==================== key_debounce_scheduler
--- src/rtl/key_sched_pkg.sv ---
// -----------------------------------------------------------------------------
// key_sched_pkg
// Shared definitions for the time-shared key debounce controller:
//   - FSM state encoding of the shared debounce timer
//   - key-count limit and the derived grant-index width
//   - widths of the 1 ms prescaler and the millisecond counter
// -----------------------------------------------------------------------------
package key_sched_pkg;

    typedef enum logic [1:0] {
        ST_IDLE   = 2'd0,
        ST_TIMING = 2'd1,
        ST_COMMIT = 2'd2
    } sched_state_e;

    localparam int MAX_KEYS = 4;
    localparam int GIDX_W   = $clog2(MAX_KEYS);
    localparam int PRESC_W  = 16;
    localparam int MS_W     = 4;

endpackage

--- src/rtl/key_sync_edge.sv ---
// -----------------------------------------------------------------------------
// key_sync_edge
// Front end for one raw key pin: two-flop synchroniser followed by an edge
// register. The edge strobe is registered, so it trails the synchronised level
// by one cycle.
//
// Ports:
//   CLK     in  system clock
//   RSTn    in  asynchronous active-low reset
//   i_key   in  raw, asynchronous key pin (idle high)
//   o_sync  out synchronised key level
//   o_edge  out one-cycle strobe for every change of the synchronised level
// -----------------------------------------------------------------------------
module key_sync_edge (
    input  logic CLK,
    input  logic RSTn,
    input  logic i_key,
    output logic o_sync,
    output logic o_edge
);

    logic r_meta;
    logic r_sync;
    logic r_prev;
    logic r_edge;

    // Synchroniser and edge register reset to the idle (released) level, so
    // leaving reset with the key released produces no spurious edge.
    // NOTE: every flop here uses non-blocking assignment; a blocking '=' would
    // collapse the shift chain into a single stage in simulation.
    always_ff @(posedge CLK or negedge RSTn) begin
        if (!RSTn) begin
            r_meta <= 1'b1;
            r_sync <= 1'b1;
            r_prev <= 1'b1;
            r_edge <= 1'b0;
        end else begin
            r_meta <= i_key;
            r_sync <= r_meta;
            r_prev <= r_sync;
            r_edge <= r_sync ^ r_prev;
        end
    end

    assign o_sync = r_sync;
    assign o_edge = r_edge;

endmodule

--- src/rtl/key_debounce_scheduler.sv ---
// -----------------------------------------------------------------------------
// key_debounce_scheduler
// Debounces up to four mechanical keys with a single shared timer. Every key
// change is queued as a pending request; a round-robin arbiter hands the timer
// to one key at a time. A key that stays unchanged for DEBOUNCE_MS ms gets its
// debounced level registered plus a one-cycle press or release pulse.
//
// Parameters:
//   NUM_KEYS     number of keys, 2..4
//   T1MS         prescaler terminal count, 1 ms = T1MS+1 cycles, 1..65535
//   DEBOUNCE_MS  stable time required, in ms, 1..15
//
// Ports:
//   CLK            in  system clock
//   RSTn           in  asynchronous active-low reset
//   Key_In         in  raw key pins, idle high, pressed = 0
//   Key_State      out debounced level, 1 = pressed
//   Press_Pulse    out one-cycle pulse on a debounced press
//   Release_Pulse  out one-cycle pulse on a debounced release
//   Busy           out shared timer allocated (TIMING or COMMIT)
//   Grant_Idx      out index of the key being timed; holds when idle
// -----------------------------------------------------------------------------
module key_debounce_scheduler
    import key_sched_pkg::*;
#(
    parameter int                 NUM_KEYS    = 4,
    parameter logic [PRESC_W-1:0] T1MS        = 16'd49_999,
    parameter logic [MS_W-1:0]    DEBOUNCE_MS = 4'd10
) (
    input  logic                CLK,
    input  logic                RSTn,
    input  logic [NUM_KEYS-1:0] Key_In,
    output logic [NUM_KEYS-1:0] Key_State,
    output logic [NUM_KEYS-1:0] Press_Pulse,
    output logic [NUM_KEYS-1:0] Release_Pulse,
    output logic                Busy,
    output logic [GIDX_W-1:0]   Grant_Idx
);

    sched_state_e        r_state;
    logic [NUM_KEYS-1:0] r_pend;
    logic [GIDX_W-1:0]   r_rr_ptr;
    logic [GIDX_W-1:0]   r_grant;
    logic [PRESC_W-1:0]  r_presc;
    logic [MS_W-1:0]     r_ms;
    logic [NUM_KEYS-1:0] r_key_state;
    logic [NUM_KEYS-1:0] r_press;
    logic [NUM_KEYS-1:0] r_release;
    logic                r_busy;

    logic [NUM_KEYS-1:0] w_sync;
    logic [NUM_KEYS-1:0] w_edge;
    logic [NUM_KEYS-1:0] w_pend_nxt;
    logic                w_found;
    logic [GIDX_W-1:0]   w_gnt;
    logic                w_active_edge;
    logic                w_lvl;

    // ---------------------------------------------------------------------
    // Per-key synchroniser and edge detector
    // ---------------------------------------------------------------------
    for (genvar g = 0; g < NUM_KEYS; g++) begin : g_key
        key_sync_edge u_sync_edge (
            .CLK    (CLK),
            .RSTn   (RSTn),
            .i_key  (Key_In[g]),
            .o_sync (w_sync[g]),
            .o_edge (w_edge[g])
        );
    end

    assign w_active_edge = w_edge[r_grant];
    assign w_lvl         = ~w_sync[r_grant];

    // ---------------------------------------------------------------------
    // Round-robin arbiter: first pending key at or after r_rr_ptr. Scanning
    // offsets from the far end down lets the nearest pending key win.
    // NOTE: every signal driven here gets a default before the loop, so no
    // path leaves it unassigned and no latch is inferred.
    // ---------------------------------------------------------------------
    always_comb begin
        logic [GIDX_W-1:0] v_idx;
        w_found = 1'b0;
        w_gnt   = '0;
        v_idx   = '0;
        for (int off = NUM_KEYS - 1; off >= 0; off--) begin
            v_idx = GIDX_W'((int'(r_rr_ptr) + off) % NUM_KEYS);
            if (r_pend[v_idx]) begin
                w_found = 1'b1;
                w_gnt   = v_idx;
            end
        end
    end

    // Pending requests: the grant clears the granted bit first, then any edge
    // sets its bit, so an edge landing on the grant cycle is never lost. The
    // key being timed absorbs its own edges as a window restart instead.
    always_comb begin
        w_pend_nxt = r_pend;
        if (r_state == ST_IDLE && w_found) begin
            w_pend_nxt[w_gnt] = 1'b0;
        end
        for (int i = 0; i < NUM_KEYS; i++) begin
            if (w_edge[i] && !(r_state == ST_TIMING && r_grant == GIDX_W'(i))) begin
                w_pend_nxt[i] = 1'b1;
            end
        end
    end

    // ---------------------------------------------------------------------
    // Shared-timer FSM with counters and registered outputs
    // ---------------------------------------------------------------------
    always_ff @(posedge CLK or negedge RSTn) begin
        if (!RSTn) begin
            r_state     <= ST_IDLE;
            r_pend      <= '0;
            r_rr_ptr    <= '0;
            r_grant     <= '0;
            r_presc     <= '0;
            r_ms        <= '0;
            r_key_state <= '0;
            r_press     <= '0;
            r_release   <= '0;
            r_busy      <= 1'b0;
        end else begin
            r_pend    <= w_pend_nxt;
            r_press   <= '0;
            r_release <= '0;

            case (r_state)
                ST_IDLE: begin
                    if (w_found) begin
                        r_grant <= w_gnt;
                        r_presc <= '0;
                        r_ms    <= '0;
                        r_busy  <= 1'b1;
                        r_state <= ST_TIMING;
                    end
                end

                ST_TIMING: begin
                    if (w_active_edge) begin
                        // The key moved again: restart its window.
                        r_presc <= '0;
                        r_ms    <= '0;
                    end else if (r_presc == T1MS) begin
                        r_presc <= '0;
                        r_ms    <= r_ms + MS_W'(1);
                        // This wrap brings ms_cnt to DEBOUNCE_MS: window done.
                        if (r_ms == DEBOUNCE_MS - MS_W'(1)) begin
                            r_state <= ST_COMMIT;
                        end
                    end else begin
                        r_presc <= r_presc + PRESC_W'(1);
                    end
                end

                ST_COMMIT: begin
                    // A bounce that returned to the old level leaves no trace.
                    if (w_lvl != r_key_state[r_grant]) begin
                        r_key_state[r_grant] <= w_lvl;
                        if (w_lvl) begin
                            r_press[r_grant] <= 1'b1;
                        end else begin
                            r_release[r_grant] <= 1'b1;
                        end
                    end
                    r_rr_ptr <= GIDX_W'((int'(r_grant) + 1) % NUM_KEYS);
                    r_busy   <= 1'b0;
                    r_state  <= ST_IDLE;
                end

                default: begin
                    r_busy  <= 1'b0;
                    r_state <= ST_IDLE;
                end
            endcase
        end
    end

    assign Key_State     = r_key_state;
    assign Press_Pulse   = r_press;
    assign Release_Pulse = r_release;
    assign Busy          = r_busy;
    assign Grant_Idx     = r_grant;

endmodule
--- config.mk ---
export PLATFORM = sky130hd
export DESIGN_NAME = key_debounce_scheduler
export DESIGN_NICKNAME = d
export VERILOG_FILES = /design/src/rtl/key_sched_pkg.sv /design/src/rtl/key_sync_edge.sv /design/src/rtl/key_debounce_scheduler.sv
export SDC_FILE = /design/constraint.sdc
export NUM_CORES = 1
export LEC_CHECK = 0
export CORE_MARGIN = 1.5
export CORE_UTILIZATION = 62
export DETAILED_ROUTE_END_ITERATION = 7
export GPL_ROUTABILITY_DRIVEN = 0
export PLACE_DENSITY_LB_ADDON = 0.05
export RECOVER_POWER = 100
export SYNTH_ARGS = -nofsm -noshare
export SYNTH_HDL_FRONTEND = slang
export SYNTH_SLANG_ARGS = --single-unit
--- constraint.sdc ---
create_clock -name CLK -period 5.5 [get_ports CLK]
set_clock_uncertainty 0.15 [all_clocks]
set_input_delay 0.825 -clock CLK [delete_from_list [all_inputs] [get_ports CLK]]
set_output_delay 0.825 -clock CLK [all_outputs]
set_load 0.05 [all_outputs]
==================== dmi_cdc_event_sync
==> config.mk <==
export PLATFORM = sky130hd
export DESIGN_NAME = dmi_cdc_event_sync
export DESIGN_NICKNAME = d
export VERILOG_FILES = /design/src/rtl/dmi_pkg.sv /design/src/rtl/dmi_sync_chain.sv /design/src/rtl/dmi_cdc_event_sync.sv
export SDC_FILE = /design/constraint.sdc
export NUM_CORES = 1
export LEC_CHECK = 0
export CAP_MARGIN = 20
export CORE_AREA = 2 2 39 41
export CTS_BUF_LIST = sky130_fd_sc_hd__clkbuf_4 sky130_fd_sc_hd__clkbuf_8
export CTS_CLUSTER_SIZE = 25
export DETAILED_ROUTE_END_ITERATION = 6
export DIE_AREA = 0 0 41 43
export GPL_TIMING_DRIVEN = 0
export PLACE_DENSITY_LB_ADDON = 0.25
export SLEW_MARGIN = 0
export SYNTH_ARGS = -nofsm -noshare
export SYNTH_HDL_FRONTEND = slang
export SYNTH_HIERARCHICAL = 1
export SYNTH_SLANG_ARGS = --single-unit
==> constraint.sdc <==
create_clock -name clk -period 1.12 [get_ports clk]
set_input_delay 0.28 -clock clk [delete_from_list [all_inputs] [get_ports clk]]
set_output_delay 0.28 -clock clk [all_outputs]
set_load 0.005 [all_outputs]
==> src/rtl/dmi_pkg.sv <==
// Shared DMI constants: channel assignments and legal parameter ranges
// for the event synchroniser.
package dmi_pkg;

    localparam int DMI_CH_RD       = 0;
    localparam int DMI_CH_WR       = 1;

    localparam int SYNC_STAGES_MIN = 2;
    localparam int SYNC_STAGES_MAX = 4;

    localparam int NUM_CH_MIN      = 1;
    localparam int NUM_CH_MAX      = 16;

endpackage

==> src/rtl/dmi_sync_chain.sv <==
// Single-bit multi-flop synchroniser for one TCK-domain level entering
// the core clock domain.
module dmi_sync_chain
    import dmi_pkg::*;
#(
    parameter int STAGES = SYNC_STAGES_MIN
) (
    input  logic clk,
    input  logic rst,
    input  logic i_d,
    output logic o_q
);

    (* ASYNC_REG = "TRUE" *) logic [STAGES-1:0] r_sync;

    // NOTE: sequential state uses non-blocking assignments so every flop
    // samples the pre-edge value; blocking here would collapse the chain.
    always_ff @(posedge clk) begin
        if (rst) begin
            r_sync <= '0;
        end else begin
            r_sync <= {r_sync[STAGES-2:0], i_d};
        end
    end

    assign o_q = r_sync[STAGES-1];

endmodule

==> src/rtl/dmi_cdc_event_sync.sv <==
// Multi-channel TCK->core event synchroniser with pending/ack handshake,
// lowest-index priority and sticky overflow. Define DMI_CDC_TOGGLE_MODE_EN
// to treat every input transition as an event instead of rising edges only.
module dmi_cdc_event_sync
    import dmi_pkg::*;
#(
    parameter int  NUM_CH      = 2,
    parameter int  SYNC_STAGES = 2,
    localparam int CH_W        = (NUM_CH > 1) ? $clog2(NUM_CH) : 1
) (
    input  logic              clk,
    input  logic              rst,
    input  logic [NUM_CH-1:0] async_in,
    output logic              evt_valid,
    output logic [CH_W-1:0]   evt_ch,
    input  logic              evt_ack,
    output logic [NUM_CH-1:0] pend,
    output logic [NUM_CH-1:0] ovf,
    input  logic              ovf_clr
);

    if (SYNC_STAGES < SYNC_STAGES_MIN || SYNC_STAGES > SYNC_STAGES_MAX) begin : g_bad_stages
        $error("dmi_cdc_event_sync: SYNC_STAGES=%0d outside %0d..%0d",
               SYNC_STAGES, SYNC_STAGES_MIN, SYNC_STAGES_MAX);
    end

    if (NUM_CH < NUM_CH_MIN || NUM_CH > NUM_CH_MAX) begin : g_bad_num_ch
        $error("dmi_cdc_event_sync: NUM_CH=%0d outside %0d..%0d",
               NUM_CH, NUM_CH_MIN, NUM_CH_MAX);
    end

    logic [NUM_CH-1:0] w_sync;
    logic [NUM_CH-1:0] r_dly;
    logic [NUM_CH-1:0] w_evt;
    logic [NUM_CH-1:0] w_ack_hit;
    logic [NUM_CH-1:0] r_pend;
    logic [NUM_CH-1:0] r_ovf;
    logic [NUM_CH-1:0] w_pend_nxt;
    logic [NUM_CH-1:0] w_ovf_nxt;
    logic              w_valid;
    logic [CH_W-1:0]   w_ch;

    for (genvar g = 0; g < NUM_CH; g++) begin : g_ch
        dmi_sync_chain #(
            .STAGES (SYNC_STAGES)
        ) u_sync (
            .clk (clk),
            .rst (rst),
            .i_d (async_in[g]),
            .o_q (w_sync[g])
        );
    end

`ifdef DMI_CDC_TOGGLE_MODE_EN
    assign w_evt = w_sync ^ r_dly;
`else
    assign w_evt = w_sync & ~r_dly;
`endif

    // Fixed priority: scanning downward leaves the lowest pending index.
    always_comb begin
        w_valid = |r_pend;
        w_ch    = '0;
        for (int i = NUM_CH - 1; i >= 0; i--) begin
            if (r_pend[i]) begin
                w_ch = CH_W'(i);
            end
        end
    end

    always_comb begin
        w_ack_hit = '0;
        for (int i = 0; i < NUM_CH; i++) begin
            w_ack_hit[i] = evt_ack & w_valid & (w_ch == CH_W'(i));
        end
    end

    // NOTE: every combinational output is given a default before any
    // conditional update, so no path leaves it unassigned and no latch forms.
    always_comb begin
        w_pend_nxt = r_pend;
        w_ovf_nxt  = r_ovf;
        if (ovf_clr) begin
            w_ovf_nxt = '0;
        end
        for (int i = 0; i < NUM_CH; i++) begin
            if (w_evt[i]) begin
                // A fresh event on a channel being acked replaces it cleanly.
                if (r_pend[i] && !w_ack_hit[i]) begin
                    w_ovf_nxt[i] = 1'b1;
                end
                w_pend_nxt[i] = 1'b1;
            end else if (w_ack_hit[i]) begin
                w_pend_nxt[i] = 1'b0;
            end
        end
    end

    always_ff @(posedge clk) begin
        if (rst) begin
            r_dly  <= '0;
            r_pend <= '0;
            r_ovf  <= '0;
        end else begin
            r_dly  <= w_sync;
            r_pend <= w_pend_nxt;
            r_ovf  <= w_ovf_nxt;
        end
    end

    assign evt_valid = w_valid;
    assign evt_ch    = w_ch;
    assign pend      = r_pend;
    assign ovf       = r_ovf;

endmodule

==================== pc_redirect_controller
--- config.mk ---
export PLATFORM = sky130hd
export DESIGN_NAME = pc_redirect_controller
export DESIGN_NICKNAME = d
export VERILOG_FILES = /design/src/rtl/pc_redirect_controller.sv
export SDC_FILE = /design/constraint.sdc
export NUM_CORES = 1
export LEC_CHECK = 0
export CORE_ASPECT_RATIO = 0.75
export CORE_MARGIN = 3
export CORE_UTILIZATION = 44
export DETAILED_ROUTE_END_ITERATION = 10
export PLACE_DENSITY_LB_ADDON = 0.1
export SYNTH_ARGS = -nofsm -noshare
export SYNTH_HDL_FRONTEND = slang
export SYNTH_SLANG_ARGS = --single-unit
--- constraint.sdc ---
create_clock -name CLK -period 2.3 [get_ports CLK]
set_input_delay 0.46 -clock CLK [delete_from_list [all_inputs] [get_ports CLK]]
set_output_delay 0.46 -clock CLK [all_outputs]
set_load 0.03 [all_outputs]
--- src/rtl/pc_redirect_controller.sv ---
// pc_redirect_controller: registered EX-stage redirect FSM (IDLE/PENDING/REDIRECT/SHADOW).
// Optional branch/jump redirect counters when REDIRECT_STATS_EN is defined.
module pc_redirect_controller (
    input  logic        CLK,
    input  logic        RESET,
    input  logic        ex_valid,
    input  logic        branch_jump_mux_signal,
    input  logic        jump_signal,
    input  logic [31:0] Branch_jump_PC_OUT,
    input  logic        imem_busy,
    output logic        pc_load,
    output logic [31:0] pc_target,
    output logic        flush_if_id,
    output logic        flush_id_ex,
    output logic        misalign_trap,
    output logic        busy
`ifdef REDIRECT_STATS_EN
    ,
    output logic [31:0] branch_count,
    output logic [31:0] jump_count
`endif
);
    typedef enum logic [1:0] {IDLE, PENDING, REDIRECT, SHADOW} state_t;

    state_t      r_state;
    state_t      w_next;
    logic [31:0] r_target;
    logic        w_taken;
    logic        w_aligned;
    logic        w_launch;

    assign w_taken   = ex_valid & branch_jump_mux_signal;
    assign w_aligned = Branch_jump_PC_OUT[1:0] == 2'b00;
    assign w_launch  = (r_state == IDLE) & w_taken & w_aligned;

    // Taken is only honoured in IDLE; everything seen in later states is wrong-path.
    assign w_next = (r_state == IDLE)     ? (w_launch ? (imem_busy ? PENDING : REDIRECT) : IDLE) :
                    (r_state == PENDING)  ? (imem_busy ? PENDING : REDIRECT) :
                    (r_state == REDIRECT) ? SHADOW : IDLE;

    always_ff @(posedge CLK or negedge RESET) begin
        if (!RESET) begin
            r_state       <= IDLE;
            r_target      <= '0;
            pc_target     <= '0;
            pc_load       <= 1'b0;
            flush_if_id   <= 1'b0;
            flush_id_ex   <= 1'b0;
            misalign_trap <= 1'b0;
            busy          <= 1'b0;
        end else begin
            r_state       <= w_next;
            if (w_launch)
                r_target <= Branch_jump_PC_OUT;
            if (w_next == REDIRECT)
                pc_target <= (r_state == IDLE) ? Branch_jump_PC_OUT : r_target;
            pc_load       <= w_next == REDIRECT;
            flush_if_id   <= (w_next == REDIRECT) | (w_next == SHADOW);
            flush_id_ex   <= (w_next == REDIRECT) | (w_next == PENDING);
            misalign_trap <= (r_state == IDLE) & w_taken & ~w_aligned;
            busy          <= w_next != IDLE;
        end
    end

`ifdef REDIRECT_STATS_EN
    logic r_jump;
    logic w_jump;

    assign w_jump = (r_state == IDLE) ? jump_signal : r_jump;

    always_ff @(posedge CLK or negedge RESET) begin
        if (!RESET) begin
            r_jump       <= 1'b0;
            branch_count <= '0;
            jump_count   <= '0;
        end else begin
            if (w_launch)
                r_jump <= jump_signal;
            if (w_next == REDIRECT) begin
                if (w_jump)
                    jump_count <= jump_count + 32'd1;
                else
                    branch_count <= branch_count + 32'd1;
            end
        end
    end
`else
    logic w_unused_jump;
    assign w_unused_jump = jump_signal;
`endif
endmodule

dmi_cdc_event_sync/gates.png
The bar under the picture is 10 µm long.
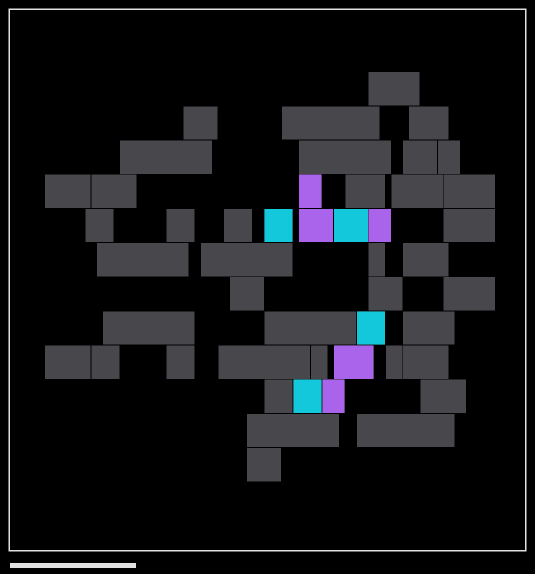
[cyan] nand cells | cells: 4
[purple] aoi and oai cells | cells: 5
most frequent logic cell in the layout: dfxtp_1
Finished Layout Cells: 64
Comb/total area: 0.225

==> flow_metrics.py, dmi_cdc_event_sync <==
# Generated from Yosys and OpenROAD reports
metrics = {
    "synthesis": {
        "yosysMostFrequentCell": "dfxtp_1",
        "ys_cells": 30,
        "yosys-stat-area_um2": 322,
        "ys_sh_simple": 0.257,
    },
    "run_status": {
        "status": "finished with violations",
        "violations": "setup timing",
    },
    "run": {
        "drv_cap": 0,
    },
    "hold_path": {
        "hold_path_class": "reg -> reg",
    },
    "timing": {
        "layout_setup_ws_ps": -131,
        "setup_viol": 3,
    },
    "floorplan": {
        "pin_count": 12,
        "coreArea_um2": 1380,
    },
    "layout": {
        "nets": 56,
        "layout-drive-gt1-share": 0.333,
    },
    "clock_network": {
        "cts_tree": "done",
        "insertion_delay_ps": 250,
    },
    "setup_path": {
        "path_buffers": 2,
        "crit_end": "evt_ch",
    },
    "global_route": {
        "grt_usage": 0.0785,
    },
    "route": {
        "num_vias": 252,
    },
}
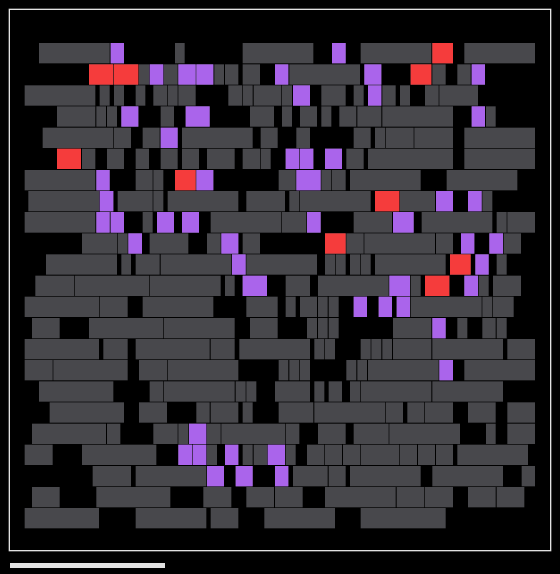
key_debounce_scheduler/gates.png
The bar under the picture is 20 µm long.
[red] non-inverting ao/oa cells | cells: 10
[purple] aoi and oai cells | cells: 51 | where: all over the die
Comb/total area: 0.367
most frequent logic cell in the layout: nand2_1
Finished Layout Cells: 346

key_debounce_scheduler/pinout.png
Pins as bars across the die edge, other pins in grey.
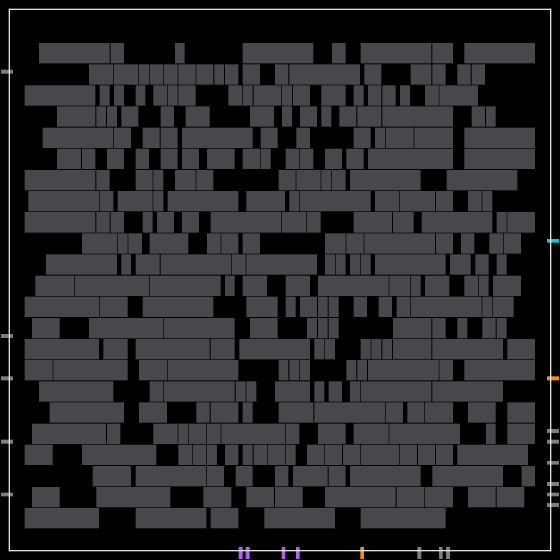
[purple] `Key_State` | pins: 4 | direction: output | edge: south
[orange] `Grant_Idx` | pins: 2 | direction: output | edge: 1 south, 1 east
[cyan] `Busy` | pins: 1 | direction: output | edge: east
all pins by edge: 8 east, 8 south, 5 west
Chip Width: 69.5 µm
IO Port Bufs: 20

==> flow_metrics.py, key_debounce_scheduler <==
# Generated from Yosys and OpenROAD reports
metrics = {
    "run_status": {
        "status": "finished with violations",
        "violations": "capacitance limit, slew limit",
    },
    "hold_path": {
        "hold_path_class": "reg -> reg",
    },
    "placed_design": {
        "placedCellCount": 330,
    },
    "setup_path": {
        "crit_family": "buffers and inverters",
    },
    "clock_network": {
        "clk_path_buf_depth": 2,
        "cts_sinks": 59,
    },
    "run": {
        "drv_cap": 1,
    },
    "layout": {
        "flop-count": 59,
        "n_antenna_cell": 0,
    },
    "route": {
        "viasPerCell": 6.20,
    },
    "timing": {
        "tightest_slew_ps": 2990,
        "period_used_share": 0.618,
        "slew_violations": 60,
    },
    "global_route": {
        "grt_use_met3": 0.0785,
    },
}
pc_redirect_controller/layers.png
Only two layers are drawn.
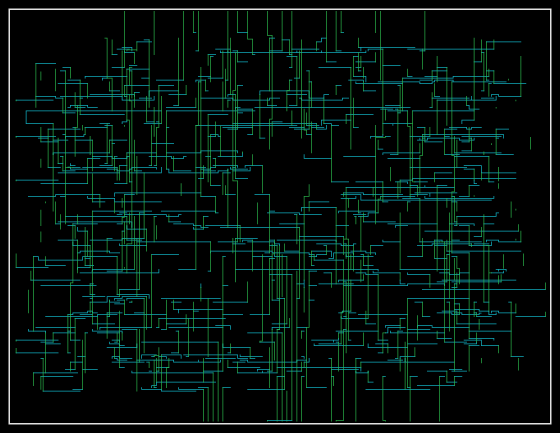
[green] M2 | wire length: 2530 µm
[cyan] M1 | wire length: 2640 µm
DR vias: 1950
GRT Util Overall: 0.161
WL final: 5670 µm
routed len/inst: 14.2 µm

pc_redirect_controller/ff_map.png
The bar under the picture is 20 µm long. Other sequential cells in the stronger grey, the rest of the logic in the fainter grey.
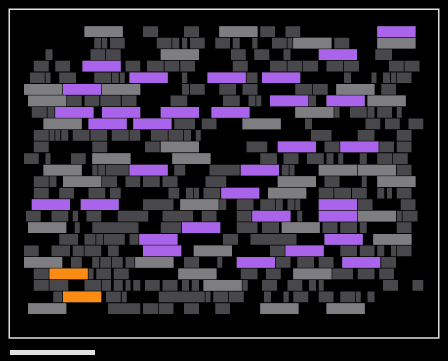
[orange] `r_state` | placed flops: 2
[purple] `r_target` | placed flops: 32
not coloured: 37
sequential power: 2.16 mW
Seq. cell area: 1780 µm²

==> flow_metrics.py, pc_redirect_controller <==
# Generated from Yosys and OpenROAD reports
metrics = {
    "pwr": {
        "vdd_drop_max_mv": 0.744,
        "comb_power_mw": 3.04,
        "p_int_mw": 3.97,
    },
    "global_route": {
        "grt_util_met1": 0.214,
        "grt_max_degree": 39,
        "overflow": 0,
        "grt_pass1_vias": 2021,
    },
    "floorplan": {
        "num_rows": 25,
        "taps": 81,
        "pin_count": 75,
    },
    "setup_path": {
        "cp_max_fo": 37,
        "rrSetupSlack_ps": 340,
    },
    "hold_path": {
        "hold_path_class": "in -> async",
    },
    "synthesis": {
        "ys_sh_adder": 0.0168,
        "mux_share": 0.229,
    },
    "timing": {
        "rsz0062_at_grt": "false",
        "max_freq_mhz": 510,
        "relSlewSlack": 0.703,
    },
    "run_status": {
        "status": "complete, no violations",
    },
    "route": {
        "drc_errors": 0,
    },
    "run": {
        "drv_cap": 0,
    },
    "layout": {
        "flop-count": 71,
    },
}

==================== mmc_bus_capture
[src/rtl/mmc_bus_capture.sv]
// mmc_bus_capture: MMC/eMMC bus sniffer. Oversamples the MMC pins, captures CMD/DAT on the
// selected CLK edge, buffers samples and serialises them as tagged bytes to an FX2 FIFO.
// Lost samples are reported in-band through marker records carrying a saturating drop count.
module mmc_bus_capture #(
  parameter int unsigned DAT_WIDTH   = 4,
  parameter int unsigned SYNC_STAGES = 2,
  parameter int unsigned BUF_DEPTH   = 16,
  parameter int unsigned ACT_W       = 24
) (
  input  logic                 FIFO_clk,
  input  logic                 reset_n,
  input  logic                 MMC_CLK,
  input  logic                 MMC_CMD,
  input  logic [DAT_WIDTH-1:0] MMC_DAT,
  input  logic                 cap_en,
  input  logic                 cfg_falling,
  output logic [7:0]           out_data,
  output logic                 out_valid,
  input  logic                 out_ready,
  output logic                 active,
  output logic                 overflow
);

  localparam int unsigned PinW = DAT_WIDTH + 2;                         // {clk, cmd, dat}
  localparam int unsigned PayW = (DAT_WIDTH + 1 > 5) ? DAT_WIDTH + 1 : 5; // {cmd, dat} or count
  localparam int unsigned EntW = PayW + 1;                              // {kind, payload}
  localparam int unsigned PtrW = $clog2(BUF_DEPTH);
  localparam int unsigned CntW = PtrW + 1;
  localparam logic [ACT_W-1:0] ActLast = {{(ACT_W-1){1'b1}}, 1'b0};

  typedef enum logic [1:0] {StIdle, StEmitLo, StEmitHi} state_e;

  // Synchroniser and history
  logic [SYNC_STAGES-1:0][PinW-1:0] sync_q, sync_d;
  logic [PinW-1:0]                  cur_q, cur_d, prev_q, prev_d;

  // Buffer
  logic [EntW-1:0] mem_q [BUF_DEPTH];
  logic [EntW-1:0] mem_d [BUF_DEPTH];
  logic [PtrW-1:0] wr_ptr_q, wr_ptr_d, rd_ptr_q, rd_ptr_d;
  logic [CntW-1:0] fifo_cnt_q, fifo_cnt_d;

  // Capture side
  logic [4:0]      drop_cnt_q, drop_cnt_d;
  logic            skid_vld_q, skid_vld_d;
  logic [EntW-1:0] skid_ent_q, skid_ent_d;

  // Serialiser / output register
  state_e      state_q, state_d;
  logic [7:0]  out_data_q, out_data_d;
  logic        out_valid_q, out_valid_d;
  logic        out_last_q, out_last_d;
  logic [3:0]  hi_nib_q, hi_nib_d;

  // Activity
  logic             active_q, active_d;
  logic [ACT_W-1:0] act_cnt_q, act_cnt_d;

  // Combinational helpers
  logic            clk_cur, clk_prev, edge_det, new_smp, pin_chg;
  logic [EntW-1:0] smp_ent, push_ent, head;
  logic [7:0]      head_dat8;
  logic [CntW-1:0] occ;
  logic            out_free, release_w, slot_free, push, pop;

  assign clk_cur   = cur_q[PinW-1];
  assign clk_prev  = prev_q[PinW-1];
  assign edge_det  = cfg_falling ? (!clk_cur && clk_prev) : (clk_cur && !clk_prev);
  assign new_smp   = edge_det && cap_en;
  assign smp_ent   = {1'b0, PayW'(cur_q[DAT_WIDTH:0])};
  assign pin_chg   = (cur_q[PinW-2:0] != prev_q[PinW-2:0]);

  assign head      = mem_q[rd_ptr_q];
  assign head_dat8 = 8'(head[DAT_WIDTH-1:0]);
  assign out_free  = !out_valid_q || out_ready;
  // An entry keeps its buffer slot until its last byte has left the output register.
  assign occ       = fifo_cnt_q + CntW'(out_valid_q);
  assign release_w = out_valid_q && out_ready && out_last_q;
  assign slot_free = (occ < CntW'(BUF_DEPTH)) || release_w;

  // Pin synchroniser chain followed by cur/prev history
  always_comb begin
    sync_d[0] = {MMC_CLK, MMC_CMD, MMC_DAT};
    for (int unsigned i = 1; i < SYNC_STAGES; i++) begin
      sync_d[i] = sync_q[i-1];
    end
    cur_d  = sync_q[SYNC_STAGES-1];
    prev_d = cur_q;
  end

  // Push arbitration: pending marker first, then skid entry or a fresh sample
  always_comb begin
    push       = 1'b0;
    push_ent   = '0;
    drop_cnt_d = drop_cnt_q;
    skid_vld_d = skid_vld_q;
    skid_ent_d = skid_ent_q;
    if (drop_cnt_q != 5'd0 && slot_free) begin
      push       = 1'b1;
      push_ent   = {1'b1, PayW'(drop_cnt_q)};
      drop_cnt_d = 5'd0;
      if (new_smp) begin
        skid_vld_d = 1'b1;
        skid_ent_d = smp_ent;
      end
    end else begin
      skid_vld_d = 1'b0;
      if (skid_vld_q || new_smp) begin
        if (slot_free) begin
          push     = 1'b1;
          push_ent = skid_vld_q ? skid_ent_q : smp_ent;
        end else if (drop_cnt_q != 5'd31) begin
          drop_cnt_d = drop_cnt_q + 5'd1;
        end
      end
    end
  end

  // Serialiser: turns buffer entries into tagged output bytes
  always_comb begin
    pop         = 1'b0;
    state_d     = state_q;
    out_data_d  = out_data_q;
    out_valid_d = out_valid_q;
    out_last_d  = out_last_q;
    hi_nib_d    = hi_nib_q;
    unique case (state_q)
      StIdle, StEmitHi: begin
        if (out_free) begin
          if (fifo_cnt_q != '0) begin
            pop         = 1'b1;
            out_valid_d = 1'b1;
            if (head[EntW-1]) begin
              out_data_d = {3'b111, head[4:0]};
              out_last_d = 1'b1;
              state_d    = StIdle;
            end else if (DAT_WIDTH == 8) begin
              out_data_d = {3'b001, head[DAT_WIDTH], head_dat8[3:0]};
              hi_nib_d   = head_dat8[7:4];
              out_last_d = 1'b0;
              state_d    = StEmitLo;
            end else begin
              out_data_d = {3'b000, head[DAT_WIDTH], head_dat8[3:0]};
              out_last_d = 1'b1;
              state_d    = StIdle;
            end
          end else begin
            out_valid_d = 1'b0;
            state_d     = StIdle;
          end
        end
      end
      StEmitLo: begin
        // The high half always follows, whatever cap_en does meanwhile.
        if (out_ready) begin
          out_data_d = {4'b0100, hi_nib_q};
          out_last_d = 1'b1;
          state_d    = StEmitHi;
        end
      end
      default: state_d = StIdle;
    endcase
  end

  // Buffer storage and pointers
  always_comb begin
    mem_d      = mem_q;
    wr_ptr_d   = wr_ptr_q;
    rd_ptr_d   = rd_ptr_q;
    fifo_cnt_d = fifo_cnt_q;
    if (push) begin
      mem_d[wr_ptr_q] = push_ent;
      wr_ptr_d        = wr_ptr_q + PtrW'(1);
    end
    if (pop) begin
      rd_ptr_d = rd_ptr_q + PtrW'(1);
    end
    if (push && !pop) begin
      fifo_cnt_d = fifo_cnt_q + CntW'(1);
    end else if (!push && pop) begin
      fifo_cnt_d = fifo_cnt_q - CntW'(1);
    end
  end

  // Activity timeout: restart on any CMD/DAT change, drop after the idle window
  always_comb begin
    active_d  = active_q;
    act_cnt_d = act_cnt_q;
    if (pin_chg) begin
      active_d  = 1'b1;
      act_cnt_d = '0;
    end else if (active_q) begin
      if (act_cnt_q == ActLast) begin
        active_d  = 1'b0;
        act_cnt_d = '0;
      end else begin
        act_cnt_d = act_cnt_q + ACT_W'(1);
      end
    end
  end

  // State registers
  always_ff @(posedge FIFO_clk or negedge reset_n) begin
    if (!reset_n) begin
      sync_q      <= '0;
      cur_q       <= '0;
      prev_q      <= '0;
      mem_q       <= '{default: '0};
      wr_ptr_q    <= '0;
      rd_ptr_q    <= '0;
      fifo_cnt_q  <= '0;
      drop_cnt_q  <= '0;
      skid_vld_q  <= 1'b0;
      skid_ent_q  <= '0;
      state_q     <= StIdle;
      out_data_q  <= '0;
      out_valid_q <= 1'b0;
      out_last_q  <= 1'b0;
      hi_nib_q    <= '0;
      active_q    <= 1'b0;
      act_cnt_q   <= '0;
    end else begin
      sync_q      <= sync_d;
      cur_q       <= cur_d;
      prev_q      <= prev_d;
      mem_q       <= mem_d;
      wr_ptr_q    <= wr_ptr_d;
      rd_ptr_q    <= rd_ptr_d;
      fifo_cnt_q  <= fifo_cnt_d;
      drop_cnt_q  <= drop_cnt_d;
      skid_vld_q  <= skid_vld_d;
      skid_ent_q  <= skid_ent_d;
      state_q     <= state_d;
      out_data_q  <= out_data_d;
      out_valid_q <= out_valid_d;
      out_last_q  <= out_last_d;
      hi_nib_q    <= hi_nib_d;
      active_q    <= active_d;
      act_cnt_q   <= act_cnt_d;
    end
  end

  assign out_data  = out_data_q;
  assign out_valid = out_valid_q;
  assign active    = active_q;
  assign overflow  = (drop_cnt_q != 5'd0);

endmodule

[config.mk]
export PLATFORM = sky130hd
export DESIGN_NAME = mmc_bus_capture
export DESIGN_NICKNAME = d
export VERILOG_FILES = /design/src/rtl/mmc_bus_capture.sv
export SDC_FILE = /design/constraint.sdc
export NUM_CORES = 1
export LEC_CHECK = 0
export CORE_MARGIN = 2
export CORE_UTILIZATION = 55
export CTS_CLUSTER_SIZE = 30
export DETAILED_ROUTE_END_ITERATION = 6
export PLACE_DENSITY = 0.72
export SETUP_SLACK_MARGIN = 0.2
export SYNTH_ARGS = -nofsm -noshare
export SYNTH_HDL_FRONTEND = slang
export SYNTH_SLANG_ARGS = --single-unit
[constraint.sdc]
create_clock -name FIFO_clk -period 4.1 [get_ports FIFO_clk]
set_input_delay 0.82 -clock FIFO_clk [delete_from_list [all_inputs] [get_ports FIFO_clk]]
set_output_delay 0.82 -clock FIFO_clk [all_outputs]
set_load 0.01 [all_outputs]
==================== dispatch_unit_flat
===== config.mk =====
export PLATFORM = sky130hd
export DESIGN_NAME = dispatch_unit_flat
export DESIGN_NICKNAME = d
export VERILOG_FILES = /design/src/rtl/dispatch_unit_if.sv /design/src/rtl/dispatch_unit.sv /design/src/flat_wrapper.sv
export SDC_FILE = /design/constraint.sdc
export NUM_CORES = 1
export LEC_CHECK = 0
export ABC_AREA = 1
export CORE_ASPECT_RATIO = 0.75
export CORE_MARGIN = 3
export CORE_UTILIZATION = 23
export DETAILED_ROUTE_END_ITERATION = 8
export PLACE_DENSITY = 0.39
export SYNTH_ARGS = -nofsm -noshare
export SYNTH_HDL_FRONTEND = slang
export SYNTH_SLANG_ARGS = --single-unit

===== constraint.sdc =====
create_clock -name clk -period 4.9 [get_ports clk]
set_input_delay 0.735 -clock clk [delete_from_list [all_inputs] [get_ports clk]]
set_output_delay 0.735 -clock clk [all_outputs]
set_load 0.01 [all_outputs]

===== src/rtl/dispatch_unit_if.sv =====
`default_nettype none
// ============================================================================
//  Module   : dispatch_pkg / dispatch_unit_if
//  Brief    : Shared op types and the decode-to-dispatch bus with
//             decoder-side (master) and dispatch-side (slave) views.
//  Revision : 1.0  initial release
// ============================================================================

package dispatch_pkg;

    localparam int c_FU_W = 3;

    // Ids 4..7 are encodable so an out-of-range unit can reach the queue.
    typedef enum logic [c_FU_W-1:0] {
        FU_ALU  = 3'd0,
        FU_MUL  = 3'd1,
        FU_LSU  = 3'd2,
        FU_BRU  = 3'd3,
        FU_RSV4 = 3'd4,
        FU_RSV5 = 3'd5,
        FU_RSV6 = 3'd6,
        FU_RSV7 = 3'd7
    } e_functional_unit;

    typedef struct packed {
        logic [31:0] insn;
        logic [7:0]  enc;
    } op_t;

endpackage

interface dispatch_unit_if #(
    parameter int NUM_UNITS = 4,
    parameter int TAG_W     = 6
);
    import dispatch_pkg::*;

    logic                  in_valid;
    logic                  in_ready;
    e_functional_unit      in_rs_id;
    op_t                   in_op;
    logic                  flush;
    logic [NUM_UNITS-1:0]  disp_valid;
    logic [NUM_UNITS-1:0]  disp_ready;
    op_t                   disp_op;
    logic [TAG_W-1:0]      disp_tag;
    logic                  illegal_insn;
    logic [TAG_W-1:0]      illegal_tag;

    modport master (
        output in_valid, in_rs_id, in_op, flush, disp_ready,
        input  in_ready, disp_valid, disp_op, disp_tag, illegal_insn, illegal_tag
    );

    modport slave (
        input  in_valid, in_rs_id, in_op, flush, disp_ready,
        output in_ready, disp_valid, disp_op, disp_tag, illegal_insn, illegal_tag
    );

endinterface

`default_nettype wire


===== src/rtl/dispatch_unit.sv =====
`default_nettype none
// ============================================================================
//  Module   : dispatch_unit
//  Brief    : In-order dispatch queue that tags decoded ops and routes the
//             head to its reservation station. Optional feature macro:
//             DISPATCH_ILLEGAL_TRAP_EN (drop and report out-of-range unit ids).
//  Revision : 1.0  initial release
// ============================================================================

module dispatch_unit
    import dispatch_pkg::*;
#(
    parameter int DEPTH     = 4,
    parameter int NUM_UNITS = 4,
    parameter int TAG_W     = 6
) (
    input  wire logic       clk,
    input  wire logic       rst,
    dispatch_unit_if.slave  bus
);

    localparam int c_PTR_W = $clog2(DEPTH);
    localparam int c_CNT_W = c_PTR_W + 1;

    logic [c_FU_W-1:0]   r_rs_id [DEPTH];
    op_t                 r_op    [DEPTH];
    logic [TAG_W-1:0]    r_tag   [DEPTH];

    logic [c_PTR_W-1:0]  r_wr_ptr;
    logic [c_PTR_W-1:0]  r_rd_ptr;
    logic [c_CNT_W-1:0]  r_count;
    logic [TAG_W-1:0]    r_next_tag;

    logic                w_full;
    logic                w_empty;
    logic                w_take;
    logic                w_illegal;
    logic                w_enq;
    logic                w_pop;
    logic [c_FU_W-1:0]   w_in_id;
    logic [c_FU_W-1:0]   w_head_id;
    logic [NUM_UNITS-1:0] w_disp_valid;

    assign w_full    = (r_count == c_CNT_W'(DEPTH));
    assign w_empty   = (r_count == '0);
    assign w_in_id   = bus.in_rs_id;
    assign w_head_id = r_rs_id[r_rd_ptr];

    // A flushed push is discarded outright and does not consume a tag.
    assign w_take = bus.in_valid && !w_full && !bus.flush;

`ifdef DISPATCH_ILLEGAL_TRAP_EN
    assign w_illegal = (32'(w_in_id) >= 32'(NUM_UNITS));
`else
    assign w_illegal = 1'b0;
`endif

    assign w_enq = w_take && !w_illegal;

    generate
        for (genvar u = 0; u < NUM_UNITS; u++) begin : g_route
            assign w_disp_valid[u] = !w_empty && (w_head_id == c_FU_W'(u));
        end
    endgenerate

    assign w_pop = (|(w_disp_valid & bus.disp_ready)) && !bus.flush;

    assign bus.in_ready   = !w_full;
    assign bus.disp_valid = w_disp_valid;
    assign bus.disp_op    = r_op[r_rd_ptr];
    assign bus.disp_tag   = r_tag[r_rd_ptr];

    always_ff @(posedge clk) begin
        if (rst) begin
            r_wr_ptr   <= '0;
            r_rd_ptr   <= '0;
            r_count    <= '0;
            r_next_tag <= '0;
            for (int i = 0; i < DEPTH; i++) begin
                r_rs_id[i] <= '0;
                r_op[i]    <= '0;
                r_tag[i]   <= '0;
            end
        end else begin
            if (w_take) begin
                r_next_tag <= r_next_tag + TAG_W'(1);
            end
            if (bus.flush) begin
                r_wr_ptr <= '0;
                r_rd_ptr <= '0;
                r_count  <= '0;
            end else begin
                if (w_enq) begin
                    r_rs_id[r_wr_ptr] <= w_in_id;
                    r_op[r_wr_ptr]    <= bus.in_op;
                    r_tag[r_wr_ptr]   <= r_next_tag;
                    r_wr_ptr          <= r_wr_ptr + c_PTR_W'(1);
                end
                if (w_pop) begin
                    r_rd_ptr <= r_rd_ptr + c_PTR_W'(1);
                end
                r_count <= r_count + c_CNT_W'(w_enq) - c_CNT_W'(w_pop);
            end
        end
    end

`ifdef DISPATCH_ILLEGAL_TRAP_EN
    logic             r_illegal_insn;
    logic [TAG_W-1:0] r_illegal_tag;

    always_ff @(posedge clk) begin
        if (rst) begin
            r_illegal_insn <= 1'b0;
            r_illegal_tag  <= '0;
        end else begin
            r_illegal_insn <= w_take && w_illegal;
            r_illegal_tag  <= (w_take && w_illegal) ? r_next_tag : '0;
        end
    end

    assign bus.illegal_insn = r_illegal_insn;
    assign bus.illegal_tag  = r_illegal_tag;
`else
    assign bus.illegal_insn = 1'b0;
    assign bus.illegal_tag  = '0;
`endif

endmodule

`default_nettype wire


===== src/flat_wrapper.sv =====
// flat-port wrapper written by rule: the top's interface ports become plain ports
module dispatch_unit_flat import dispatch_pkg::*;
#(
    parameter int DEPTH     = 4,
    parameter int NUM_UNITS = 4,
    parameter int TAG_W     = 6
)
  (clk, rst, bus_in_valid, bus_in_rs_id, bus_in_op, bus_flush, bus_disp_ready, bus_in_ready, bus_disp_valid, bus_disp_op, bus_disp_tag, bus_illegal_insn, bus_illegal_tag);
  dispatch_unit_if #(.NUM_UNITS(NUM_UNITS), .TAG_W(TAG_W)) bus_i ();
  input  wire logic clk;
  input  wire logic rst;
  input wire logic [$bits(bus_i.in_valid)-1:0] bus_in_valid;
  input wire logic [$bits(bus_i.in_rs_id)-1:0] bus_in_rs_id;
  input wire logic [$bits(bus_i.in_op)-1:0] bus_in_op;
  input wire logic [$bits(bus_i.flush)-1:0] bus_flush;
  input wire logic [$bits(bus_i.disp_ready)-1:0] bus_disp_ready;
  output wire logic [$bits(bus_i.in_ready)-1:0] bus_in_ready;
  output wire logic [$bits(bus_i.disp_valid)-1:0] bus_disp_valid;
  output wire logic [$bits(bus_i.disp_op)-1:0] bus_disp_op;
  output wire logic [$bits(bus_i.disp_tag)-1:0] bus_disp_tag;
  output wire logic [$bits(bus_i.illegal_insn)-1:0] bus_illegal_insn;
  output wire logic [$bits(bus_i.illegal_tag)-1:0] bus_illegal_tag;
  assign bus_i.in_valid = bus_in_valid;
  assign bus_i.in_rs_id = bus_in_rs_id;
  assign bus_i.in_op = bus_in_op;
  assign bus_i.flush = bus_flush;
  assign bus_i.disp_ready = bus_disp_ready;
  assign bus_in_ready = bus_i.in_ready;
  assign bus_disp_valid = bus_i.disp_valid;
  assign bus_disp_op = bus_i.disp_op;
  assign bus_disp_tag = bus_i.disp_tag;
  assign bus_illegal_insn = bus_i.illegal_insn;
  assign bus_illegal_tag = bus_i.illegal_tag;
  dispatch_unit #(.DEPTH(DEPTH), .NUM_UNITS(NUM_UNITS), .TAG_W(TAG_W)) u_core (.clk(clk), .rst(rst), .bus(bus_i));
endmodule

==================== pipeline_control_unit
==> config.mk <==
export PLATFORM = sky130hd
export DESIGN_NAME = pipeline_control_unit
export DESIGN_NICKNAME = d
export VERILOG_FILES = /design/src/rtl/rv_ctrl_pkg.sv /design/src/rtl/main_alu_decoder.sv /design/src/rtl/pipeline_control_unit.sv
export SDC_FILE = /design/constraint.sdc
export NUM_CORES = 1
export LEC_CHECK = 0
export CORE_UTILIZATION = 30
export CTS_BUF_LIST = sky130_fd_sc_hd__clkbuf_8
export CTS_CLUSTER_DIAMETER = 100
export DETAILED_ROUTE_END_ITERATION = 7
export DONT_BUFFER_PORTS = 1
export RECOVER_POWER = 100
export SKIP_CTS_REPAIR_TIMING = 1
export SLEW_MARGIN = 20
export SYNTH_ARGS = -nofsm -noshare
export SYNTH_HDL_FRONTEND = slang
export SYNTH_SLANG_ARGS = --single-unit
==> constraint.sdc <==
create_clock -name clk -period 4.85 [get_ports clk]
set_clock_uncertainty 0.2 [all_clocks]
set_input_delay 1.2125 -clock clk [delete_from_list [all_inputs] [get_ports clk]]
set_output_delay 1.2125 -clock clk [all_outputs]
set_load 0.1 [all_outputs]
==> src/rtl/rv_ctrl_pkg.sv <==
// rtl/rv_ctrl_pkg.sv - shared encodings and control-word types for the RV32I pipeline control unit
// Contents: opcode constants, ALU operation codes, immediate/result-select
// encodings, the decoded control word carried through the pipeline, and the
// reduced Memory/Writeback control records.
package rv_ctrl_pkg;

  localparam int IMM_W = 3;
  localparam int ALU_W = 4;

  localparam logic [6:0] OP_R     = 7'b0110011;
  localparam logic [6:0] OP_I_ALU = 7'b0010011;
  localparam logic [6:0] OP_LOAD  = 7'b0000011;
  localparam logic [6:0] OP_STORE = 7'b0100011;
  localparam logic [6:0] OP_BRANCH = 7'b1100011;
  localparam logic [6:0] OP_JAL   = 7'b1101111;
  localparam logic [6:0] OP_JALR  = 7'b1100111;
  localparam logic [6:0] OP_LUI   = 7'b0110111;

  localparam logic [ALU_W-1:0] ALU_ADD  = 4'd0;
  localparam logic [ALU_W-1:0] ALU_SUB  = 4'd1;
  localparam logic [ALU_W-1:0] ALU_AND  = 4'd2;
  localparam logic [ALU_W-1:0] ALU_OR   = 4'd3;
  localparam logic [ALU_W-1:0] ALU_XOR  = 4'd4;
  localparam logic [ALU_W-1:0] ALU_SLT  = 4'd5;
  localparam logic [ALU_W-1:0] ALU_SLTU = 4'd6;
  localparam logic [ALU_W-1:0] ALU_SLL  = 4'd7;
  localparam logic [ALU_W-1:0] ALU_SRL  = 4'd8;
  localparam logic [ALU_W-1:0] ALU_SRA  = 4'd9;

  typedef enum logic [IMM_W-1:0] {
    IMM_I = 3'd0,
    IMM_S = 3'd1,
    IMM_B = 3'd2,
    IMM_U = 3'd3,
    IMM_J = 3'd4
  } imm_src_e;

  typedef enum logic [1:0] {
    RES_ALU = 2'd0,
    RES_MEM = 2'd1,
    RES_PC4 = 2'd2,
    RES_IMM = 2'd3
  } result_src_e;

  typedef struct packed {
    logic             reg_write;
    logic             mem_write;
    logic [1:0]       result_src;
    logic             jump;
    logic             branch;
    logic             jalr;
    logic             alu_src;
    logic [ALU_W-1:0] alu_control;
    logic [2:0]       funct3;
    logic             illegal;
  } ctrl_word_t;

  typedef struct packed {
    logic       reg_write;
    logic       mem_write;
    logic [1:0] result_src;
    logic       illegal;
  } ctrl_m_t;

  typedef struct packed {
    logic       reg_write;
    logic [1:0] result_src;
    logic       illegal;
  } ctrl_w_t;

  // Shared by R-type and I-type: only R-type uses funct7b5 for SUB, both use
  // it to pick arithmetic vs logical right shift.
  function automatic logic [ALU_W-1:0] alu_decode(input logic [2:0] f3,
                                                  input logic       f7b5,
                                                  input logic       is_r);
    logic [ALU_W-1:0] code;
    code = ALU_ADD;
    case (f3)
      3'b000: code = (is_r && f7b5) ? ALU_SUB : ALU_ADD;
      3'b001: code = ALU_SLL;
      3'b010: code = ALU_SLT;
      3'b011: code = ALU_SLTU;
      3'b100: code = ALU_XOR;
      3'b101: code = f7b5 ? ALU_SRA : ALU_SRL;
      3'b110: code = ALU_OR;
      3'b111: code = ALU_AND;
      default: code = ALU_ADD;
    endcase
    return code;
  endfunction

endpackage

==> src/rtl/main_alu_decoder.sv <==
// rtl/main_alu_decoder.sv - combinational main + ALU decoder for the Decode stage
// Ports: op/funct3/funct7b5 (instruction fields) in; ctrl (full control word)
// and imm_src (immediate format) out.
// Build option: RV_ILLEGAL_DETECT_EN flags unknown opcodes in ctrl.illegal.
module main_alu_decoder
  import rv_ctrl_pkg::*;
(
  input  logic [6:0]       op,
  input  logic [2:0]       funct3,
  input  logic             funct7b5,
  output ctrl_word_t       ctrl,
  output logic [IMM_W-1:0] imm_src
);

  always_comb begin
    ctrl    = '0;
    imm_src = IMM_I;
    case (op)
      OP_R: begin
        ctrl.reg_write   = 1'b1;
        ctrl.alu_control = alu_decode(funct3, funct7b5, 1'b1);
        ctrl.funct3      = funct3;
      end
      OP_I_ALU: begin
        ctrl.reg_write   = 1'b1;
        ctrl.alu_src     = 1'b1;
        ctrl.alu_control = alu_decode(funct3, funct7b5, 1'b0);
        ctrl.funct3      = funct3;
        imm_src          = IMM_I;
      end
      OP_LOAD: begin
        ctrl.reg_write   = 1'b1;
        ctrl.alu_src     = 1'b1;
        ctrl.result_src  = RES_MEM;
        ctrl.alu_control = ALU_ADD;
        ctrl.funct3      = funct3;
        imm_src          = IMM_I;
      end
      OP_STORE: begin
        ctrl.mem_write   = 1'b1;
        ctrl.alu_src     = 1'b1;
        ctrl.alu_control = ALU_ADD;
        ctrl.funct3      = funct3;
        imm_src          = IMM_S;
      end
      OP_BRANCH: begin
        ctrl.branch      = 1'b1;
        ctrl.alu_control = ALU_SUB;
        ctrl.funct3      = funct3;
        imm_src          = IMM_B;
      end
      OP_JAL: begin
        ctrl.jump        = 1'b1;
        ctrl.reg_write   = 1'b1;
        ctrl.result_src  = RES_PC4;
        ctrl.funct3      = funct3;
        imm_src          = IMM_J;
      end
      OP_JALR: begin
        ctrl.jump        = 1'b1;
        ctrl.jalr        = 1'b1;
        ctrl.reg_write   = 1'b1;
        ctrl.result_src  = RES_PC4;
        ctrl.alu_src     = 1'b1;
        ctrl.funct3      = funct3;
        imm_src          = IMM_I;
      end
      OP_LUI: begin
        ctrl.reg_write   = 1'b1;
        ctrl.result_src  = RES_IMM;
        ctrl.funct3      = funct3;
        imm_src          = IMM_U;
      end
      default: begin
        // Unknown opcodes always decode to the all-zero NOP word.
`ifdef RV_ILLEGAL_DETECT_EN
        ctrl.illegal = 1'b1;
`else
        ctrl.illegal = 1'b0;
`endif
      end
    endcase
  end

endmodule

==> src/rtl/pipeline_control_unit.sv <==
// rtl/pipeline_control_unit.sv - RV32I five-stage control unit: decode, ID/EX/MEM/WB control registers, branch resolution
// Ports: clk, rst (sync, active high); Decode inputs op/funct3/funct7b5;
// FlushE clears ID/EX; ZeroE/LtE/LtuE compare flags from Execute.
// Outputs: ImmSrcD/IllegalD (combinational Decode), Execute controls and
// PCSrcE, Memory controls, Writeback controls.
// Build option: RV_ILLEGAL_DETECT_EN enables IllegalD for unknown opcodes.
module pipeline_control_unit
  import rv_ctrl_pkg::*;
#(
  parameter int IMM_SRC_W  = 3,
  parameter int ALU_CTRL_W = 4
) (
  input  logic                  clk,
  input  logic                  rst,
  input  logic [6:0]            op,
  input  logic [2:0]            funct3,
  input  logic                  funct7b5,
  input  logic                  FlushE,
  input  logic                  ZeroE,
  input  logic                  LtE,
  input  logic                  LtuE,
  output logic [IMM_SRC_W-1:0]  ImmSrcD,
  output logic                  IllegalD,
  output logic [ALU_CTRL_W-1:0] ALUControlE,
  output logic                  ALUSrcE,
  output logic                  JalrE,
  output logic                  PCSrcE,
  output logic [1:0]            ResultSrcE,
  output logic                  RegWriteM,
  output logic                  MemWriteM,
  output logic [1:0]            ResultSrcM,
  output logic                  RegWriteW,
  output logic [1:0]            ResultSrcW
);

  ctrl_word_t       ctrl_d;
  logic [IMM_W-1:0] imm_src_d;
  ctrl_word_t       e_q;
  ctrl_m_t          m_q;
  ctrl_w_t          w_q;
  logic             taken_e;

  main_alu_decoder u_dec (
    .op       (op),
    .funct3   (funct3),
    .funct7b5 (funct7b5),
    .ctrl     (ctrl_d),
    .imm_src  (imm_src_d)
  );

  assign ImmSrcD  = imm_src_d;
  assign IllegalD = ctrl_d.illegal;

  // ID/EX: a flush loads the NOP word, so the squashed slot can never write,
  // store or redirect as it moves on to M and W.
  always_ff @(posedge clk) begin
    if (rst) begin
      e_q <= '0;
    end else if (FlushE) begin
      e_q <= '0;
    end else begin
      e_q <= ctrl_d;
    end
  end

  // EX/MEM and MEM/WB have no stall path; they advance every cycle.
  always_ff @(posedge clk) begin
    if (rst) begin
      m_q <= '0;
      w_q <= '0;
    end else begin
      m_q.reg_write  <= e_q.reg_write;
      m_q.mem_write  <= e_q.mem_write;
      m_q.result_src <= e_q.result_src;
      m_q.illegal    <= e_q.illegal;
      w_q.reg_write  <= m_q.reg_write;
      w_q.result_src <= m_q.result_src;
      w_q.illegal    <= m_q.illegal;
    end
  end

  // Branch condition from funct3; 010/011 are not branch encodings.
  always_comb begin
    taken_e = 1'b0;
    case (e_q.funct3)
      3'b000:  taken_e = ZeroE;
      3'b001:  taken_e = ~ZeroE;
      3'b100:  taken_e = LtE;
      3'b101:  taken_e = ~LtE;
      3'b110:  taken_e = LtuE;
      3'b111:  taken_e = ~LtuE;
      default: taken_e = 1'b0;
    endcase
  end

  assign PCSrcE      = e_q.jump | (e_q.branch & taken_e);
  assign ALUControlE = e_q.alu_control;
  assign ALUSrcE     = e_q.alu_src;
  assign JalrE       = e_q.jalr;
  assign ResultSrcE  = e_q.result_src;

  assign RegWriteM   = m_q.reg_write;
  assign MemWriteM   = m_q.mem_write;
  assign ResultSrcM  = m_q.result_src;

  assign RegWriteW   = w_q.reg_write;
  assign ResultSrcW  = w_q.result_src;

  // The illegal flag reaches Writeback for a future trap hook; nothing
  // consumes it at this level yet.
  logic unused_w_illegal;
  assign unused_w_illegal = w_q.illegal;

endmodule


## Gallery

Gate-type map.
shot_01.png
The bar under the picture is 50 µm long.
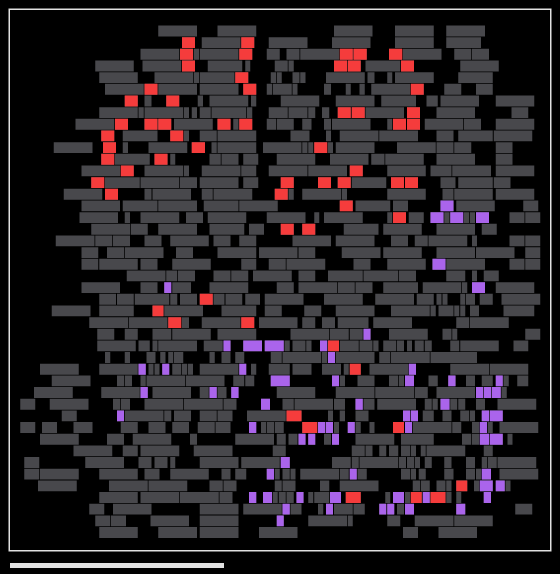
shot_02.png
The bar under the picture is 20 µm long.
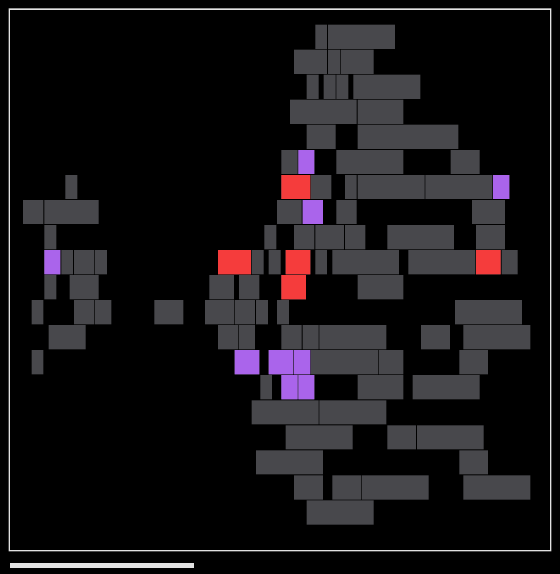
shot_03.png
The bar under the picture is 50 µm long.
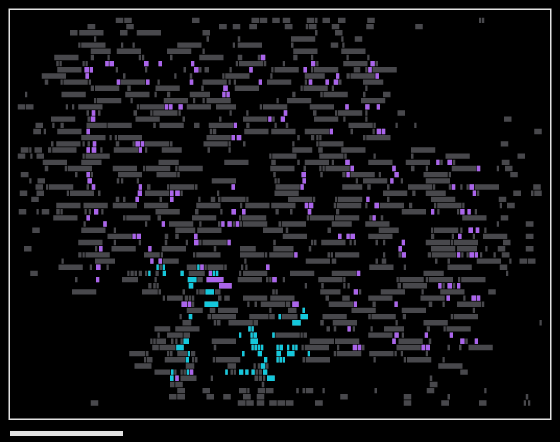
shot_01.png is mmc_bus_capture.
shot_02.png is pipeline_control_unit.
shot_03.png is dispatch_unit_flat.
- most cells: shot_03.png
- smallest die: shot_02.png

mmc_bus_capture/pinout.png
Pins as bars across the die edge, other pins in grey.
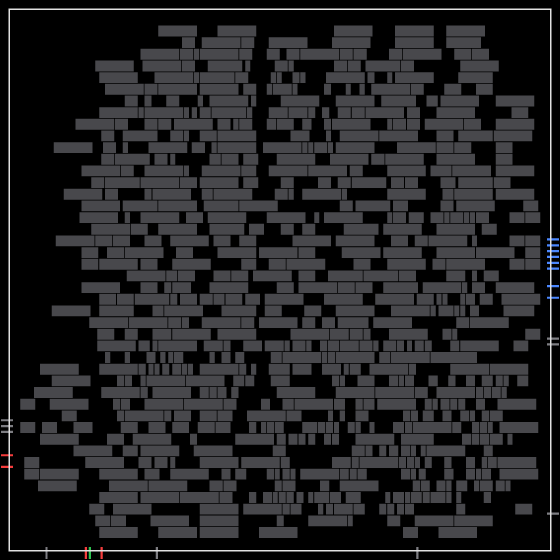
[red] `MMC_DAT` | pins: 4 | direction: input | edge: 2 south, 2 west
[blue] `out_data` | pins: 8 | direction: output | edge: east
[green] `MMC_CMD` | pins: 1 | direction: input | edge: south
Die Y-Extent: 126 µm
IO Port Bufs: 21
Chip Width: 126 µm

mmc_bus_capture/ff_map.png
The bar under the picture is 50 µm long. Other sequential cells in the stronger grey, the rest of the logic in the fainter grey.
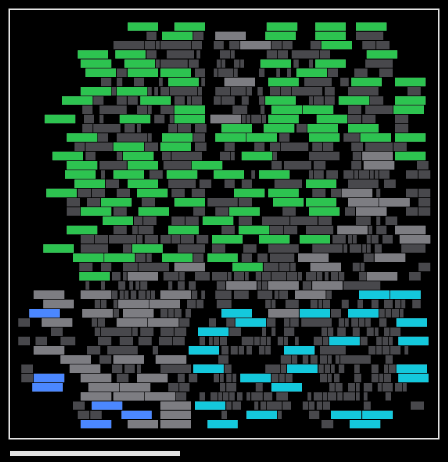
[green] `mem_q` | placed flops: 96
[blue] `sync_d` | placed flops: 6 | where: south-west
[cyan] `act_cnt_q` | placed flops: 24
not coloured: 51
sequential share of cell area: 0.487
Layout Utilization: 0.626
Seq. cell area: 4430 µm²

==> flow_metrics.py, mmc_bus_capture <==
# Generated from Yosys and OpenROAD reports
metrics = {
    "global_route": {
        "grt_usage": 0.226,
        "grt.busiest_layer": "met2",
        "grt.met2_usage": 0.354,
    },
    "clock_network": {
        "numCtsBuffers": 17,
        "cts_resized": 0,
        "clk_path_buf_depth": 2,
        "cts_sinks": 177,
    },
    "layout": {
        "combAreaFraction": 0.388,
        "clkCellAreaFrac": 0.0611,
        "reg_top3": "mem_q (96), act_cnt_q (24)",
        "n_clock_buffer": 19,
        "layout_top_cells": "dfrtp_1, nand2_1, o22a_1, mux2_2, nor2_1",
    },
    "placed_design": {
        "placedCellCount": 838,
    },
    "synthesis": {
        "yosysMostFrequentCell": "dfrtp_1",
        "yosys-stat-area_um2": 8180,
    },
    "pwr": {
        "p_sw_mw": 2.07,
    },
    "run_status": {
        "status": "complete, no violations",
    },
}
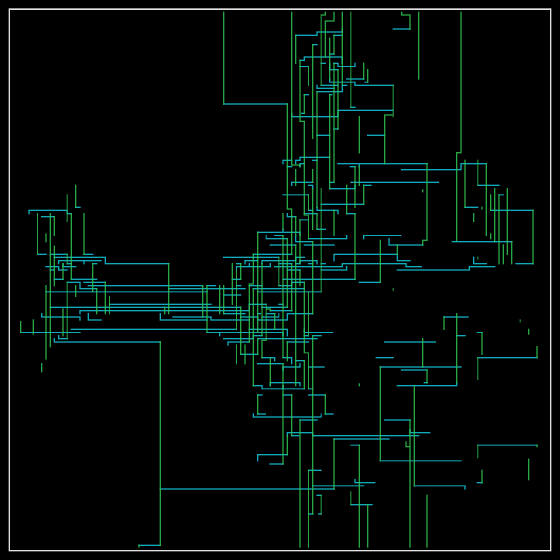
pipeline_control_unit/layers.png
Only two layers are drawn.
[cyan] M1 | wire length: 686 µm
[green] M2 | wire length: 757 µm
GRT Util Overall: 0.101
routed len/inst: 11.2 µm
DR vias: 658

==> flow_metrics.py, pipeline_control_unit <==
# Generated from Yosys and OpenROAD reports
metrics = {
    "global_route": {
        "antenna_found_initial": 0,
    },
    "setup_path": {
        "worstSetupPathType": "in -> out",
        "path_buffers": 1,
        "startpoint_type": "input port",
        "crit_end": "ImmSrcD[2]",
    },
    "timing": {
        "finalSetupTns_ps": 0,
        "period_used_share": 0.820,
        "fin_crit_ps": 3980,
    },
    "floorplan": {
        "fp_util": 0.316,
        "coreArea_um2": 3050,
    },
    "pwr": {
        "totalPowerFinal_mw": 0.369,
        "seq_power_share": 0.498,
        "pwr-share-clk": 0.448,
        "comb_power_mw": 0.0201,
    },
    "synthesis": {
        "synth_top_flop_cell": "dfxtp_1",
    },
    "run_status": {
        "status": "complete, no violations",
    },
    "clock_network": {
        "cts_root_buf": "clkbuf_8",
        "cts_tree": "done",
    },
    "placed_design": {
        "gp_congestion": 0.753,
    },
    "hold_path": {
        "hold_path_class": "reg -> reg",
        "hold_end": "RegWriteM",
    },
}
dispatch_unit_flat/pinout.png
Pins as bars across the die edge, other pins in grey.
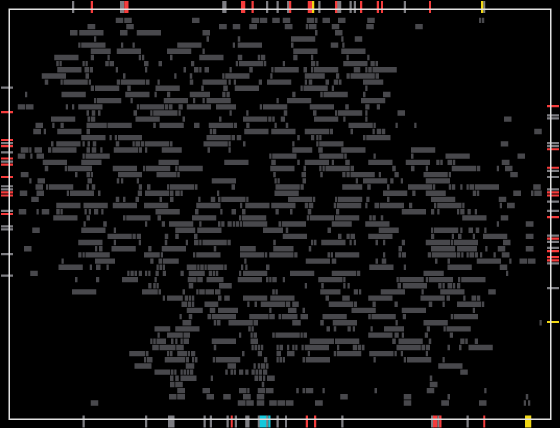
[cyan] `bus_disp_valid` | pins: 4 | direction: output | edge: south
[yellow] `bus_illegal_tag` | pins: 6 | direction: output | edge: 3 south, 2 north, 1 east
[red] `bus_in_op` | pins: 40 | direction: input | edge: 14 north, 10 east, 9 west, 7 south
all pins by edge: 33 south, 31 north, 25 east, 20 west
Die Y-Extent: 180 µm
IO Port Bufs: 101

dispatch_unit_flat/clock_nets.png
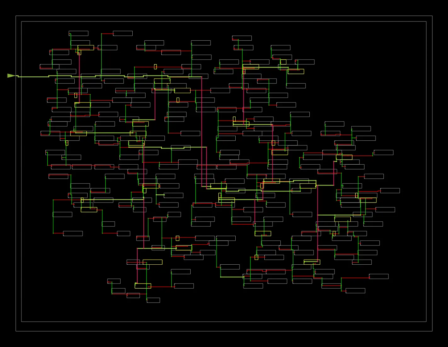
Inserted Clock Buffers: 24
Clk power: 1.73 mW

==> flow_metrics.py, dispatch_unit_flat <==
# Generated from Yosys and OpenROAD reports
metrics = {
    "route": {
        "top_layer": "met4",
        "wl_met3_um": 1110,
        "met1_length_um": 13600,
    },
    "floorplan": {
        "coreArea_um2": 39600,
        "dieWidth_um": 238,
    },
    "layout": {
        "flop-count": 211,
        "n_clock_buffer": 33,
        "nets": 1023,
        "multi_input_comb_cells": 539,
    },
    "timing": {
        "hold_violations": 0,
        "fin_worst_skew_ps": 8.73,
        "slew_violations": 0,
        "finalSetupTns_ps": 0,
    },
    "global_route": {
        "grt_util_met1": 0.183,
    },
    "clock_network": {
        "clkTransAtPathRegs_ps": 60,
    },
    "pwr": {
        "pwr-share-clk": 0.420,
        "power_leader": "registers",
    },
    "synthesis": {
        "yosys.area.top_type": "edfxtp_1",
        "synth_area_um2": 9290,
        "postSynthSeqShare": 0.666,
        "yosys-top-cells-area": "edfxtp_1, nor2_1, o21ai_0",
    },
    "setup_path": {
        "cp_num_cells": 4,
        "cp_max_fo": 95,
    },
    "run_status": {
        "status": "complete, no violations",
    },
    "hold_path": {
        "hp-start": "u_core.r_next_tag[3]",
    },
}

==================== markov_transition_sampler
File: src/rtl/markov_transition_sampler.sv
// Two-pass weighted sampler over a {note, count} list in RAM: sum the counts, scale the random word, then cumulative search.
// Optional internal 16-bit LFSR random source when MARKOV_SAMPLER_LFSR_EN is defined.
module markov_transition_sampler #(
    parameter int NOTE_W = 7,
    parameter int CNT_W  = 8,
    parameter int ADDR_W = 6,
    parameter int RAND_W = 16
) (
    input  logic                    clk,
    input  logic                    reset,
    input  logic                    i_start,
    input  logic [ADDR_W-1:0]       i_list_base,
    input  logic [ADDR_W:0]         i_list_len,
    input  logic [RAND_W-1:0]       i_rand_in,
    output logic                    o_mem_rd,
    output logic [ADDR_W-1:0]       o_mem_addr,
    input  logic [NOTE_W+CNT_W-1:0] i_mem_rdata,
    output logic                    o_busy,
    output logic                    o_done,
    output logic                    o_error,
    output logic [NOTE_W-1:0]       o_next_note
);

    localparam int TOT_W  = CNT_W + ADDR_W + 1;
    localparam int PROD_W = RAND_W + TOT_W;

    typedef enum logic [2:0] {
        IDLE,
        SUM,
        SCALE,
        SEARCH,
        FINISH
    } state_t;

    state_t              r_state;
    state_t              w_state_next;
    logic [ADDR_W-1:0]   r_base;
    logic [ADDR_W:0]     r_len;
    logic [RAND_W-1:0]   r_rand;
    logic [ADDR_W:0]     r_idx;
    logic                r_rvalid;
    logic [TOT_W-1:0]    r_total;
    logic [TOT_W-1:0]    r_cum;
    logic [TOT_W-1:0]    r_thresh;
    logic                r_error;
    logic [NOTE_W-1:0]   r_note;

    logic [CNT_W-1:0]    w_count;
    logic [NOTE_W-1:0]   w_note;
    logic [TOT_W-1:0]    w_cum_next;
    logic                w_more;
    logic                w_hit;
    logic [PROD_W-1:0]   w_product;
    logic [TOT_W-1:0]    w_thresh;
    logic [RAND_W-1:0]   w_rand_src;

    assign w_count    = i_mem_rdata[CNT_W-1:0];
    assign w_note     = i_mem_rdata[NOTE_W+CNT_W-1:CNT_W];
    assign w_cum_next = r_cum + TOT_W'(w_count);
    assign w_more     = (r_idx < r_len);
    assign w_hit      = (r_state == SEARCH) && r_rvalid && (w_cum_next > r_thresh);
    assign w_product  = PROD_W'(r_rand) * PROD_W'(r_total);
    assign w_thresh   = TOT_W'(w_product >> RAND_W);

`ifdef MARKOV_SAMPLER_LFSR_EN
    logic [15:0] r_lfsr;
    logic        w_lfsr_fb;

    // Taps 16,14,13,11 in right-shift Fibonacci form; stepped once per accepted start.
    assign w_lfsr_fb  = r_lfsr[0] ^ r_lfsr[2] ^ r_lfsr[3] ^ r_lfsr[5];
    assign w_rand_src = RAND_W'(r_lfsr);

    always_ff @(posedge clk) begin
        if (reset) begin
            r_lfsr <= 16'hACE1;
        end else if (r_state == IDLE && i_start) begin
            r_lfsr <= {w_lfsr_fb, r_lfsr[15:1]};
        end
    end
`else
    assign w_rand_src = i_rand_in;
`endif

    assign o_mem_addr  = r_base + r_idx[ADDR_W-1:0];
    assign o_busy      = (r_state == SUM) || (r_state == SCALE) || (r_state == SEARCH);
    assign o_done      = (r_state == FINISH);
    assign o_error     = (r_state == FINISH) && r_error;
    assign o_next_note = r_note;

    // An empty list goes through SCALE, where the cleared total flags the error one cycle later.
    always_comb begin
        w_state_next = r_state;
        o_mem_rd     = 1'b0;
        case (r_state)
            IDLE: begin
                if (i_start) begin
                    w_state_next = (i_list_len == '0) ? SCALE : SUM;
                end
            end
            SUM: begin
                o_mem_rd = w_more;
                if (!w_more && r_rvalid) begin
                    w_state_next = SCALE;
                end
            end
            SCALE: begin
                w_state_next = (r_total == '0) ? FINISH : SEARCH;
            end
            SEARCH: begin
                o_mem_rd = w_more && !w_hit;
                if (w_hit || (!w_more && !r_rvalid)) begin
                    w_state_next = FINISH;
                end
            end
            FINISH: begin
                w_state_next = IDLE;
            end
            default: begin
                w_state_next = IDLE;
            end
        endcase
    end

    always_ff @(posedge clk) begin
        if (reset) begin
            r_state  <= IDLE;
            r_base   <= '0;
            r_len    <= '0;
            r_rand   <= '0;
            r_idx    <= '0;
            r_rvalid <= 1'b0;
            r_total  <= '0;
            r_cum    <= '0;
            r_thresh <= '0;
            r_error  <= 1'b0;
            r_note   <= '0;
        end else begin
            r_state  <= w_state_next;
            r_rvalid <= o_mem_rd;
            case (r_state)
                IDLE: begin
                    if (i_start) begin
                        r_base  <= i_list_base;
                        r_len   <= i_list_len;
                        r_rand  <= w_rand_src;
                        r_total <= '0;
                        r_cum   <= '0;
                        r_idx   <= '0;
                        r_error <= 1'b0;
                    end
                end
                SUM: begin
                    if (o_mem_rd) begin
                        r_idx <= r_idx + 1'b1;
                    end
                    if (r_rvalid) begin
                        r_total <= r_total + TOT_W'(w_count);
                    end
                end
                SCALE: begin
                    r_thresh <= w_thresh;
                    r_idx    <= '0;
                    r_cum    <= '0;
                    if (r_total == '0) begin
                        r_error <= 1'b1;
                    end
                end
                SEARCH: begin
                    if (o_mem_rd) begin
                        r_idx <= r_idx + 1'b1;
                    end
                    if (r_rvalid) begin
                        r_cum <= w_cum_next;
                    end
                    // Exhausting the list without a hit cannot happen while threshold < total.
                    if (w_hit) begin
                        r_note <= w_note;
                    end else if (!w_more && !r_rvalid) begin
                        r_error <= 1'b1;
                    end
                end
                default: begin
                end
            endcase
        end
    end

endmodule

File: config.mk
export PLATFORM = sky130hd
export DESIGN_NAME = markov_transition_sampler
export DESIGN_NICKNAME = d
export VERILOG_FILES = /design/src/rtl/markov_transition_sampler.sv
export SDC_FILE = /design/constraint.sdc
export NUM_CORES = 1
export LEC_CHECK = 0
export CAP_MARGIN = 20
export CELL_PAD_IN_SITES_DETAIL_PLACEMENT = 1
export CELL_PAD_IN_SITES_GLOBAL_PLACEMENT = 1
export CORE_ASPECT_RATIO = 1.25
export CORE_UTILIZATION = 48
export DETAILED_ROUTE_END_ITERATION = 16
export PLACE_DENSITY = 0.79
export SLEW_MARGIN = 40
export SYNTH_ARGS = -nofsm -noshare
export SYNTH_HDL_FRONTEND = slang
export SYNTH_SLANG_ARGS = --single-unit
File: constraint.sdc
create_clock -name clk -period 6.9 [get_ports clk]
set_input_delay 1.38 -clock clk [delete_from_list [all_inputs] [get_ports clk]]
set_output_delay 1.38 -clock clk [all_outputs]
set_load 0.03 [all_outputs]
==================== bit_serial_operand_shifter
--- src/rtl/bit_serial_operand_shifter.sv ---
// bit_serial_operand_shifter
//   Upstream feeder for the bit-serial adder. Accepts a pair of W-bit
//   operands over valid/ready, then shifts both out LSB-first, one bit
//   per clock, with first/last framing strobes. Back-to-back words run
//   with no idle cycle between them.
//
//   Build option: define BIT_SERIAL_SHIFTER_GUARD_EN to append one guard
//   bit after the MSB (word length W+1). The guard bit is the operand MSB
//   when SIGNED=1, else 0. Without the macro the word length is W.
//
// Ports
//   clk       in   clock, rising edge
//   reset     in   asynchronous, active-high reset
//   in_valid  in   operand pair valid
//   in_ready  out  operand pair can be accepted this cycle
//   in_a/in_b in   W-bit parallel operands
//   a/b       out  serial operand bits, LSB first
//   s_valid   out  a/b carry a valid bit
//   s_first   out  bit 0 of a word (downstream clears carry)
//   s_last    out  final bit of a word
//   busy      out  a word is being shifted
module bit_serial_operand_shifter #(
    parameter int W      = 8,
    parameter bit SIGNED = 1'b0
) (
    input  logic         clk,
    input  logic         reset,
    input  logic         in_valid,
    output logic         in_ready,
    input  logic [W-1:0] in_a,
    input  logic [W-1:0] in_b,
    output logic         a,
    output logic         b,
    output logic         s_valid,
    output logic         s_first,
    output logic         s_last,
    output logic         busy
);

`ifdef BIT_SERIAL_SHIFTER_GUARD_EN
    localparam int N = W + 1;
`else
    localparam int N = W;
`endif
    localparam int            CW   = $clog2(N + 1);
    localparam logic [CW-1:0] LAST = CW'(N - 1);

    typedef enum logic {IDLE, SHIFT} state_e;

    state_e        state_q;
    logic [CW-1:0] cnt_q;       // index of the bit currently on a/b
    logic [N-1:0]  sh_a_q;      // bits still to send; bit 0 goes out next
    logic [N-1:0]  sh_b_q;
    logic          a_q, b_q, first_q, last_q;

    logic          ext_a, ext_b;
    logic [N-1:0]  ld_a, ld_b;
    logic [CW-1:0] cnt_d;
    logic          hs;

    // Extension bit seeds the top of the shift register and is replicated
    // as it shifts. Without the guard bit it never reaches the output.
    assign ext_a = SIGNED ? in_a[W-1] : 1'b0;
    assign ext_b = SIGNED ? in_b[W-1] : 1'b0;

`ifdef BIT_SERIAL_SHIFTER_GUARD_EN
    assign ld_a = {ext_a, in_a};
    assign ld_b = {ext_b, in_b};
`else
    assign ld_a = in_a;
    assign ld_b = in_b;
`endif

    // Ready in IDLE and on the last-bit cycle, which is what gives the
    // zero-gap hand-over between consecutive words.
    assign in_ready = ~reset & ((state_q == IDLE) | last_q);
    assign hs       = in_valid & in_ready;
    assign cnt_d    = cnt_q + CW'(1);

    always_ff @(posedge clk or posedge reset) begin
        if (reset) begin
            state_q <= IDLE;
            cnt_q   <= '0;
            sh_a_q  <= '0;
            sh_b_q  <= '0;
            a_q     <= 1'b0;
            b_q     <= 1'b0;
            first_q <= 1'b0;
            last_q  <= 1'b0;
        end else if (hs) begin
            // Bit 0 goes straight to the output flops; the rest wait in
            // the shift register with the extension bit on top.
            state_q <= SHIFT;
            cnt_q   <= '0;
            a_q     <= ld_a[0];
            b_q     <= ld_b[0];
            sh_a_q  <= {ext_a, ld_a[N-1:1]};
            sh_b_q  <= {ext_b, ld_b[N-1:1]};
            first_q <= 1'b1;
            last_q  <= 1'b0;
        end else if (state_q == SHIFT && !last_q) begin
            cnt_q   <= cnt_d;
            a_q     <= sh_a_q[0];
            b_q     <= sh_b_q[0];
            sh_a_q  <= {sh_a_q[N-1], sh_a_q[N-1:1]};
            sh_b_q  <= {sh_b_q[N-1], sh_b_q[N-1:1]};
            first_q <= 1'b0;
            last_q  <= (cnt_d == LAST);
        end else begin
            // Word finished with no follow-on handshake, or idle.
            state_q <= IDLE;
            cnt_q   <= '0;
            a_q     <= 1'b0;
            b_q     <= 1'b0;
            first_q <= 1'b0;
            last_q  <= 1'b0;
        end
    end

    assign a       = a_q;
    assign b       = b_q;
    assign s_first = first_q;
    assign s_last  = last_q;
    assign busy    = (state_q == SHIFT);
    assign s_valid = (state_q == SHIFT);

endmodule

--- config.mk ---
export PLATFORM = sky130hd
export DESIGN_NAME = bit_serial_operand_shifter
export DESIGN_NICKNAME = d
export VERILOG_FILES = /design/src/rtl/bit_serial_operand_shifter.sv
export SDC_FILE = /design/constraint.sdc
export NUM_CORES = 1
export LEC_CHECK = 0
export ABC_AREA = 0
export CELL_PAD_IN_SITES_DETAIL_PLACEMENT = 1
export CELL_PAD_IN_SITES_GLOBAL_PLACEMENT = 1
export CORE_MARGIN = 2
export CORE_UTILIZATION = 33
export CTS_CLUSTER_DIAMETER = 30
export DETAILED_ROUTE_END_ITERATION = 8
export PLACE_DENSITY = 0.82
export SYNTH_ARGS = -nofsm -noshare
export SYNTH_HDL_FRONTEND = slang
export SYNTH_SLANG_ARGS = --single-unit
--- constraint.sdc ---
create_clock -name clk -period 1.4 [get_ports clk]
set_input_delay 0.28 -clock clk [delete_from_list [all_inputs] [get_ports clk]]
set_output_delay 0.28 -clock clk [all_outputs]
set_load 0.02 [all_outputs]
bit_serial_operand_shifter/pinout.png
Pins as bars across the die edge, other pins in grey.
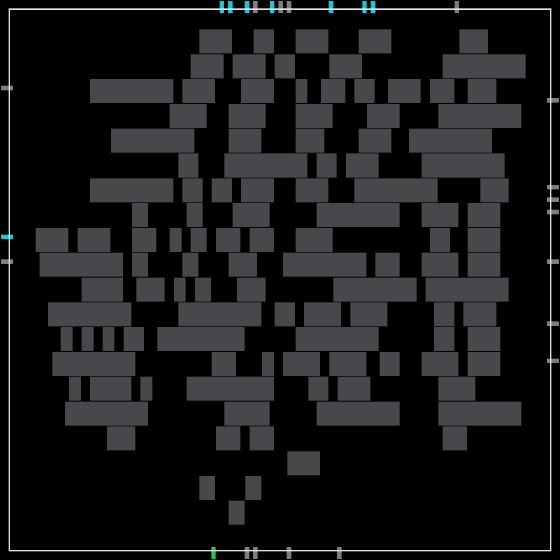
[cyan] `in_b` | pins: 8 | direction: input | edge: 7 north, 1 west
[green] `s_last` | pins: 1 | direction: output | edge: south
all pins by edge: 11 north, 7 east, 5 south, 3 west
IO Port Bufs: 25
Chip Width: 59.2 µm
Die Y-Extent: 59.2 µm

bit_serial_operand_shifter/gates.png
The bar under the picture is 20 µm long.
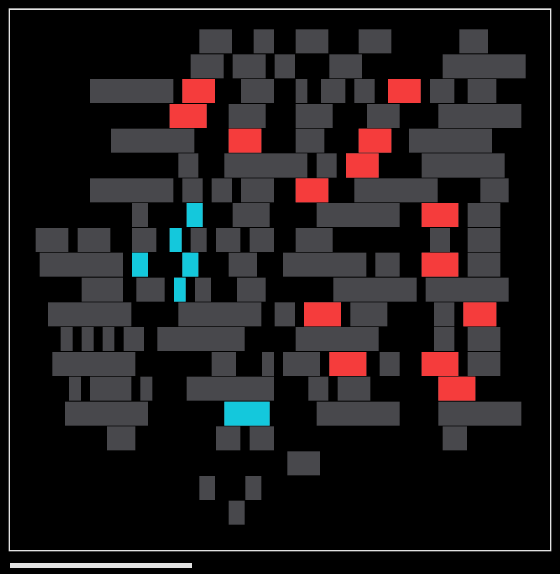
[cyan] nand cells | cells: 6
[red] non-inverting ao/oa cells | cells: 14
most frequent logic cell in the layout: dfrtp_1
Finished Layout Cells: 147
Comb/total area: 0.277

==> flow_metrics.py, bit_serial_operand_shifter <==
# Generated from Yosys and OpenROAD reports
metrics = {
    "synthesis": {
        "top_cells_by_count": "dfrtp_1, and2_1, a221o_2",
        "yosys.area.top_type": "dfrtp_1",
        "ys_sh_xor": 0.0174,
        "ys_sh_adder": 0.0249,
    },
    "run_status": {
        "status": "finished with violations",
        "violations": "setup timing",
    },
    "hold_path": {
        "hold_path_class": "in -> async",
    },
    "timing": {
        "setup_viol": 11,
        "hold_violations": 0,
        "layout_setup_ws_ps": -75.1,
    },
    "clock_network": {
        "numCtsBuffers": 3,
        "clk_path_buf_depth": 2,
        "cts_tree": "done",
    },
    "placed_design": {
        "gp_congestion": 0.727,
    },
    "layout": {
        "fin_area_um2": 1370,
    },
    "floorplan": {
        "coreArea_um2": 2980,
        "pin_count": 26,
    },
    "global_route": {
        "overflow": 0,
    },
}
markov_transition_sampler/clock_nets.png
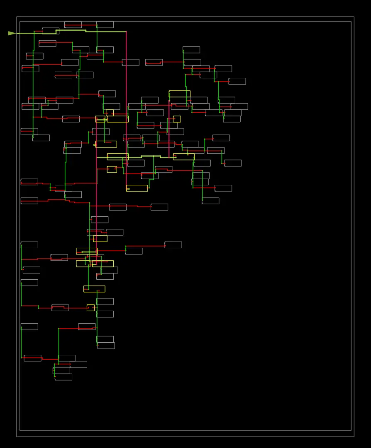
Clk power: 0.515 mW
Inserted Clock Buffers: 9
Seq cells: 93

==> flow_metrics.py, markov_transition_sampler <==
# Generated from Yosys and OpenROAD reports
metrics = {
    "run_status": {
        "status": "complete, no violations",
    },
    "timing": {
        "setup_viol": 0,
        "tightest_slew_ps": 741,
        "period_used_share": 0.958,
    },
    "clock_network": {
        "cts_tree": "done",
        "cts_root_buf": "clkbuf_16",
        "insertion_delay_ps": 350,
    },
    "layout": {
        "final_common_cell": "inv_1",
        "largest_register_ffs": 16,
        "fillers": 2994,
        "multi_input_comb_cells": 1050,
        "buffers": 118,
        "n_clock_buffer": 9,
        "top_register": "r_rand",
        "n_antenna_cell": 1,
    },
    "synthesis": {
        "aoi_share": 0.0977,
        "top_area_frac": 0.294,
        "ys_warn_count": 0,
        "yosys.area.top_type": "fa_1",
        "yosysMostFrequentCell": "inv_1",
        "mux_share": 0.00646,
    },
    "setup_path": {
        "endpoint_kind": "output pin",
        "setup.worst_path.start": "i_mem_rdata[1]",
        "cpPeakStageDelay_ps": 510,
    },
    "placed_design": {
        "place_area_um2": 13600,
    },
    "hold_path": {
        "hold_end": "r_len[2]",
    },
    "pwr": {
        "p_int_mw": 0.997,
    },
    "run": {
        "warning_count": 26,
    },
    "global_route": {
        "grt_max_degree": 48,
    },
}

==> gallery <==
Sequential cells coloured by netlist name.
image #1
The bar under the picture is 50 µm long. Other sequential cells in the stronger grey, the rest of the logic in the fainter grey.
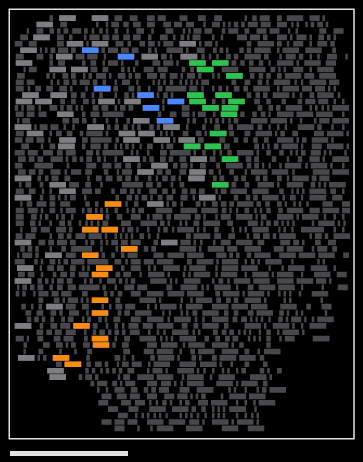
image #2
The bar under the picture is 20 µm long. Other sequential cells in the stronger grey, the rest of the logic in the fainter grey.
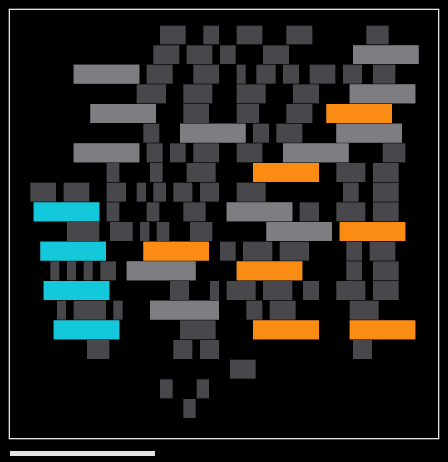
- most sequential cells: image #1
image #1: markov_transition_sampler
image #2: bit_serial_operand_shifter

Key to image #1:
[green] `r_rand` | placed flops: 16 | where: north
[orange] `r_thresh` | placed flops: 15
[blue] `r_len` | placed flops: 7 | where: north
not coloured: 55


==================== alu_seq_ctrl
alu_seq_ctrl/pinout.png
Pins as bars across the die edge, other pins in grey.
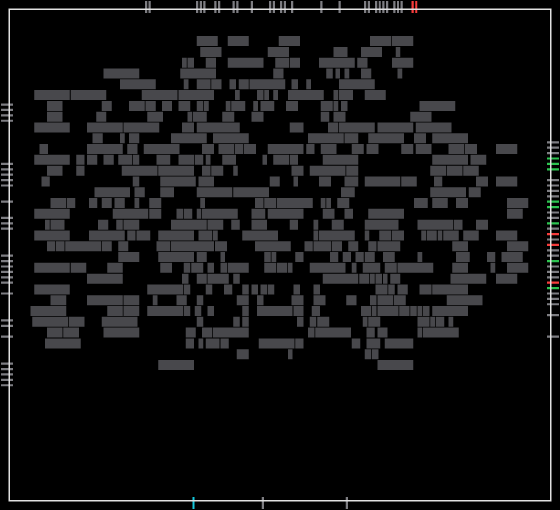

===== src/rtl/alu_pkg.sv =====
// Shared ALU operation codes and the sequencer's state/operation types.
package alu_pkg;

  localparam int DATA_W = 8;

  localparam logic [4:0] OP_AND = 5'b00000;
  localparam logic [4:0] OP_ADD = 5'b00100;
  localparam logic [4:0] OP_SUB = 5'b00101;
  localparam logic [4:0] OP_LSL = 5'b10000;
  localparam logic [4:0] OP_LSR = 5'b10001;

  typedef enum logic [2:0] {
    IDLE,
    MUL_ADD,
    MUL_SHL,
    DIV_SHL,
    DIV_SUB,
    DONE
  } seq_state_t;

  typedef enum logic {
    MUL = 1'b0,
    DIV = 1'b1
  } seq_op_t;

endpackage


===== src/rtl/alu_bus_mux.sv =====
// Selects who drives the shared ALU: the core when idle, the sequencer while busy.
module alu_bus_mux
  import alu_pkg::*;
(
  input  logic              sel_seq_i,
  input  logic [4:0]        core_op_i,
  input  logic [DATA_W-1:0] core_a_i,
  input  logic [DATA_W-1:0] core_b_i,
  input  logic [4:0]        seq_op_i,
  input  logic [DATA_W-1:0] seq_a_i,
  input  logic [DATA_W-1:0] seq_b_i,
  output logic [4:0]        alu_op_o,
  output logic [DATA_W-1:0] alu_a_o,
  output logic [DATA_W-1:0] alu_b_o
);

  assign alu_op_o = sel_seq_i ? seq_op_i : core_op_i;
  assign alu_a_o  = sel_seq_i ? seq_a_i  : core_a_i;
  assign alu_b_o  = sel_seq_i ? seq_b_i  : core_b_i;

endmodule


===== src/rtl/alu_seq_ctrl.sv =====
// Multi-cycle MUL (low byte) / restoring DIV sequencer borrowing the shared ALU.
// Optional macro ALU_SEQ_EARLY_EXIT_EN: MUL finishes once remaining multiplier bits are zero.
module alu_seq_ctrl
  import alu_pkg::*;
#(
  parameter int ITER = 8
) (
  input  logic              clk,
  input  logic              rst_n,
  input  logic              start,
  input  logic              seq_op,
  input  logic [DATA_W-1:0] opA,
  input  logic [DATA_W-1:0] opB,
  input  logic [4:0]        core_op,
  input  logic [DATA_W-1:0] core_a,
  input  logic [DATA_W-1:0] core_b,
  output logic [4:0]        alu_op,
  output logic [DATA_W-1:0] alu_a,
  output logic [DATA_W-1:0] alu_b,
  input  logic [DATA_W-1:0] alu_result,
  input  logic              alu_less,
  output logic              busy,
  output logic              core_stall,
  output logic              done,
  output logic [DATA_W-1:0] res_lo,
  output logic [DATA_W-1:0] res_hi,
  output logic              div_err
);

  localparam int IW = (ITER > 1) ? $clog2(ITER) : 1;
  localparam logic [IW-1:0] LAST = IW'(ITER - 1);

  seq_state_t        state_q, state_d;
  logic [DATA_W-1:0] acc_q, acc_d;
  logic [DATA_W-1:0] mcand_q, mcand_d;
  logic [DATA_W-1:0] mplier_q, mplier_d;
  logic [DATA_W-1:0] rem_q, rem_d;
  logic [DATA_W-1:0] dividend_q, dividend_d;
  logic [DATA_W-1:0] divisor_q, divisor_d;
  logic [DATA_W-1:0] quot_q, quot_d;
  logic [IW-1:0]     i_q, i_d;
  logic [DATA_W-1:0] res_lo_q, res_lo_d;
  logic [DATA_W-1:0] res_hi_q, res_hi_d;
  logic              div_err_q, div_err_d;

  logic [4:0]        seq_alu_op;
  logic [DATA_W-1:0] seq_alu_a;
  logic [DATA_W-1:0] seq_alu_b;
  logic              mul_last;

`ifdef ALU_SEQ_EARLY_EXIT_EN
  assign mul_last = (i_q == LAST) || (((mplier_q >> i_q) >> 1) == '0);
`else
  assign mul_last = (i_q == LAST);
`endif

  always_ff @(posedge clk or negedge rst_n) begin
    if (!rst_n) begin
      state_q    <= IDLE;
      acc_q      <= '0;
      mcand_q    <= '0;
      mplier_q   <= '0;
      rem_q      <= '0;
      dividend_q <= '0;
      divisor_q  <= '0;
      quot_q     <= '0;
      i_q        <= '0;
      res_lo_q   <= '0;
      res_hi_q   <= '0;
      div_err_q  <= 1'b0;
    end else begin
      state_q    <= state_d;
      acc_q      <= acc_d;
      mcand_q    <= mcand_d;
      mplier_q   <= mplier_d;
      rem_q      <= rem_d;
      dividend_q <= dividend_d;
      divisor_q  <= divisor_d;
      quot_q     <= quot_d;
      i_q        <= i_d;
      res_lo_q   <= res_lo_d;
      res_hi_q   <= res_hi_d;
      div_err_q  <= div_err_d;
    end
  end

  // Results are loaded on the transition into DONE so they are valid while done is high.
  always_comb begin
    state_d    = state_q;
    acc_d      = acc_q;
    mcand_d    = mcand_q;
    mplier_d   = mplier_q;
    rem_d      = rem_q;
    dividend_d = dividend_q;
    divisor_d  = divisor_q;
    quot_d     = quot_q;
    i_d        = i_q;
    res_lo_d   = res_lo_q;
    res_hi_d   = res_hi_q;
    div_err_d  = div_err_q;
    seq_alu_op = OP_AND;
    seq_alu_a  = '0;
    seq_alu_b  = '0;

    case (state_q)
      IDLE: begin
        if (start) begin
          mcand_d    = opA;
          mplier_d   = opB;
          dividend_d = opA;
          divisor_d  = opB;
          acc_d      = '0;
          rem_d      = '0;
          quot_d     = '0;
          div_err_d  = 1'b0;
          if (seq_op_t'(seq_op) == DIV) begin
            i_d     = LAST;
            state_d = DIV_SHL;
          end else begin
            i_d     = '0;
            state_d = MUL_ADD;
          end
        end
      end

      MUL_ADD: begin
        seq_alu_op = OP_ADD;
        seq_alu_a  = acc_q;
        seq_alu_b  = mcand_q;
        if (mplier_q[i_q]) acc_d = alu_result;
        state_d = MUL_SHL;
      end

      MUL_SHL: begin
        seq_alu_op = OP_LSL;
        seq_alu_a  = mcand_q;
        seq_alu_b  = DATA_W'(1);
        mcand_d    = alu_result;
        if (mul_last) begin
          res_lo_d  = acc_q;
          res_hi_d  = '0;
          state_d   = DONE;
        end else begin
          i_d     = i_q + IW'(1);
          state_d = MUL_ADD;
        end
      end

      // A zero divisor spends its first busy cycle here, then reports the error.
      DIV_SHL: begin
        if (divisor_q == '0) begin
          res_lo_d  = 8'hFF;
          res_hi_d  = dividend_q;
          div_err_d = 1'b1;
          state_d   = DONE;
        end else begin
          seq_alu_op = OP_LSL;
          seq_alu_a  = rem_q;
          seq_alu_b  = DATA_W'(1);
          rem_d      = alu_result | {{(DATA_W-1){1'b0}}, dividend_q[i_q]};
          state_d    = DIV_SUB;
        end
      end

      DIV_SUB: begin
        seq_alu_op = OP_SUB;
        seq_alu_a  = rem_q;
        seq_alu_b  = divisor_q;
        if (!alu_less) begin
          rem_d       = alu_result;
          quot_d[i_q] = 1'b1;
        end else begin
          quot_d[i_q] = 1'b0;
        end
        if (i_q == '0) begin
          res_lo_d = quot_d;
          res_hi_d = rem_d;
          state_d  = DONE;
        end else begin
          i_d     = i_q - IW'(1);
          state_d = DIV_SHL;
        end
      end

      DONE:    state_d = IDLE;
      default: state_d = IDLE;
    endcase
  end

  assign busy       = (state_q != IDLE) && (state_q != DONE);
  assign core_stall = busy;
  assign done       = (state_q == DONE);
  assign res_lo     = res_lo_q;
  assign res_hi     = res_hi_q;
  assign div_err    = div_err_q;

  alu_bus_mux u_bus_mux (
    .sel_seq_i (busy),
    .core_op_i (core_op),
    .core_a_i  (core_a),
    .core_b_i  (core_b),
    .seq_op_i  (seq_alu_op),
    .seq_a_i   (seq_alu_a),
    .seq_b_i   (seq_alu_b),
    .alu_op_o  (alu_op),
    .alu_a_o   (alu_a),
    .alu_b_o   (alu_b)
  );

endmodule


===== config.mk =====
export PLATFORM = sky130hd
export DESIGN_NAME = alu_seq_ctrl
export DESIGN_NICKNAME = d
export VERILOG_FILES = /design/src/rtl/alu_pkg.sv /design/src/rtl/alu_bus_mux.sv /design/src/rtl/alu_seq_ctrl.sv
export SDC_FILE = /design/constraint.sdc
export NUM_CORES = 1
export LEC_CHECK = 0
export CORE_ASPECT_RATIO = 0.9
export CORE_MARGIN = 5
export CORE_UTILIZATION = 30
export DETAILED_ROUTE_END_ITERATION = 7
export DONT_BUFFER_PORTS = 1
export GPL_ROUTABILITY_DRIVEN = 0
export PLACE_DENSITY = 0.54
export SETUP_SLACK_MARGIN = 0.05
export SLEW_MARGIN = 25
export SYNTH_ARGS = -nofsm -noshare
export SYNTH_HDL_FRONTEND = slang
export SYNTH_HIERARCHICAL = 1
export SYNTH_SLANG_ARGS = --single-unit
export TNS_END_PERCENT = 1

===== constraint.sdc =====
create_clock -name clk -period 4.33 [get_ports clk]
set_input_delay 1.0825 -clock clk [delete_from_list [all_inputs] [get_ports clk]]
set_output_delay 1.0825 -clock clk [all_outputs]
set_load 0.02 [all_outputs]

==================== instrumentation_trip_latch
<file path="src/rtl/instrumentation_pkg.sv">
// Shared types for the instrumentation trip latch: channel geometry, mode
// encodings, channel FSM states and the packed per-channel field accessor.
package instrumentation_pkg;

  localparam int NChannels = 3;
  localparam int lg2       = 2;
  localparam int STATE_W   = 2;

  typedef enum logic [lg2-1:0] {
    MODE_BYPASS  = 2'd0,
    MODE_OPERATE = 2'd1,
    MODE_TRIP    = 2'd2,
    MODE_ILLEGAL = 2'd3
  } mode_e;

  typedef enum logic [STATE_W-1:0] {
    ST_IDLE    = 2'd0,
    ST_PEND    = 2'd1,
    ST_TRIPPED = 2'd2
  } chan_state_e;

  // Channel 0 sits in the most significant field of every packed vector.
  function automatic logic [lg2-1:0] get_field(input logic [NChannels*lg2-1:0] vec,
                                               input int ch);
    return vec[lg2*(NChannels-ch)-1 -: lg2];
  endfunction

endpackage

</file>
<file path="src/rtl/trip_latch_channel.sv">
// One instrumentation channel: mode override, sensor debounce and a fail-safe
// trip latch that only clears on a maintenance reset while the sensor is quiet.
module trip_latch_channel
  import instrumentation_pkg::*;
#(
  parameter int DEBOUNCE = 2
) (
  input  logic        clk,
  input  logic        rst_n,
  input  logic        acc,
  input  mode_e       mode,
  input  logic        sensor,
  input  logic        reset_req,
  output chan_state_e state,
  output chan_state_e state_nxt
);

  localparam logic [3:0] DEB = 4'(DEBOUNCE);

  logic [3:0] cnt;
  logic [3:0] cnt_nxt;
  logic       rst_pend;
  logic       eff_rst;

  // A request arriving alongside the accepted sample applies to that sample.
  assign eff_rst = rst_pend | reset_req;

  always_comb begin
    state_nxt = state;
    cnt_nxt   = cnt;
    unique case (mode)
      MODE_BYPASS: begin
        state_nxt = ST_IDLE;
        cnt_nxt   = '0;
      end
      MODE_TRIP, MODE_ILLEGAL: begin
        state_nxt = ST_TRIPPED;
      end
      MODE_OPERATE: begin
        case (state)
          ST_IDLE: begin
            if (sensor) begin
              cnt_nxt   = 4'd1;
              state_nxt = (DEB == 4'd1) ? ST_TRIPPED : ST_PEND;
            end else begin
              cnt_nxt = '0;
            end
          end
          ST_PEND: begin
            if (sensor) begin
              cnt_nxt = (cnt < DEB) ? cnt + 4'd1 : DEB;
              if (cnt_nxt >= DEB) state_nxt = ST_TRIPPED;
            end else begin
              state_nxt = ST_IDLE;
              cnt_nxt   = '0;
            end
          end
          ST_TRIPPED: begin
            // An active sensor overrides the reset: the trip stays latched.
            if (eff_rst && !sensor) begin
              state_nxt = ST_IDLE;
              cnt_nxt   = '0;
            end
          end
          default: begin
            state_nxt = ST_IDLE;
            cnt_nxt   = '0;
          end
        endcase
      end
      default: begin
        state_nxt = ST_TRIPPED;
      end
    endcase
  end

  always_ff @(posedge clk or negedge rst_n) begin
    if (!rst_n) begin
      state    <= ST_IDLE;
      cnt      <= '0;
      rst_pend <= 1'b0;
    end else begin
      if (acc) begin
        state    <= state_nxt;
        cnt      <= cnt_nxt;
        rst_pend <= 1'b0;
      end else if (reset_req) begin
        rst_pend <= 1'b1;
      end
    end
  end

endmodule

</file>
<file path="src/rtl/instrumentation_trip_latch.sv">
// Trip latch stage between the sensor comparators and the voting logic.
// Handshake: a transfer happens on a cycle where valid & ready are both high;
// valid never waits on ready, and data holds while valid & !ready.
module instrumentation_trip_latch
  import instrumentation_pkg::*;
#(
  parameter int DEBOUNCE = 2
) (
  input  logic                         clk,
  input  logic                         rst_n,
  input  logic                         sample_valid,
  output logic                         sample_ready,
  input  logic [NChannels-1:0]         sensor_trips,
  input  logic [NChannels*lg2-1:0]     modes,
  input  logic [NChannels-1:0]         reset_req,
  output logic                         trip_valid,
  input  logic                         trip_ready,
  output logic [NChannels-1:0]         trip_out,
  output logic                         mode_err,
  output logic [NChannels*STATE_W-1:0] dbg_state
);

  logic                 acc;
  logic [NChannels-1:0] trip_nxt;
  logic [NChannels-1:0] illegal;
  chan_state_e          ch_state [NChannels];
  chan_state_e          ch_nxt   [NChannels];

  assign sample_ready = !trip_valid || trip_ready;
  assign acc          = sample_valid && sample_ready;

  for (genvar g = 0; g < NChannels; g++) begin : g_chan
    mode_e ch_mode;
    assign ch_mode = mode_e'(get_field(modes, g));

    trip_latch_channel #(.DEBOUNCE(DEBOUNCE)) u_chan (
      .clk       (clk),
      .rst_n     (rst_n),
      .acc       (acc),
      .mode      (ch_mode),
      .sensor    (sensor_trips[NChannels-1-g]),
      .reset_req (reset_req[NChannels-1-g]),
      .state     (ch_state[g]),
      .state_nxt (ch_nxt[g])
    );

    assign trip_nxt[NChannels-1-g] = (ch_nxt[g] == ST_TRIPPED);
    assign illegal[NChannels-1-g]  = (ch_mode == MODE_ILLEGAL);
    assign dbg_state[STATE_W*(NChannels-g)-1 -: STATE_W] = ch_state[g];
  end

  always_ff @(posedge clk or negedge rst_n) begin
    if (!rst_n) begin
      trip_valid <= 1'b0;
      trip_out   <= '0;
      mode_err   <= 1'b0;
    end else begin
      if (acc) begin
        trip_valid <= 1'b1;
        trip_out   <= trip_nxt;
      end else if (trip_ready) begin
        trip_valid <= 1'b0;
      end
      if (acc && (|illegal)) mode_err <= 1'b1;
    end
  end

endmodule

</file>
<file path="config.mk">
export PLATFORM = sky130hd
export DESIGN_NAME = instrumentation_trip_latch
export DESIGN_NICKNAME = d
export VERILOG_FILES = /design/src/rtl/instrumentation_pkg.sv /design/src/rtl/trip_latch_channel.sv /design/src/rtl/instrumentation_trip_latch.sv
export SDC_FILE = /design/constraint.sdc
export NUM_CORES = 1
export LEC_CHECK = 0
export CORE_ASPECT_RATIO = 1.2
export CORE_MARGIN = 1.5
export CORE_UTILIZATION = 61
export CTS_CLUSTER_SIZE = 8
export DETAILED_ROUTE_END_ITERATION = 6
export DONT_BUFFER_PORTS = 1
export GPL_TIMING_DRIVEN = 0
export PLACE_DENSITY = 0.78
export SLEW_MARGIN = 20
export SYNTH_ARGS = -nofsm -noshare
export SYNTH_HDL_FRONTEND = slang
export SYNTH_SLANG_ARGS = --single-unit
</file>
<file path="constraint.sdc">
create_clock -name clk -period 1.9 [get_ports clk]
set_input_delay 0.19 -clock clk [delete_from_list [all_inputs] [get_ports clk]]
set_output_delay 0.19 -clock clk [all_outputs]
set_load 0.005 [all_outputs]
</file>
==================== word_scheduler_flat
File: src/rtl/word_scheduler_if.sv
// Enable/status handshake between word_scheduler and the sendword serializer.
interface word_scheduler_if;
   logic       tx_enable;
   logic [1:0] tx_word;
   logic       tx_ready;

   modport master (
      output tx_enable,
      output tx_word,
      input  tx_ready
   );

   modport slave (
      input  tx_enable,
      input  tx_word,
      output tx_ready
   );
endinterface

File: src/rtl/word_scheduler.sv
// Queues manual words, adds periodic auto words, issues one sendword transaction at a time.
// Auto mode is built only when WORD_SCHED_AUTO_EN is defined.
module word_scheduler #(
   parameter int FIFO_DEPTH  = 4,
   parameter int ACK_TIMEOUT = 16
) (
   input  logic                        sysclk,
   input  logic                        rst_n,
   input  logic                        man_req,
   input  logic [1:0]                  man_word,
   input  logic                        auto_en,
   input  logic                        tick,
   word_scheduler_if.master            tx,
   output logic                        busy,
   output logic [$clog2(FIFO_DEPTH):0] fifo_count,
   output logic                        overflow,
   output logic                        timeout_err
);

   localparam int AW = $clog2(FIFO_DEPTH);
   localparam int TW = $clog2(ACK_TIMEOUT);
   localparam logic [TW-1:0] ACK_LAST = TW'(ACK_TIMEOUT - 1);
   localparam logic [AW:0]   FULL_CNT = (AW + 1)'(FIFO_DEPTH);

   typedef enum logic [1:0] {
      IDLE,
      START,
      WAIT_ACK,
      WAIT_DONE
   } state_t;

   state_t state;
   state_t state_nxt;

   logic [1:0]    mem [FIFO_DEPTH];
   logic [AW-1:0] rd_ptr;
   logic [AW-1:0] wr_ptr;
   logic [AW:0]   count;
   logic          empty;
   logic          full;
   logic          push;
   logic          drop;
   logic          pop;

   logic [TW-1:0] ack_cnt;
   logic          ack_clr;
   logic          ack_inc;
   logic          set_timeout;

   logic [1:0]    word_q;

`ifdef WORD_SCHED_AUTO_EN
   logic          auto_pending;
   logic [1:0]    auto_cnt;
   logic          load_auto;
   logic          is_auto;
   logic          auto_done;
`else
   logic          unused_auto;
   assign unused_auto = auto_en ^ tick;
`endif

   assign empty = (count == '0);
   assign full  = (count == FULL_CNT);
   assign push  = man_req && !full;
   assign drop  = man_req && full;

   assign tx.tx_enable = (state == START);
   assign tx.tx_word   = word_q;
   assign busy         = (state != IDLE);
   assign fifo_count   = count;

   always_comb begin
      state_nxt   = state;
      pop         = 1'b0;
      ack_clr     = 1'b0;
      ack_inc     = 1'b0;
      set_timeout = 1'b0;
`ifdef WORD_SCHED_AUTO_EN
      load_auto   = 1'b0;
`endif
      unique case (state)
         IDLE: begin
            if (tx.tx_ready && !empty) begin
               pop       = 1'b1;
               state_nxt = START;
            end
`ifdef WORD_SCHED_AUTO_EN
            else if (tx.tx_ready && auto_pending) begin
               load_auto = 1'b1;
               state_nxt = START;
            end
`endif
         end
         START: begin
            ack_clr   = 1'b1;
            state_nxt = WAIT_ACK;
         end
         WAIT_ACK: begin
            if (!tx.tx_ready) begin
               state_nxt = WAIT_DONE;
            end else if (ack_cnt == ACK_LAST) begin
               // give up on this word; it is not re-sent
               set_timeout = 1'b1;
               state_nxt   = IDLE;
            end else begin
               ack_inc = 1'b1;
            end
         end
         WAIT_DONE: begin
            if (tx.tx_ready) begin
               state_nxt = IDLE;
            end
         end
         default: state_nxt = IDLE;
      endcase
   end

   always_ff @(posedge sysclk or negedge rst_n) begin
      if (!rst_n) begin
         state <= IDLE;
      end else begin
         state <= state_nxt;
      end
   end

   always_ff @(posedge sysclk or negedge rst_n) begin
      if (!rst_n) begin
         ack_cnt <= '0;
      end else if (ack_clr) begin
         ack_cnt <= '0;
      end else if (ack_inc) begin
         ack_cnt <= ack_cnt + TW'(1);
      end
   end

   always_ff @(posedge sysclk) begin
      if (push) begin
         mem[wr_ptr] <= man_word;
      end
   end

   always_ff @(posedge sysclk or negedge rst_n) begin
      if (!rst_n) begin
         wr_ptr <= '0;
         rd_ptr <= '0;
         count  <= '0;
      end else begin
         if (push) begin
            wr_ptr <= wr_ptr + AW'(1);
         end
         if (pop) begin
            rd_ptr <= rd_ptr + AW'(1);
         end
         unique case ({push, pop})
            2'b10:   count <= count + (AW + 1)'(1);
            2'b01:   count <= count - (AW + 1)'(1);
            default: count <= count;
         endcase
      end
   end

   always_ff @(posedge sysclk or negedge rst_n) begin
      if (!rst_n) begin
         overflow    <= 1'b0;
         timeout_err <= 1'b0;
      end else begin
         if (drop) begin
            overflow <= 1'b1;
         end
         if (set_timeout) begin
            timeout_err <= 1'b1;
         end
      end
   end

`ifdef WORD_SCHED_AUTO_EN
   assign auto_done = is_auto &&
                      (set_timeout ||
                       (state == WAIT_DONE && tx.tx_ready));

   always_ff @(posedge sysclk or negedge rst_n) begin
      if (!rst_n) begin
         word_q  <= 2'b00;
         is_auto <= 1'b0;
      end else if (pop) begin
         word_q  <= mem[rd_ptr];
         is_auto <= 1'b0;
      end else if (load_auto) begin
         word_q  <= auto_cnt;
         is_auto <= 1'b1;
      end
   end

   always_ff @(posedge sysclk or negedge rst_n) begin
      if (!rst_n) begin
         auto_pending <= 1'b0;
         auto_cnt     <= 2'b00;
      end else begin
         // a tick while one is already pending merges into it
         if (!auto_en) begin
            auto_pending <= 1'b0;
         end else if (tick) begin
            auto_pending <= 1'b1;
         end else if (load_auto) begin
            auto_pending <= 1'b0;
         end
         if (auto_done) begin
            auto_cnt <= auto_cnt + 2'd1;
         end
      end
   end
`else
   always_ff @(posedge sysclk or negedge rst_n) begin
      if (!rst_n) begin
         word_q <= 2'b00;
      end else if (pop) begin
         word_q <= mem[rd_ptr];
      end
   end
`endif

endmodule

File: src/flat_wrapper.sv
// flat-port wrapper written by rule: the top's interface ports become plain ports
module word_scheduler_flat 
#(
   parameter int FIFO_DEPTH  = 4,
   parameter int ACK_TIMEOUT = 16
)
  (sysclk, rst_n, man_req, man_word, auto_en, tick, busy, fifo_count, overflow, timeout_err, tx_tx_enable, tx_tx_word, tx_tx_ready);
  word_scheduler_if tx_i ();
  input  logic sysclk;
  input  logic rst_n;
  input  logic man_req;
  input  logic [1:0] man_word;
  input  logic auto_en;
  input  logic tick;
  output logic busy;
  output logic [$clog2(FIFO_DEPTH):0] fifo_count;
  output logic overflow;
  output logic timeout_err;
  output wire logic [$bits(tx_i.tx_enable)-1:0] tx_tx_enable;
  output wire logic [$bits(tx_i.tx_word)-1:0] tx_tx_word;
  input wire logic [$bits(tx_i.tx_ready)-1:0] tx_tx_ready;
  assign tx_tx_enable = tx_i.tx_enable;
  assign tx_tx_word = tx_i.tx_word;
  assign tx_i.tx_ready = tx_tx_ready;
  word_scheduler #(.FIFO_DEPTH(FIFO_DEPTH), .ACK_TIMEOUT(ACK_TIMEOUT)) u_core (.sysclk(sysclk), .rst_n(rst_n), .man_req(man_req), .man_word(man_word), .auto_en(auto_en), .tick(tick), .tx(tx_i), .busy(busy), .fifo_count(fifo_count), .overflow(overflow), .timeout_err(timeout_err));
endmodule
File: config.mk
export PLATFORM = sky130hd
export DESIGN_NAME = word_scheduler_flat
export DESIGN_NICKNAME = d
export VERILOG_FILES = /design/src/rtl/word_scheduler_if.sv /design/src/rtl/word_scheduler.sv /design/src/flat_wrapper.sv
export SDC_FILE = /design/constraint.sdc
export NUM_CORES = 1
export LEC_CHECK = 0
export ABC_AREA = 1
export CORE_UTILIZATION = 45
export CTS_BUF_LIST = sky130_fd_sc_hd__clkbuf_16
export DETAILED_ROUTE_END_ITERATION = 12
export PLACE_DENSITY = 0.66
export SETUP_SLACK_MARGIN = 0.1
export SYNTH_ARGS = -nofsm -noshare
export SYNTH_HDL_FRONTEND = slang
export SYNTH_SLANG_ARGS = --single-unit
export TNS_END_PERCENT = 10
File: constraint.sdc
create_clock -name sysclk -period 2.43 [get_ports sysclk]
set_input_delay 0.6075 -clock sysclk [delete_from_list [all_inputs] [get_ports sysclk]]
set_output_delay 0.6075 -clock sysclk [all_outputs]
set_load 0.005 [all_outputs]

==> screenshots <==
Clock routing.
(a)
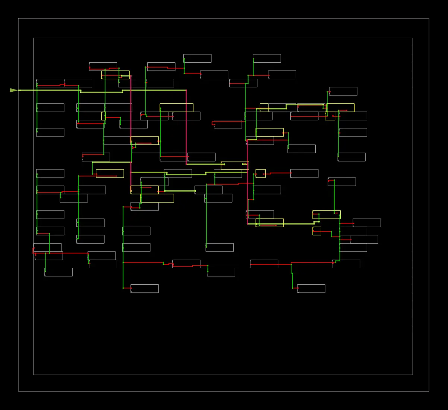
(b)
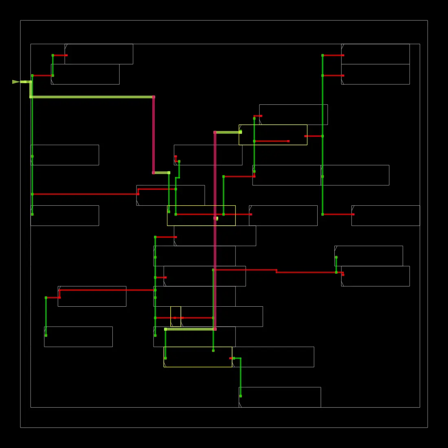
(c)
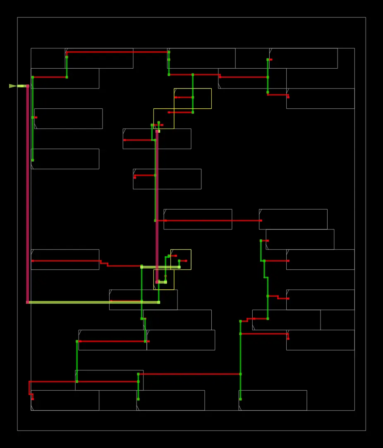
- (a) = alu_seq_ctrl
- (c) = instrumentation_trip_latch
- (b) = word_scheduler_flat

alu_seq_ctrl/gates.png
The bar under the picture is 50 µm long.
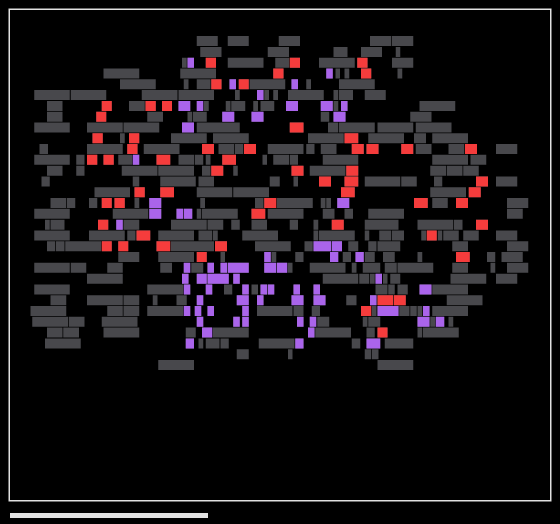
[red] non-inverting ao/oa cells | cells: 57
[purple] aoi and oai cells | cells: 69
Finished Layout Cells: 583
most frequent logic cell in the layout: dfrtp_1

About alu_seq_ctrl/pinout.png:
[green] `opB` | pins: 8 | direction: input | edge: east
[red] `alu_op` | pins: 5 | direction: output | edge: 3 east, 2 north
[cyan] `alu_less` | pins: 1 | direction: input | edge: south
Die Y-Extent: 123 µm
IO Port Bufs: 0
Chip Width: 136 µm

==> flow_metrics.py, alu_seq_ctrl <==
# Generated from Yosys and OpenROAD reports
metrics = {
    "run_status": {
        "status": "complete, no violations",
    },
    "timing": {
        "hold_ws_ps": 433,
        "fin_worst_skew_ps": 7.85,
        "setup_viol": 0,
        "tightest_slew_ps": 1030,
        "fin_crit_ps": 3910,
        "finalSetupTns_ps": 0,
    },
    "setup_path": {
        "path_buffers": 0,
        "reg2reg_to": "acc_q[4]",
        "r2r_cells": 4,
    },
    "route": {
        "first_pass_iters": 4,
        "drc_errors": 0,
        "routed_wl_um": 12800,
    },
    "clock_network": {
        "numCtsBuffers": 9,
        "hold_buffers": 0,
        "insertion_delay_ps": 340,
    },
    "floorplan": {
        "dieArea_um2": 16800,
    },
    "synthesis": {
        "synth_top_flop_cell": "dfrtp_1",
        "aoi_share": 0.221,
        "synth_flops": 71,
        "ys_sh_xor": 0.00204,
    },
    "layout": {
        "buffer_area_frac": 0.00632,
        "clkCellAreaFrac": 0.0677,
    },
    "global_route": {
        "grt_pass1_vias": 3252,
        "grt.met2_usage": 0.226,
    },
    "pwr": {
        "p_sw_mw": 1.95,
    },
    "placed_design": {
        "post-place-ws_ps": 781,
    },
}
instrumentation_trip_latch/pinout.png
Pins as bars across the die edge, other pins in grey.
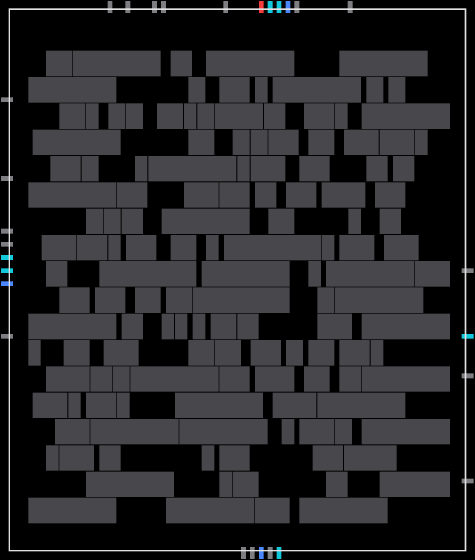
[blue] `sensor_trips` | pins: 3 | direction: input | edge: 1 south, 1 north, 1 west
[cyan] `modes` | pins: 6 | direction: input | edge: 2 north, 2 west, 1 south, 1 east
[red] `sample_ready` | pins: 1 | direction: output | edge: north
Die Y-Extent: 55.9 µm
IO Port Bufs: 0
Chip Width: 47.0 µm

instrumentation_trip_latch/layers.png
Only two layers are drawn.
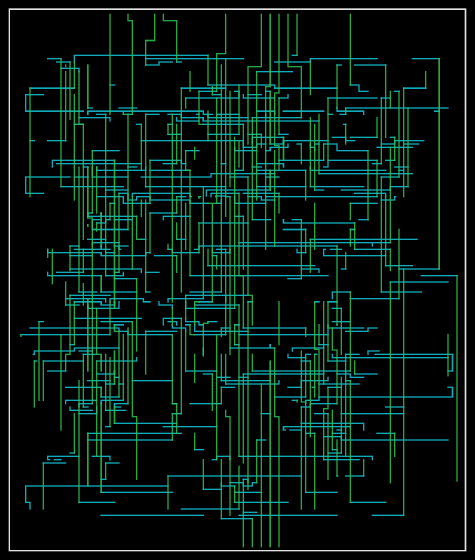
[green] M2 | wire length: 1510 µm
[cyan] M1 | wire length: 1230 µm
GRT Util Overall: 0.250
WL final: 2950 µm
DR vias: 1069
routed len/inst: 17.6 µm

==> flow_metrics.py, instrumentation_trip_latch <==
# Generated from Yosys and OpenROAD reports
metrics = {
    "run_status": {
        "status": "complete, no violations",
    },
    "global_route": {
        "grt_max_degree": 27,
        "overflow": 0,
        "grt_pass1_wl_um": 4740,
        "grt_use_met3": 0.0617,
    },
    "layout": {
        "largest_register_ffs": 12,
        "flop-count": 26,
        "inverters": 10,
        "final_common_cell": "dfrtp_1",
        "flop_area_um2": 651,
    },
    "placed_design": {
        "gp_congestion": 0.739,
    },
    "route": {
        "met1_length_um": 1230,
        "top_layer": "met4",
    },
    "setup_path": {
        "startpoint_type": "flop",
        "slowest_stage": "o311ai_0",
        "cp_data_arrival_time_ps": 1930,
        "crit_family": "AND-OR/OR-AND gates",
    },
    "synthesis": {
        "synth_top_flop_cell": "dfrtp_1",
        "mux_share": 0.0599,
        "yosys-top-cells-area": "dfrtp_1, a2111oi_4, mux2i_1",
        "postSynthSeqShare": 0.458,
    },
    "clock_network": {
        "postCtsSetupBuffers": 0,
        "htree_levels": 1,
        "clk_path_buf_depth": 2,
    },
    "run": {
        "drv_cap": 0,
        "warning_count": 26,
    },
    "pwr": {
        "p_sw_mw": 0.300,
    },
    "floorplan": {
        "pin_count": 28,
    },
    "hold_path": {
        "whs_path_depth": 2,
    },
}
word_scheduler_flat/ff_map.png
The bar under the picture is 20 µm long. Other sequential cells in the stronger grey, the rest of the logic in the fainter grey.
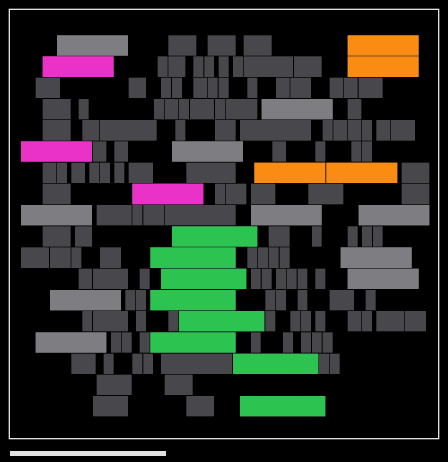
[magenta] `u_core.fifo_count` | placed flops: 3
[green] `u_core.mem` | placed flops: 8
[orange] `u_core.ack_cnt` | placed flops: 4 | where: north-east
Seq. cell area: 666 µm²
Layout Utilization: 0.605
sequential share of cell area: 0.428
sequential power: 0.717 mW

==> flow_metrics.py, word_scheduler_flat <==
# Generated from Yosys and OpenROAD reports
metrics = {
    "route": {
        "detail_route.wl_per_cell_um": 10.5,
        "routed_wl_um": 1960,
        "ant_nets": 0,
    },
    "setup_path": {
        "cp_max_fo": 2,
        "rrSetupSlack_ps": 430,
    },
    "synthesis": {
        "postSynthSeqShare": 0.529,
        "logic_family": "simple AND/OR/NAND/NOR gates",
        "ys_cells": 134,
        "synth_area_um2": 1260,
        "syn_avg_cell_area_um2": 9.38,
    },
    "clock_network": {
        "cts_root_buf": "clkbuf_16",
        "postCtsSetupBuffers": 0,
    },
    "placed_design": {
        "gp_congestion": 0.686,
    },
    "timing": {
        "fin_worst_skew_ps": 4.09,
    },
    "run_status": {
        "status": "complete, no violations",
    },
    "pwr": {
        "p_leak_nw": 0.742,
    },
    "hold_path": {
        "hold_path_class": "reg -> reg",
    },
    "global_route": {
        "grt_usage": 0.151,
    },
    "layout": {
        "clkCellAreaFrac": 0.0507,
    },
}


==> notes/layouts.md <==
Pictures saved along the way, in no particular order.

Pin placement.
Pins as bars across the die edge, other pins in grey.
panel A
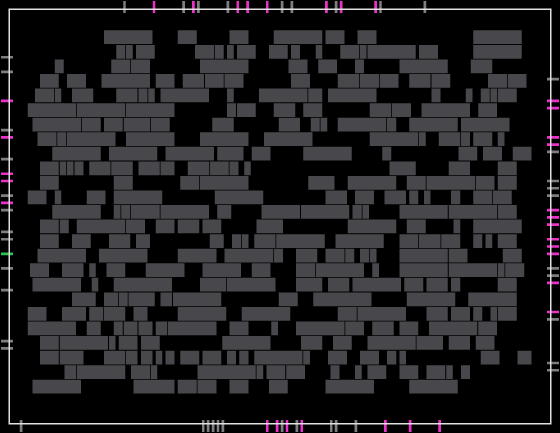
panel B
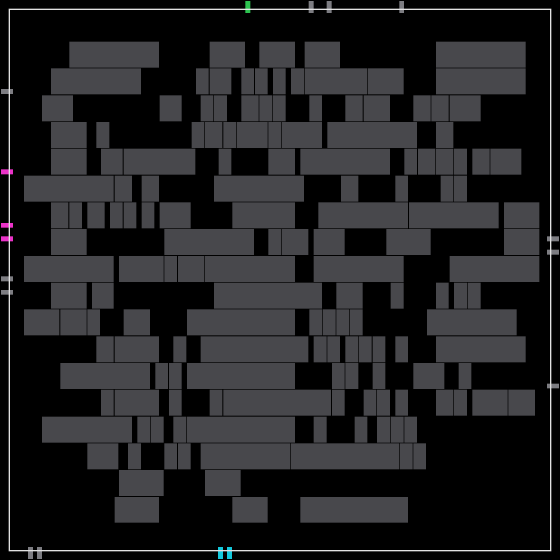
panel C
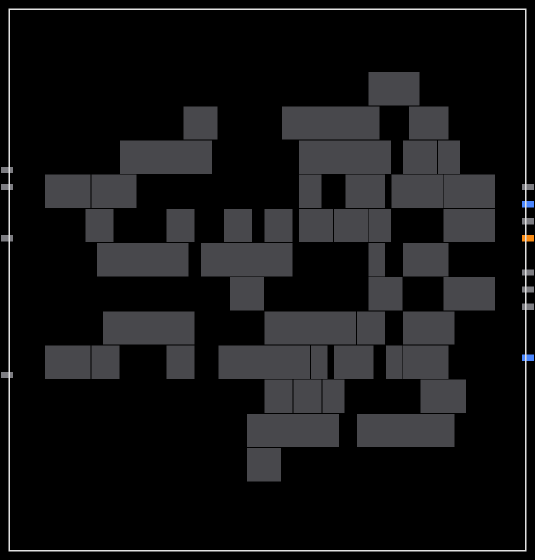
panel D
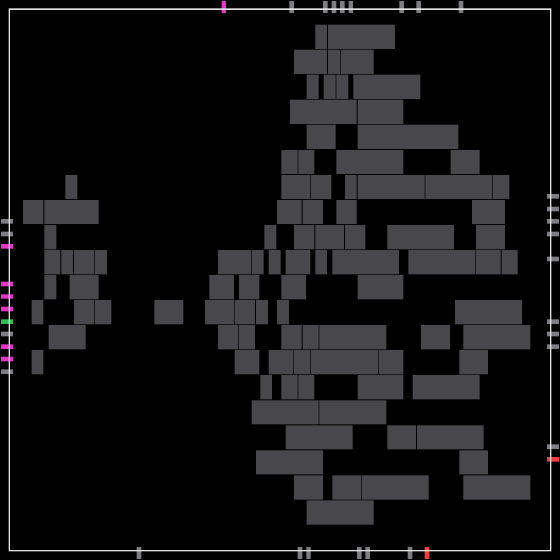
panel E
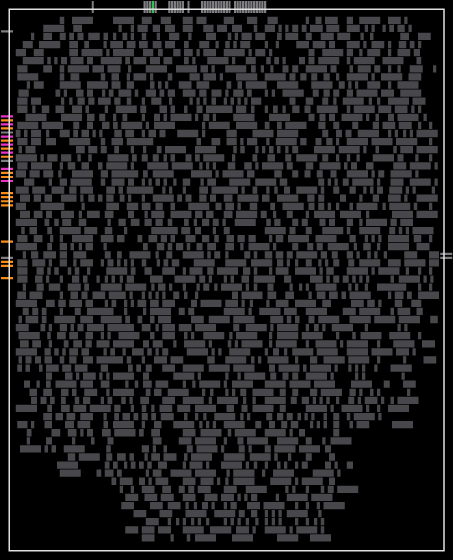
panel A -> pc_redirect_controller
panel E -> markov_transition_sampler
panel D -> pipeline_control_unit
panel B -> word_scheduler_flat
panel C -> dmi_cdc_event_sync
Of these, fewest pins: panel C

Key to panel B:
[magenta] `fifo_count` | pins: 3 | direction: output | edge: west
[green] `busy` | pins: 1 | direction: output | edge: north
[cyan] `man_word` | pins: 2 | direction: input | edge: south
all pins by edge: 6 west, 4 south, 4 north, 3 east


==> gallery <==
Sequential cells coloured by netlist name.
Plate I
The bar under the picture is 20 µm long. Other sequential cells in the stronger grey, the rest of the logic in the fainter grey.
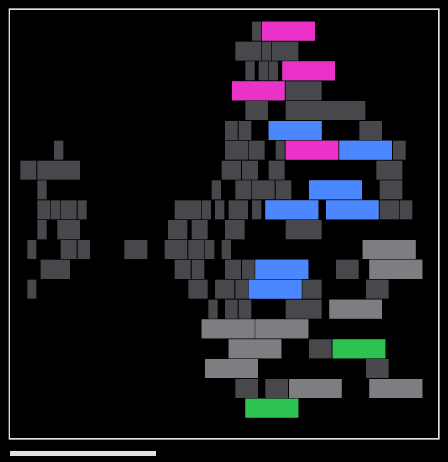
Plate II
The bar under the picture is 20 µm long. Other sequential cells in the stronger grey, the rest of the logic in the fainter grey.
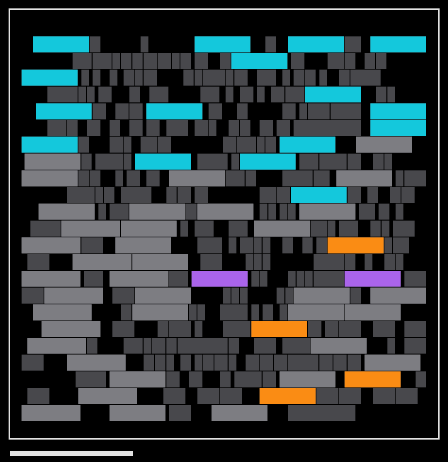
Plate III
The bar under the picture is 10 µm long. Other sequential cells in the stronger grey, the rest of the logic in the fainter grey.
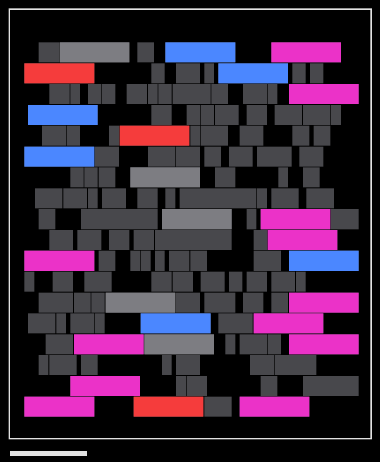
Plate IV
The bar under the picture is 10 µm long. Other sequential cells in the stronger grey, the rest of the logic in the fainter grey.
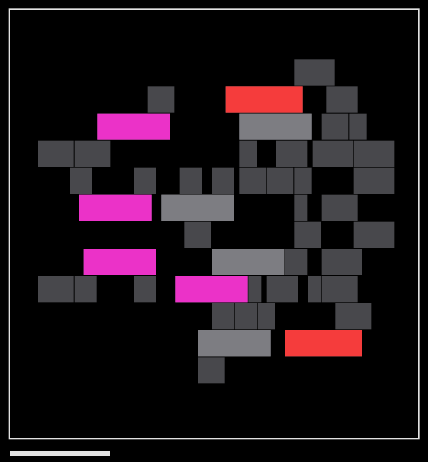
Plate V
The bar under the picture is 50 µm long. Other sequential cells in the stronger grey, the rest of the logic in the fainter grey.
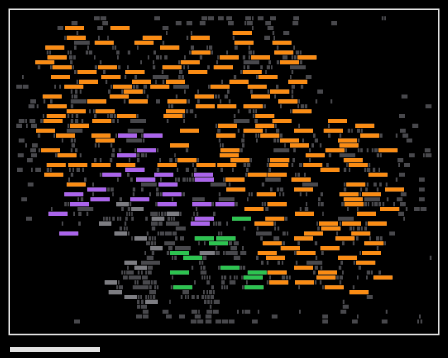
key_debounce_scheduler: Plate II
pipeline_control_unit: Plate I
instrumentation_trip_latch: Plate III
dispatch_unit_flat: Plate V
dmi_cdc_event_sync: Plate IV
The one with the most cells is Plate V.

Key to Plate IV:
[red] `pend` | placed flops: 2
[magenta] `g_ch.u_sync/r_sync` | placed flops: 4
not coloured: 4

Power is estimated from default activity; no workload was simulated.
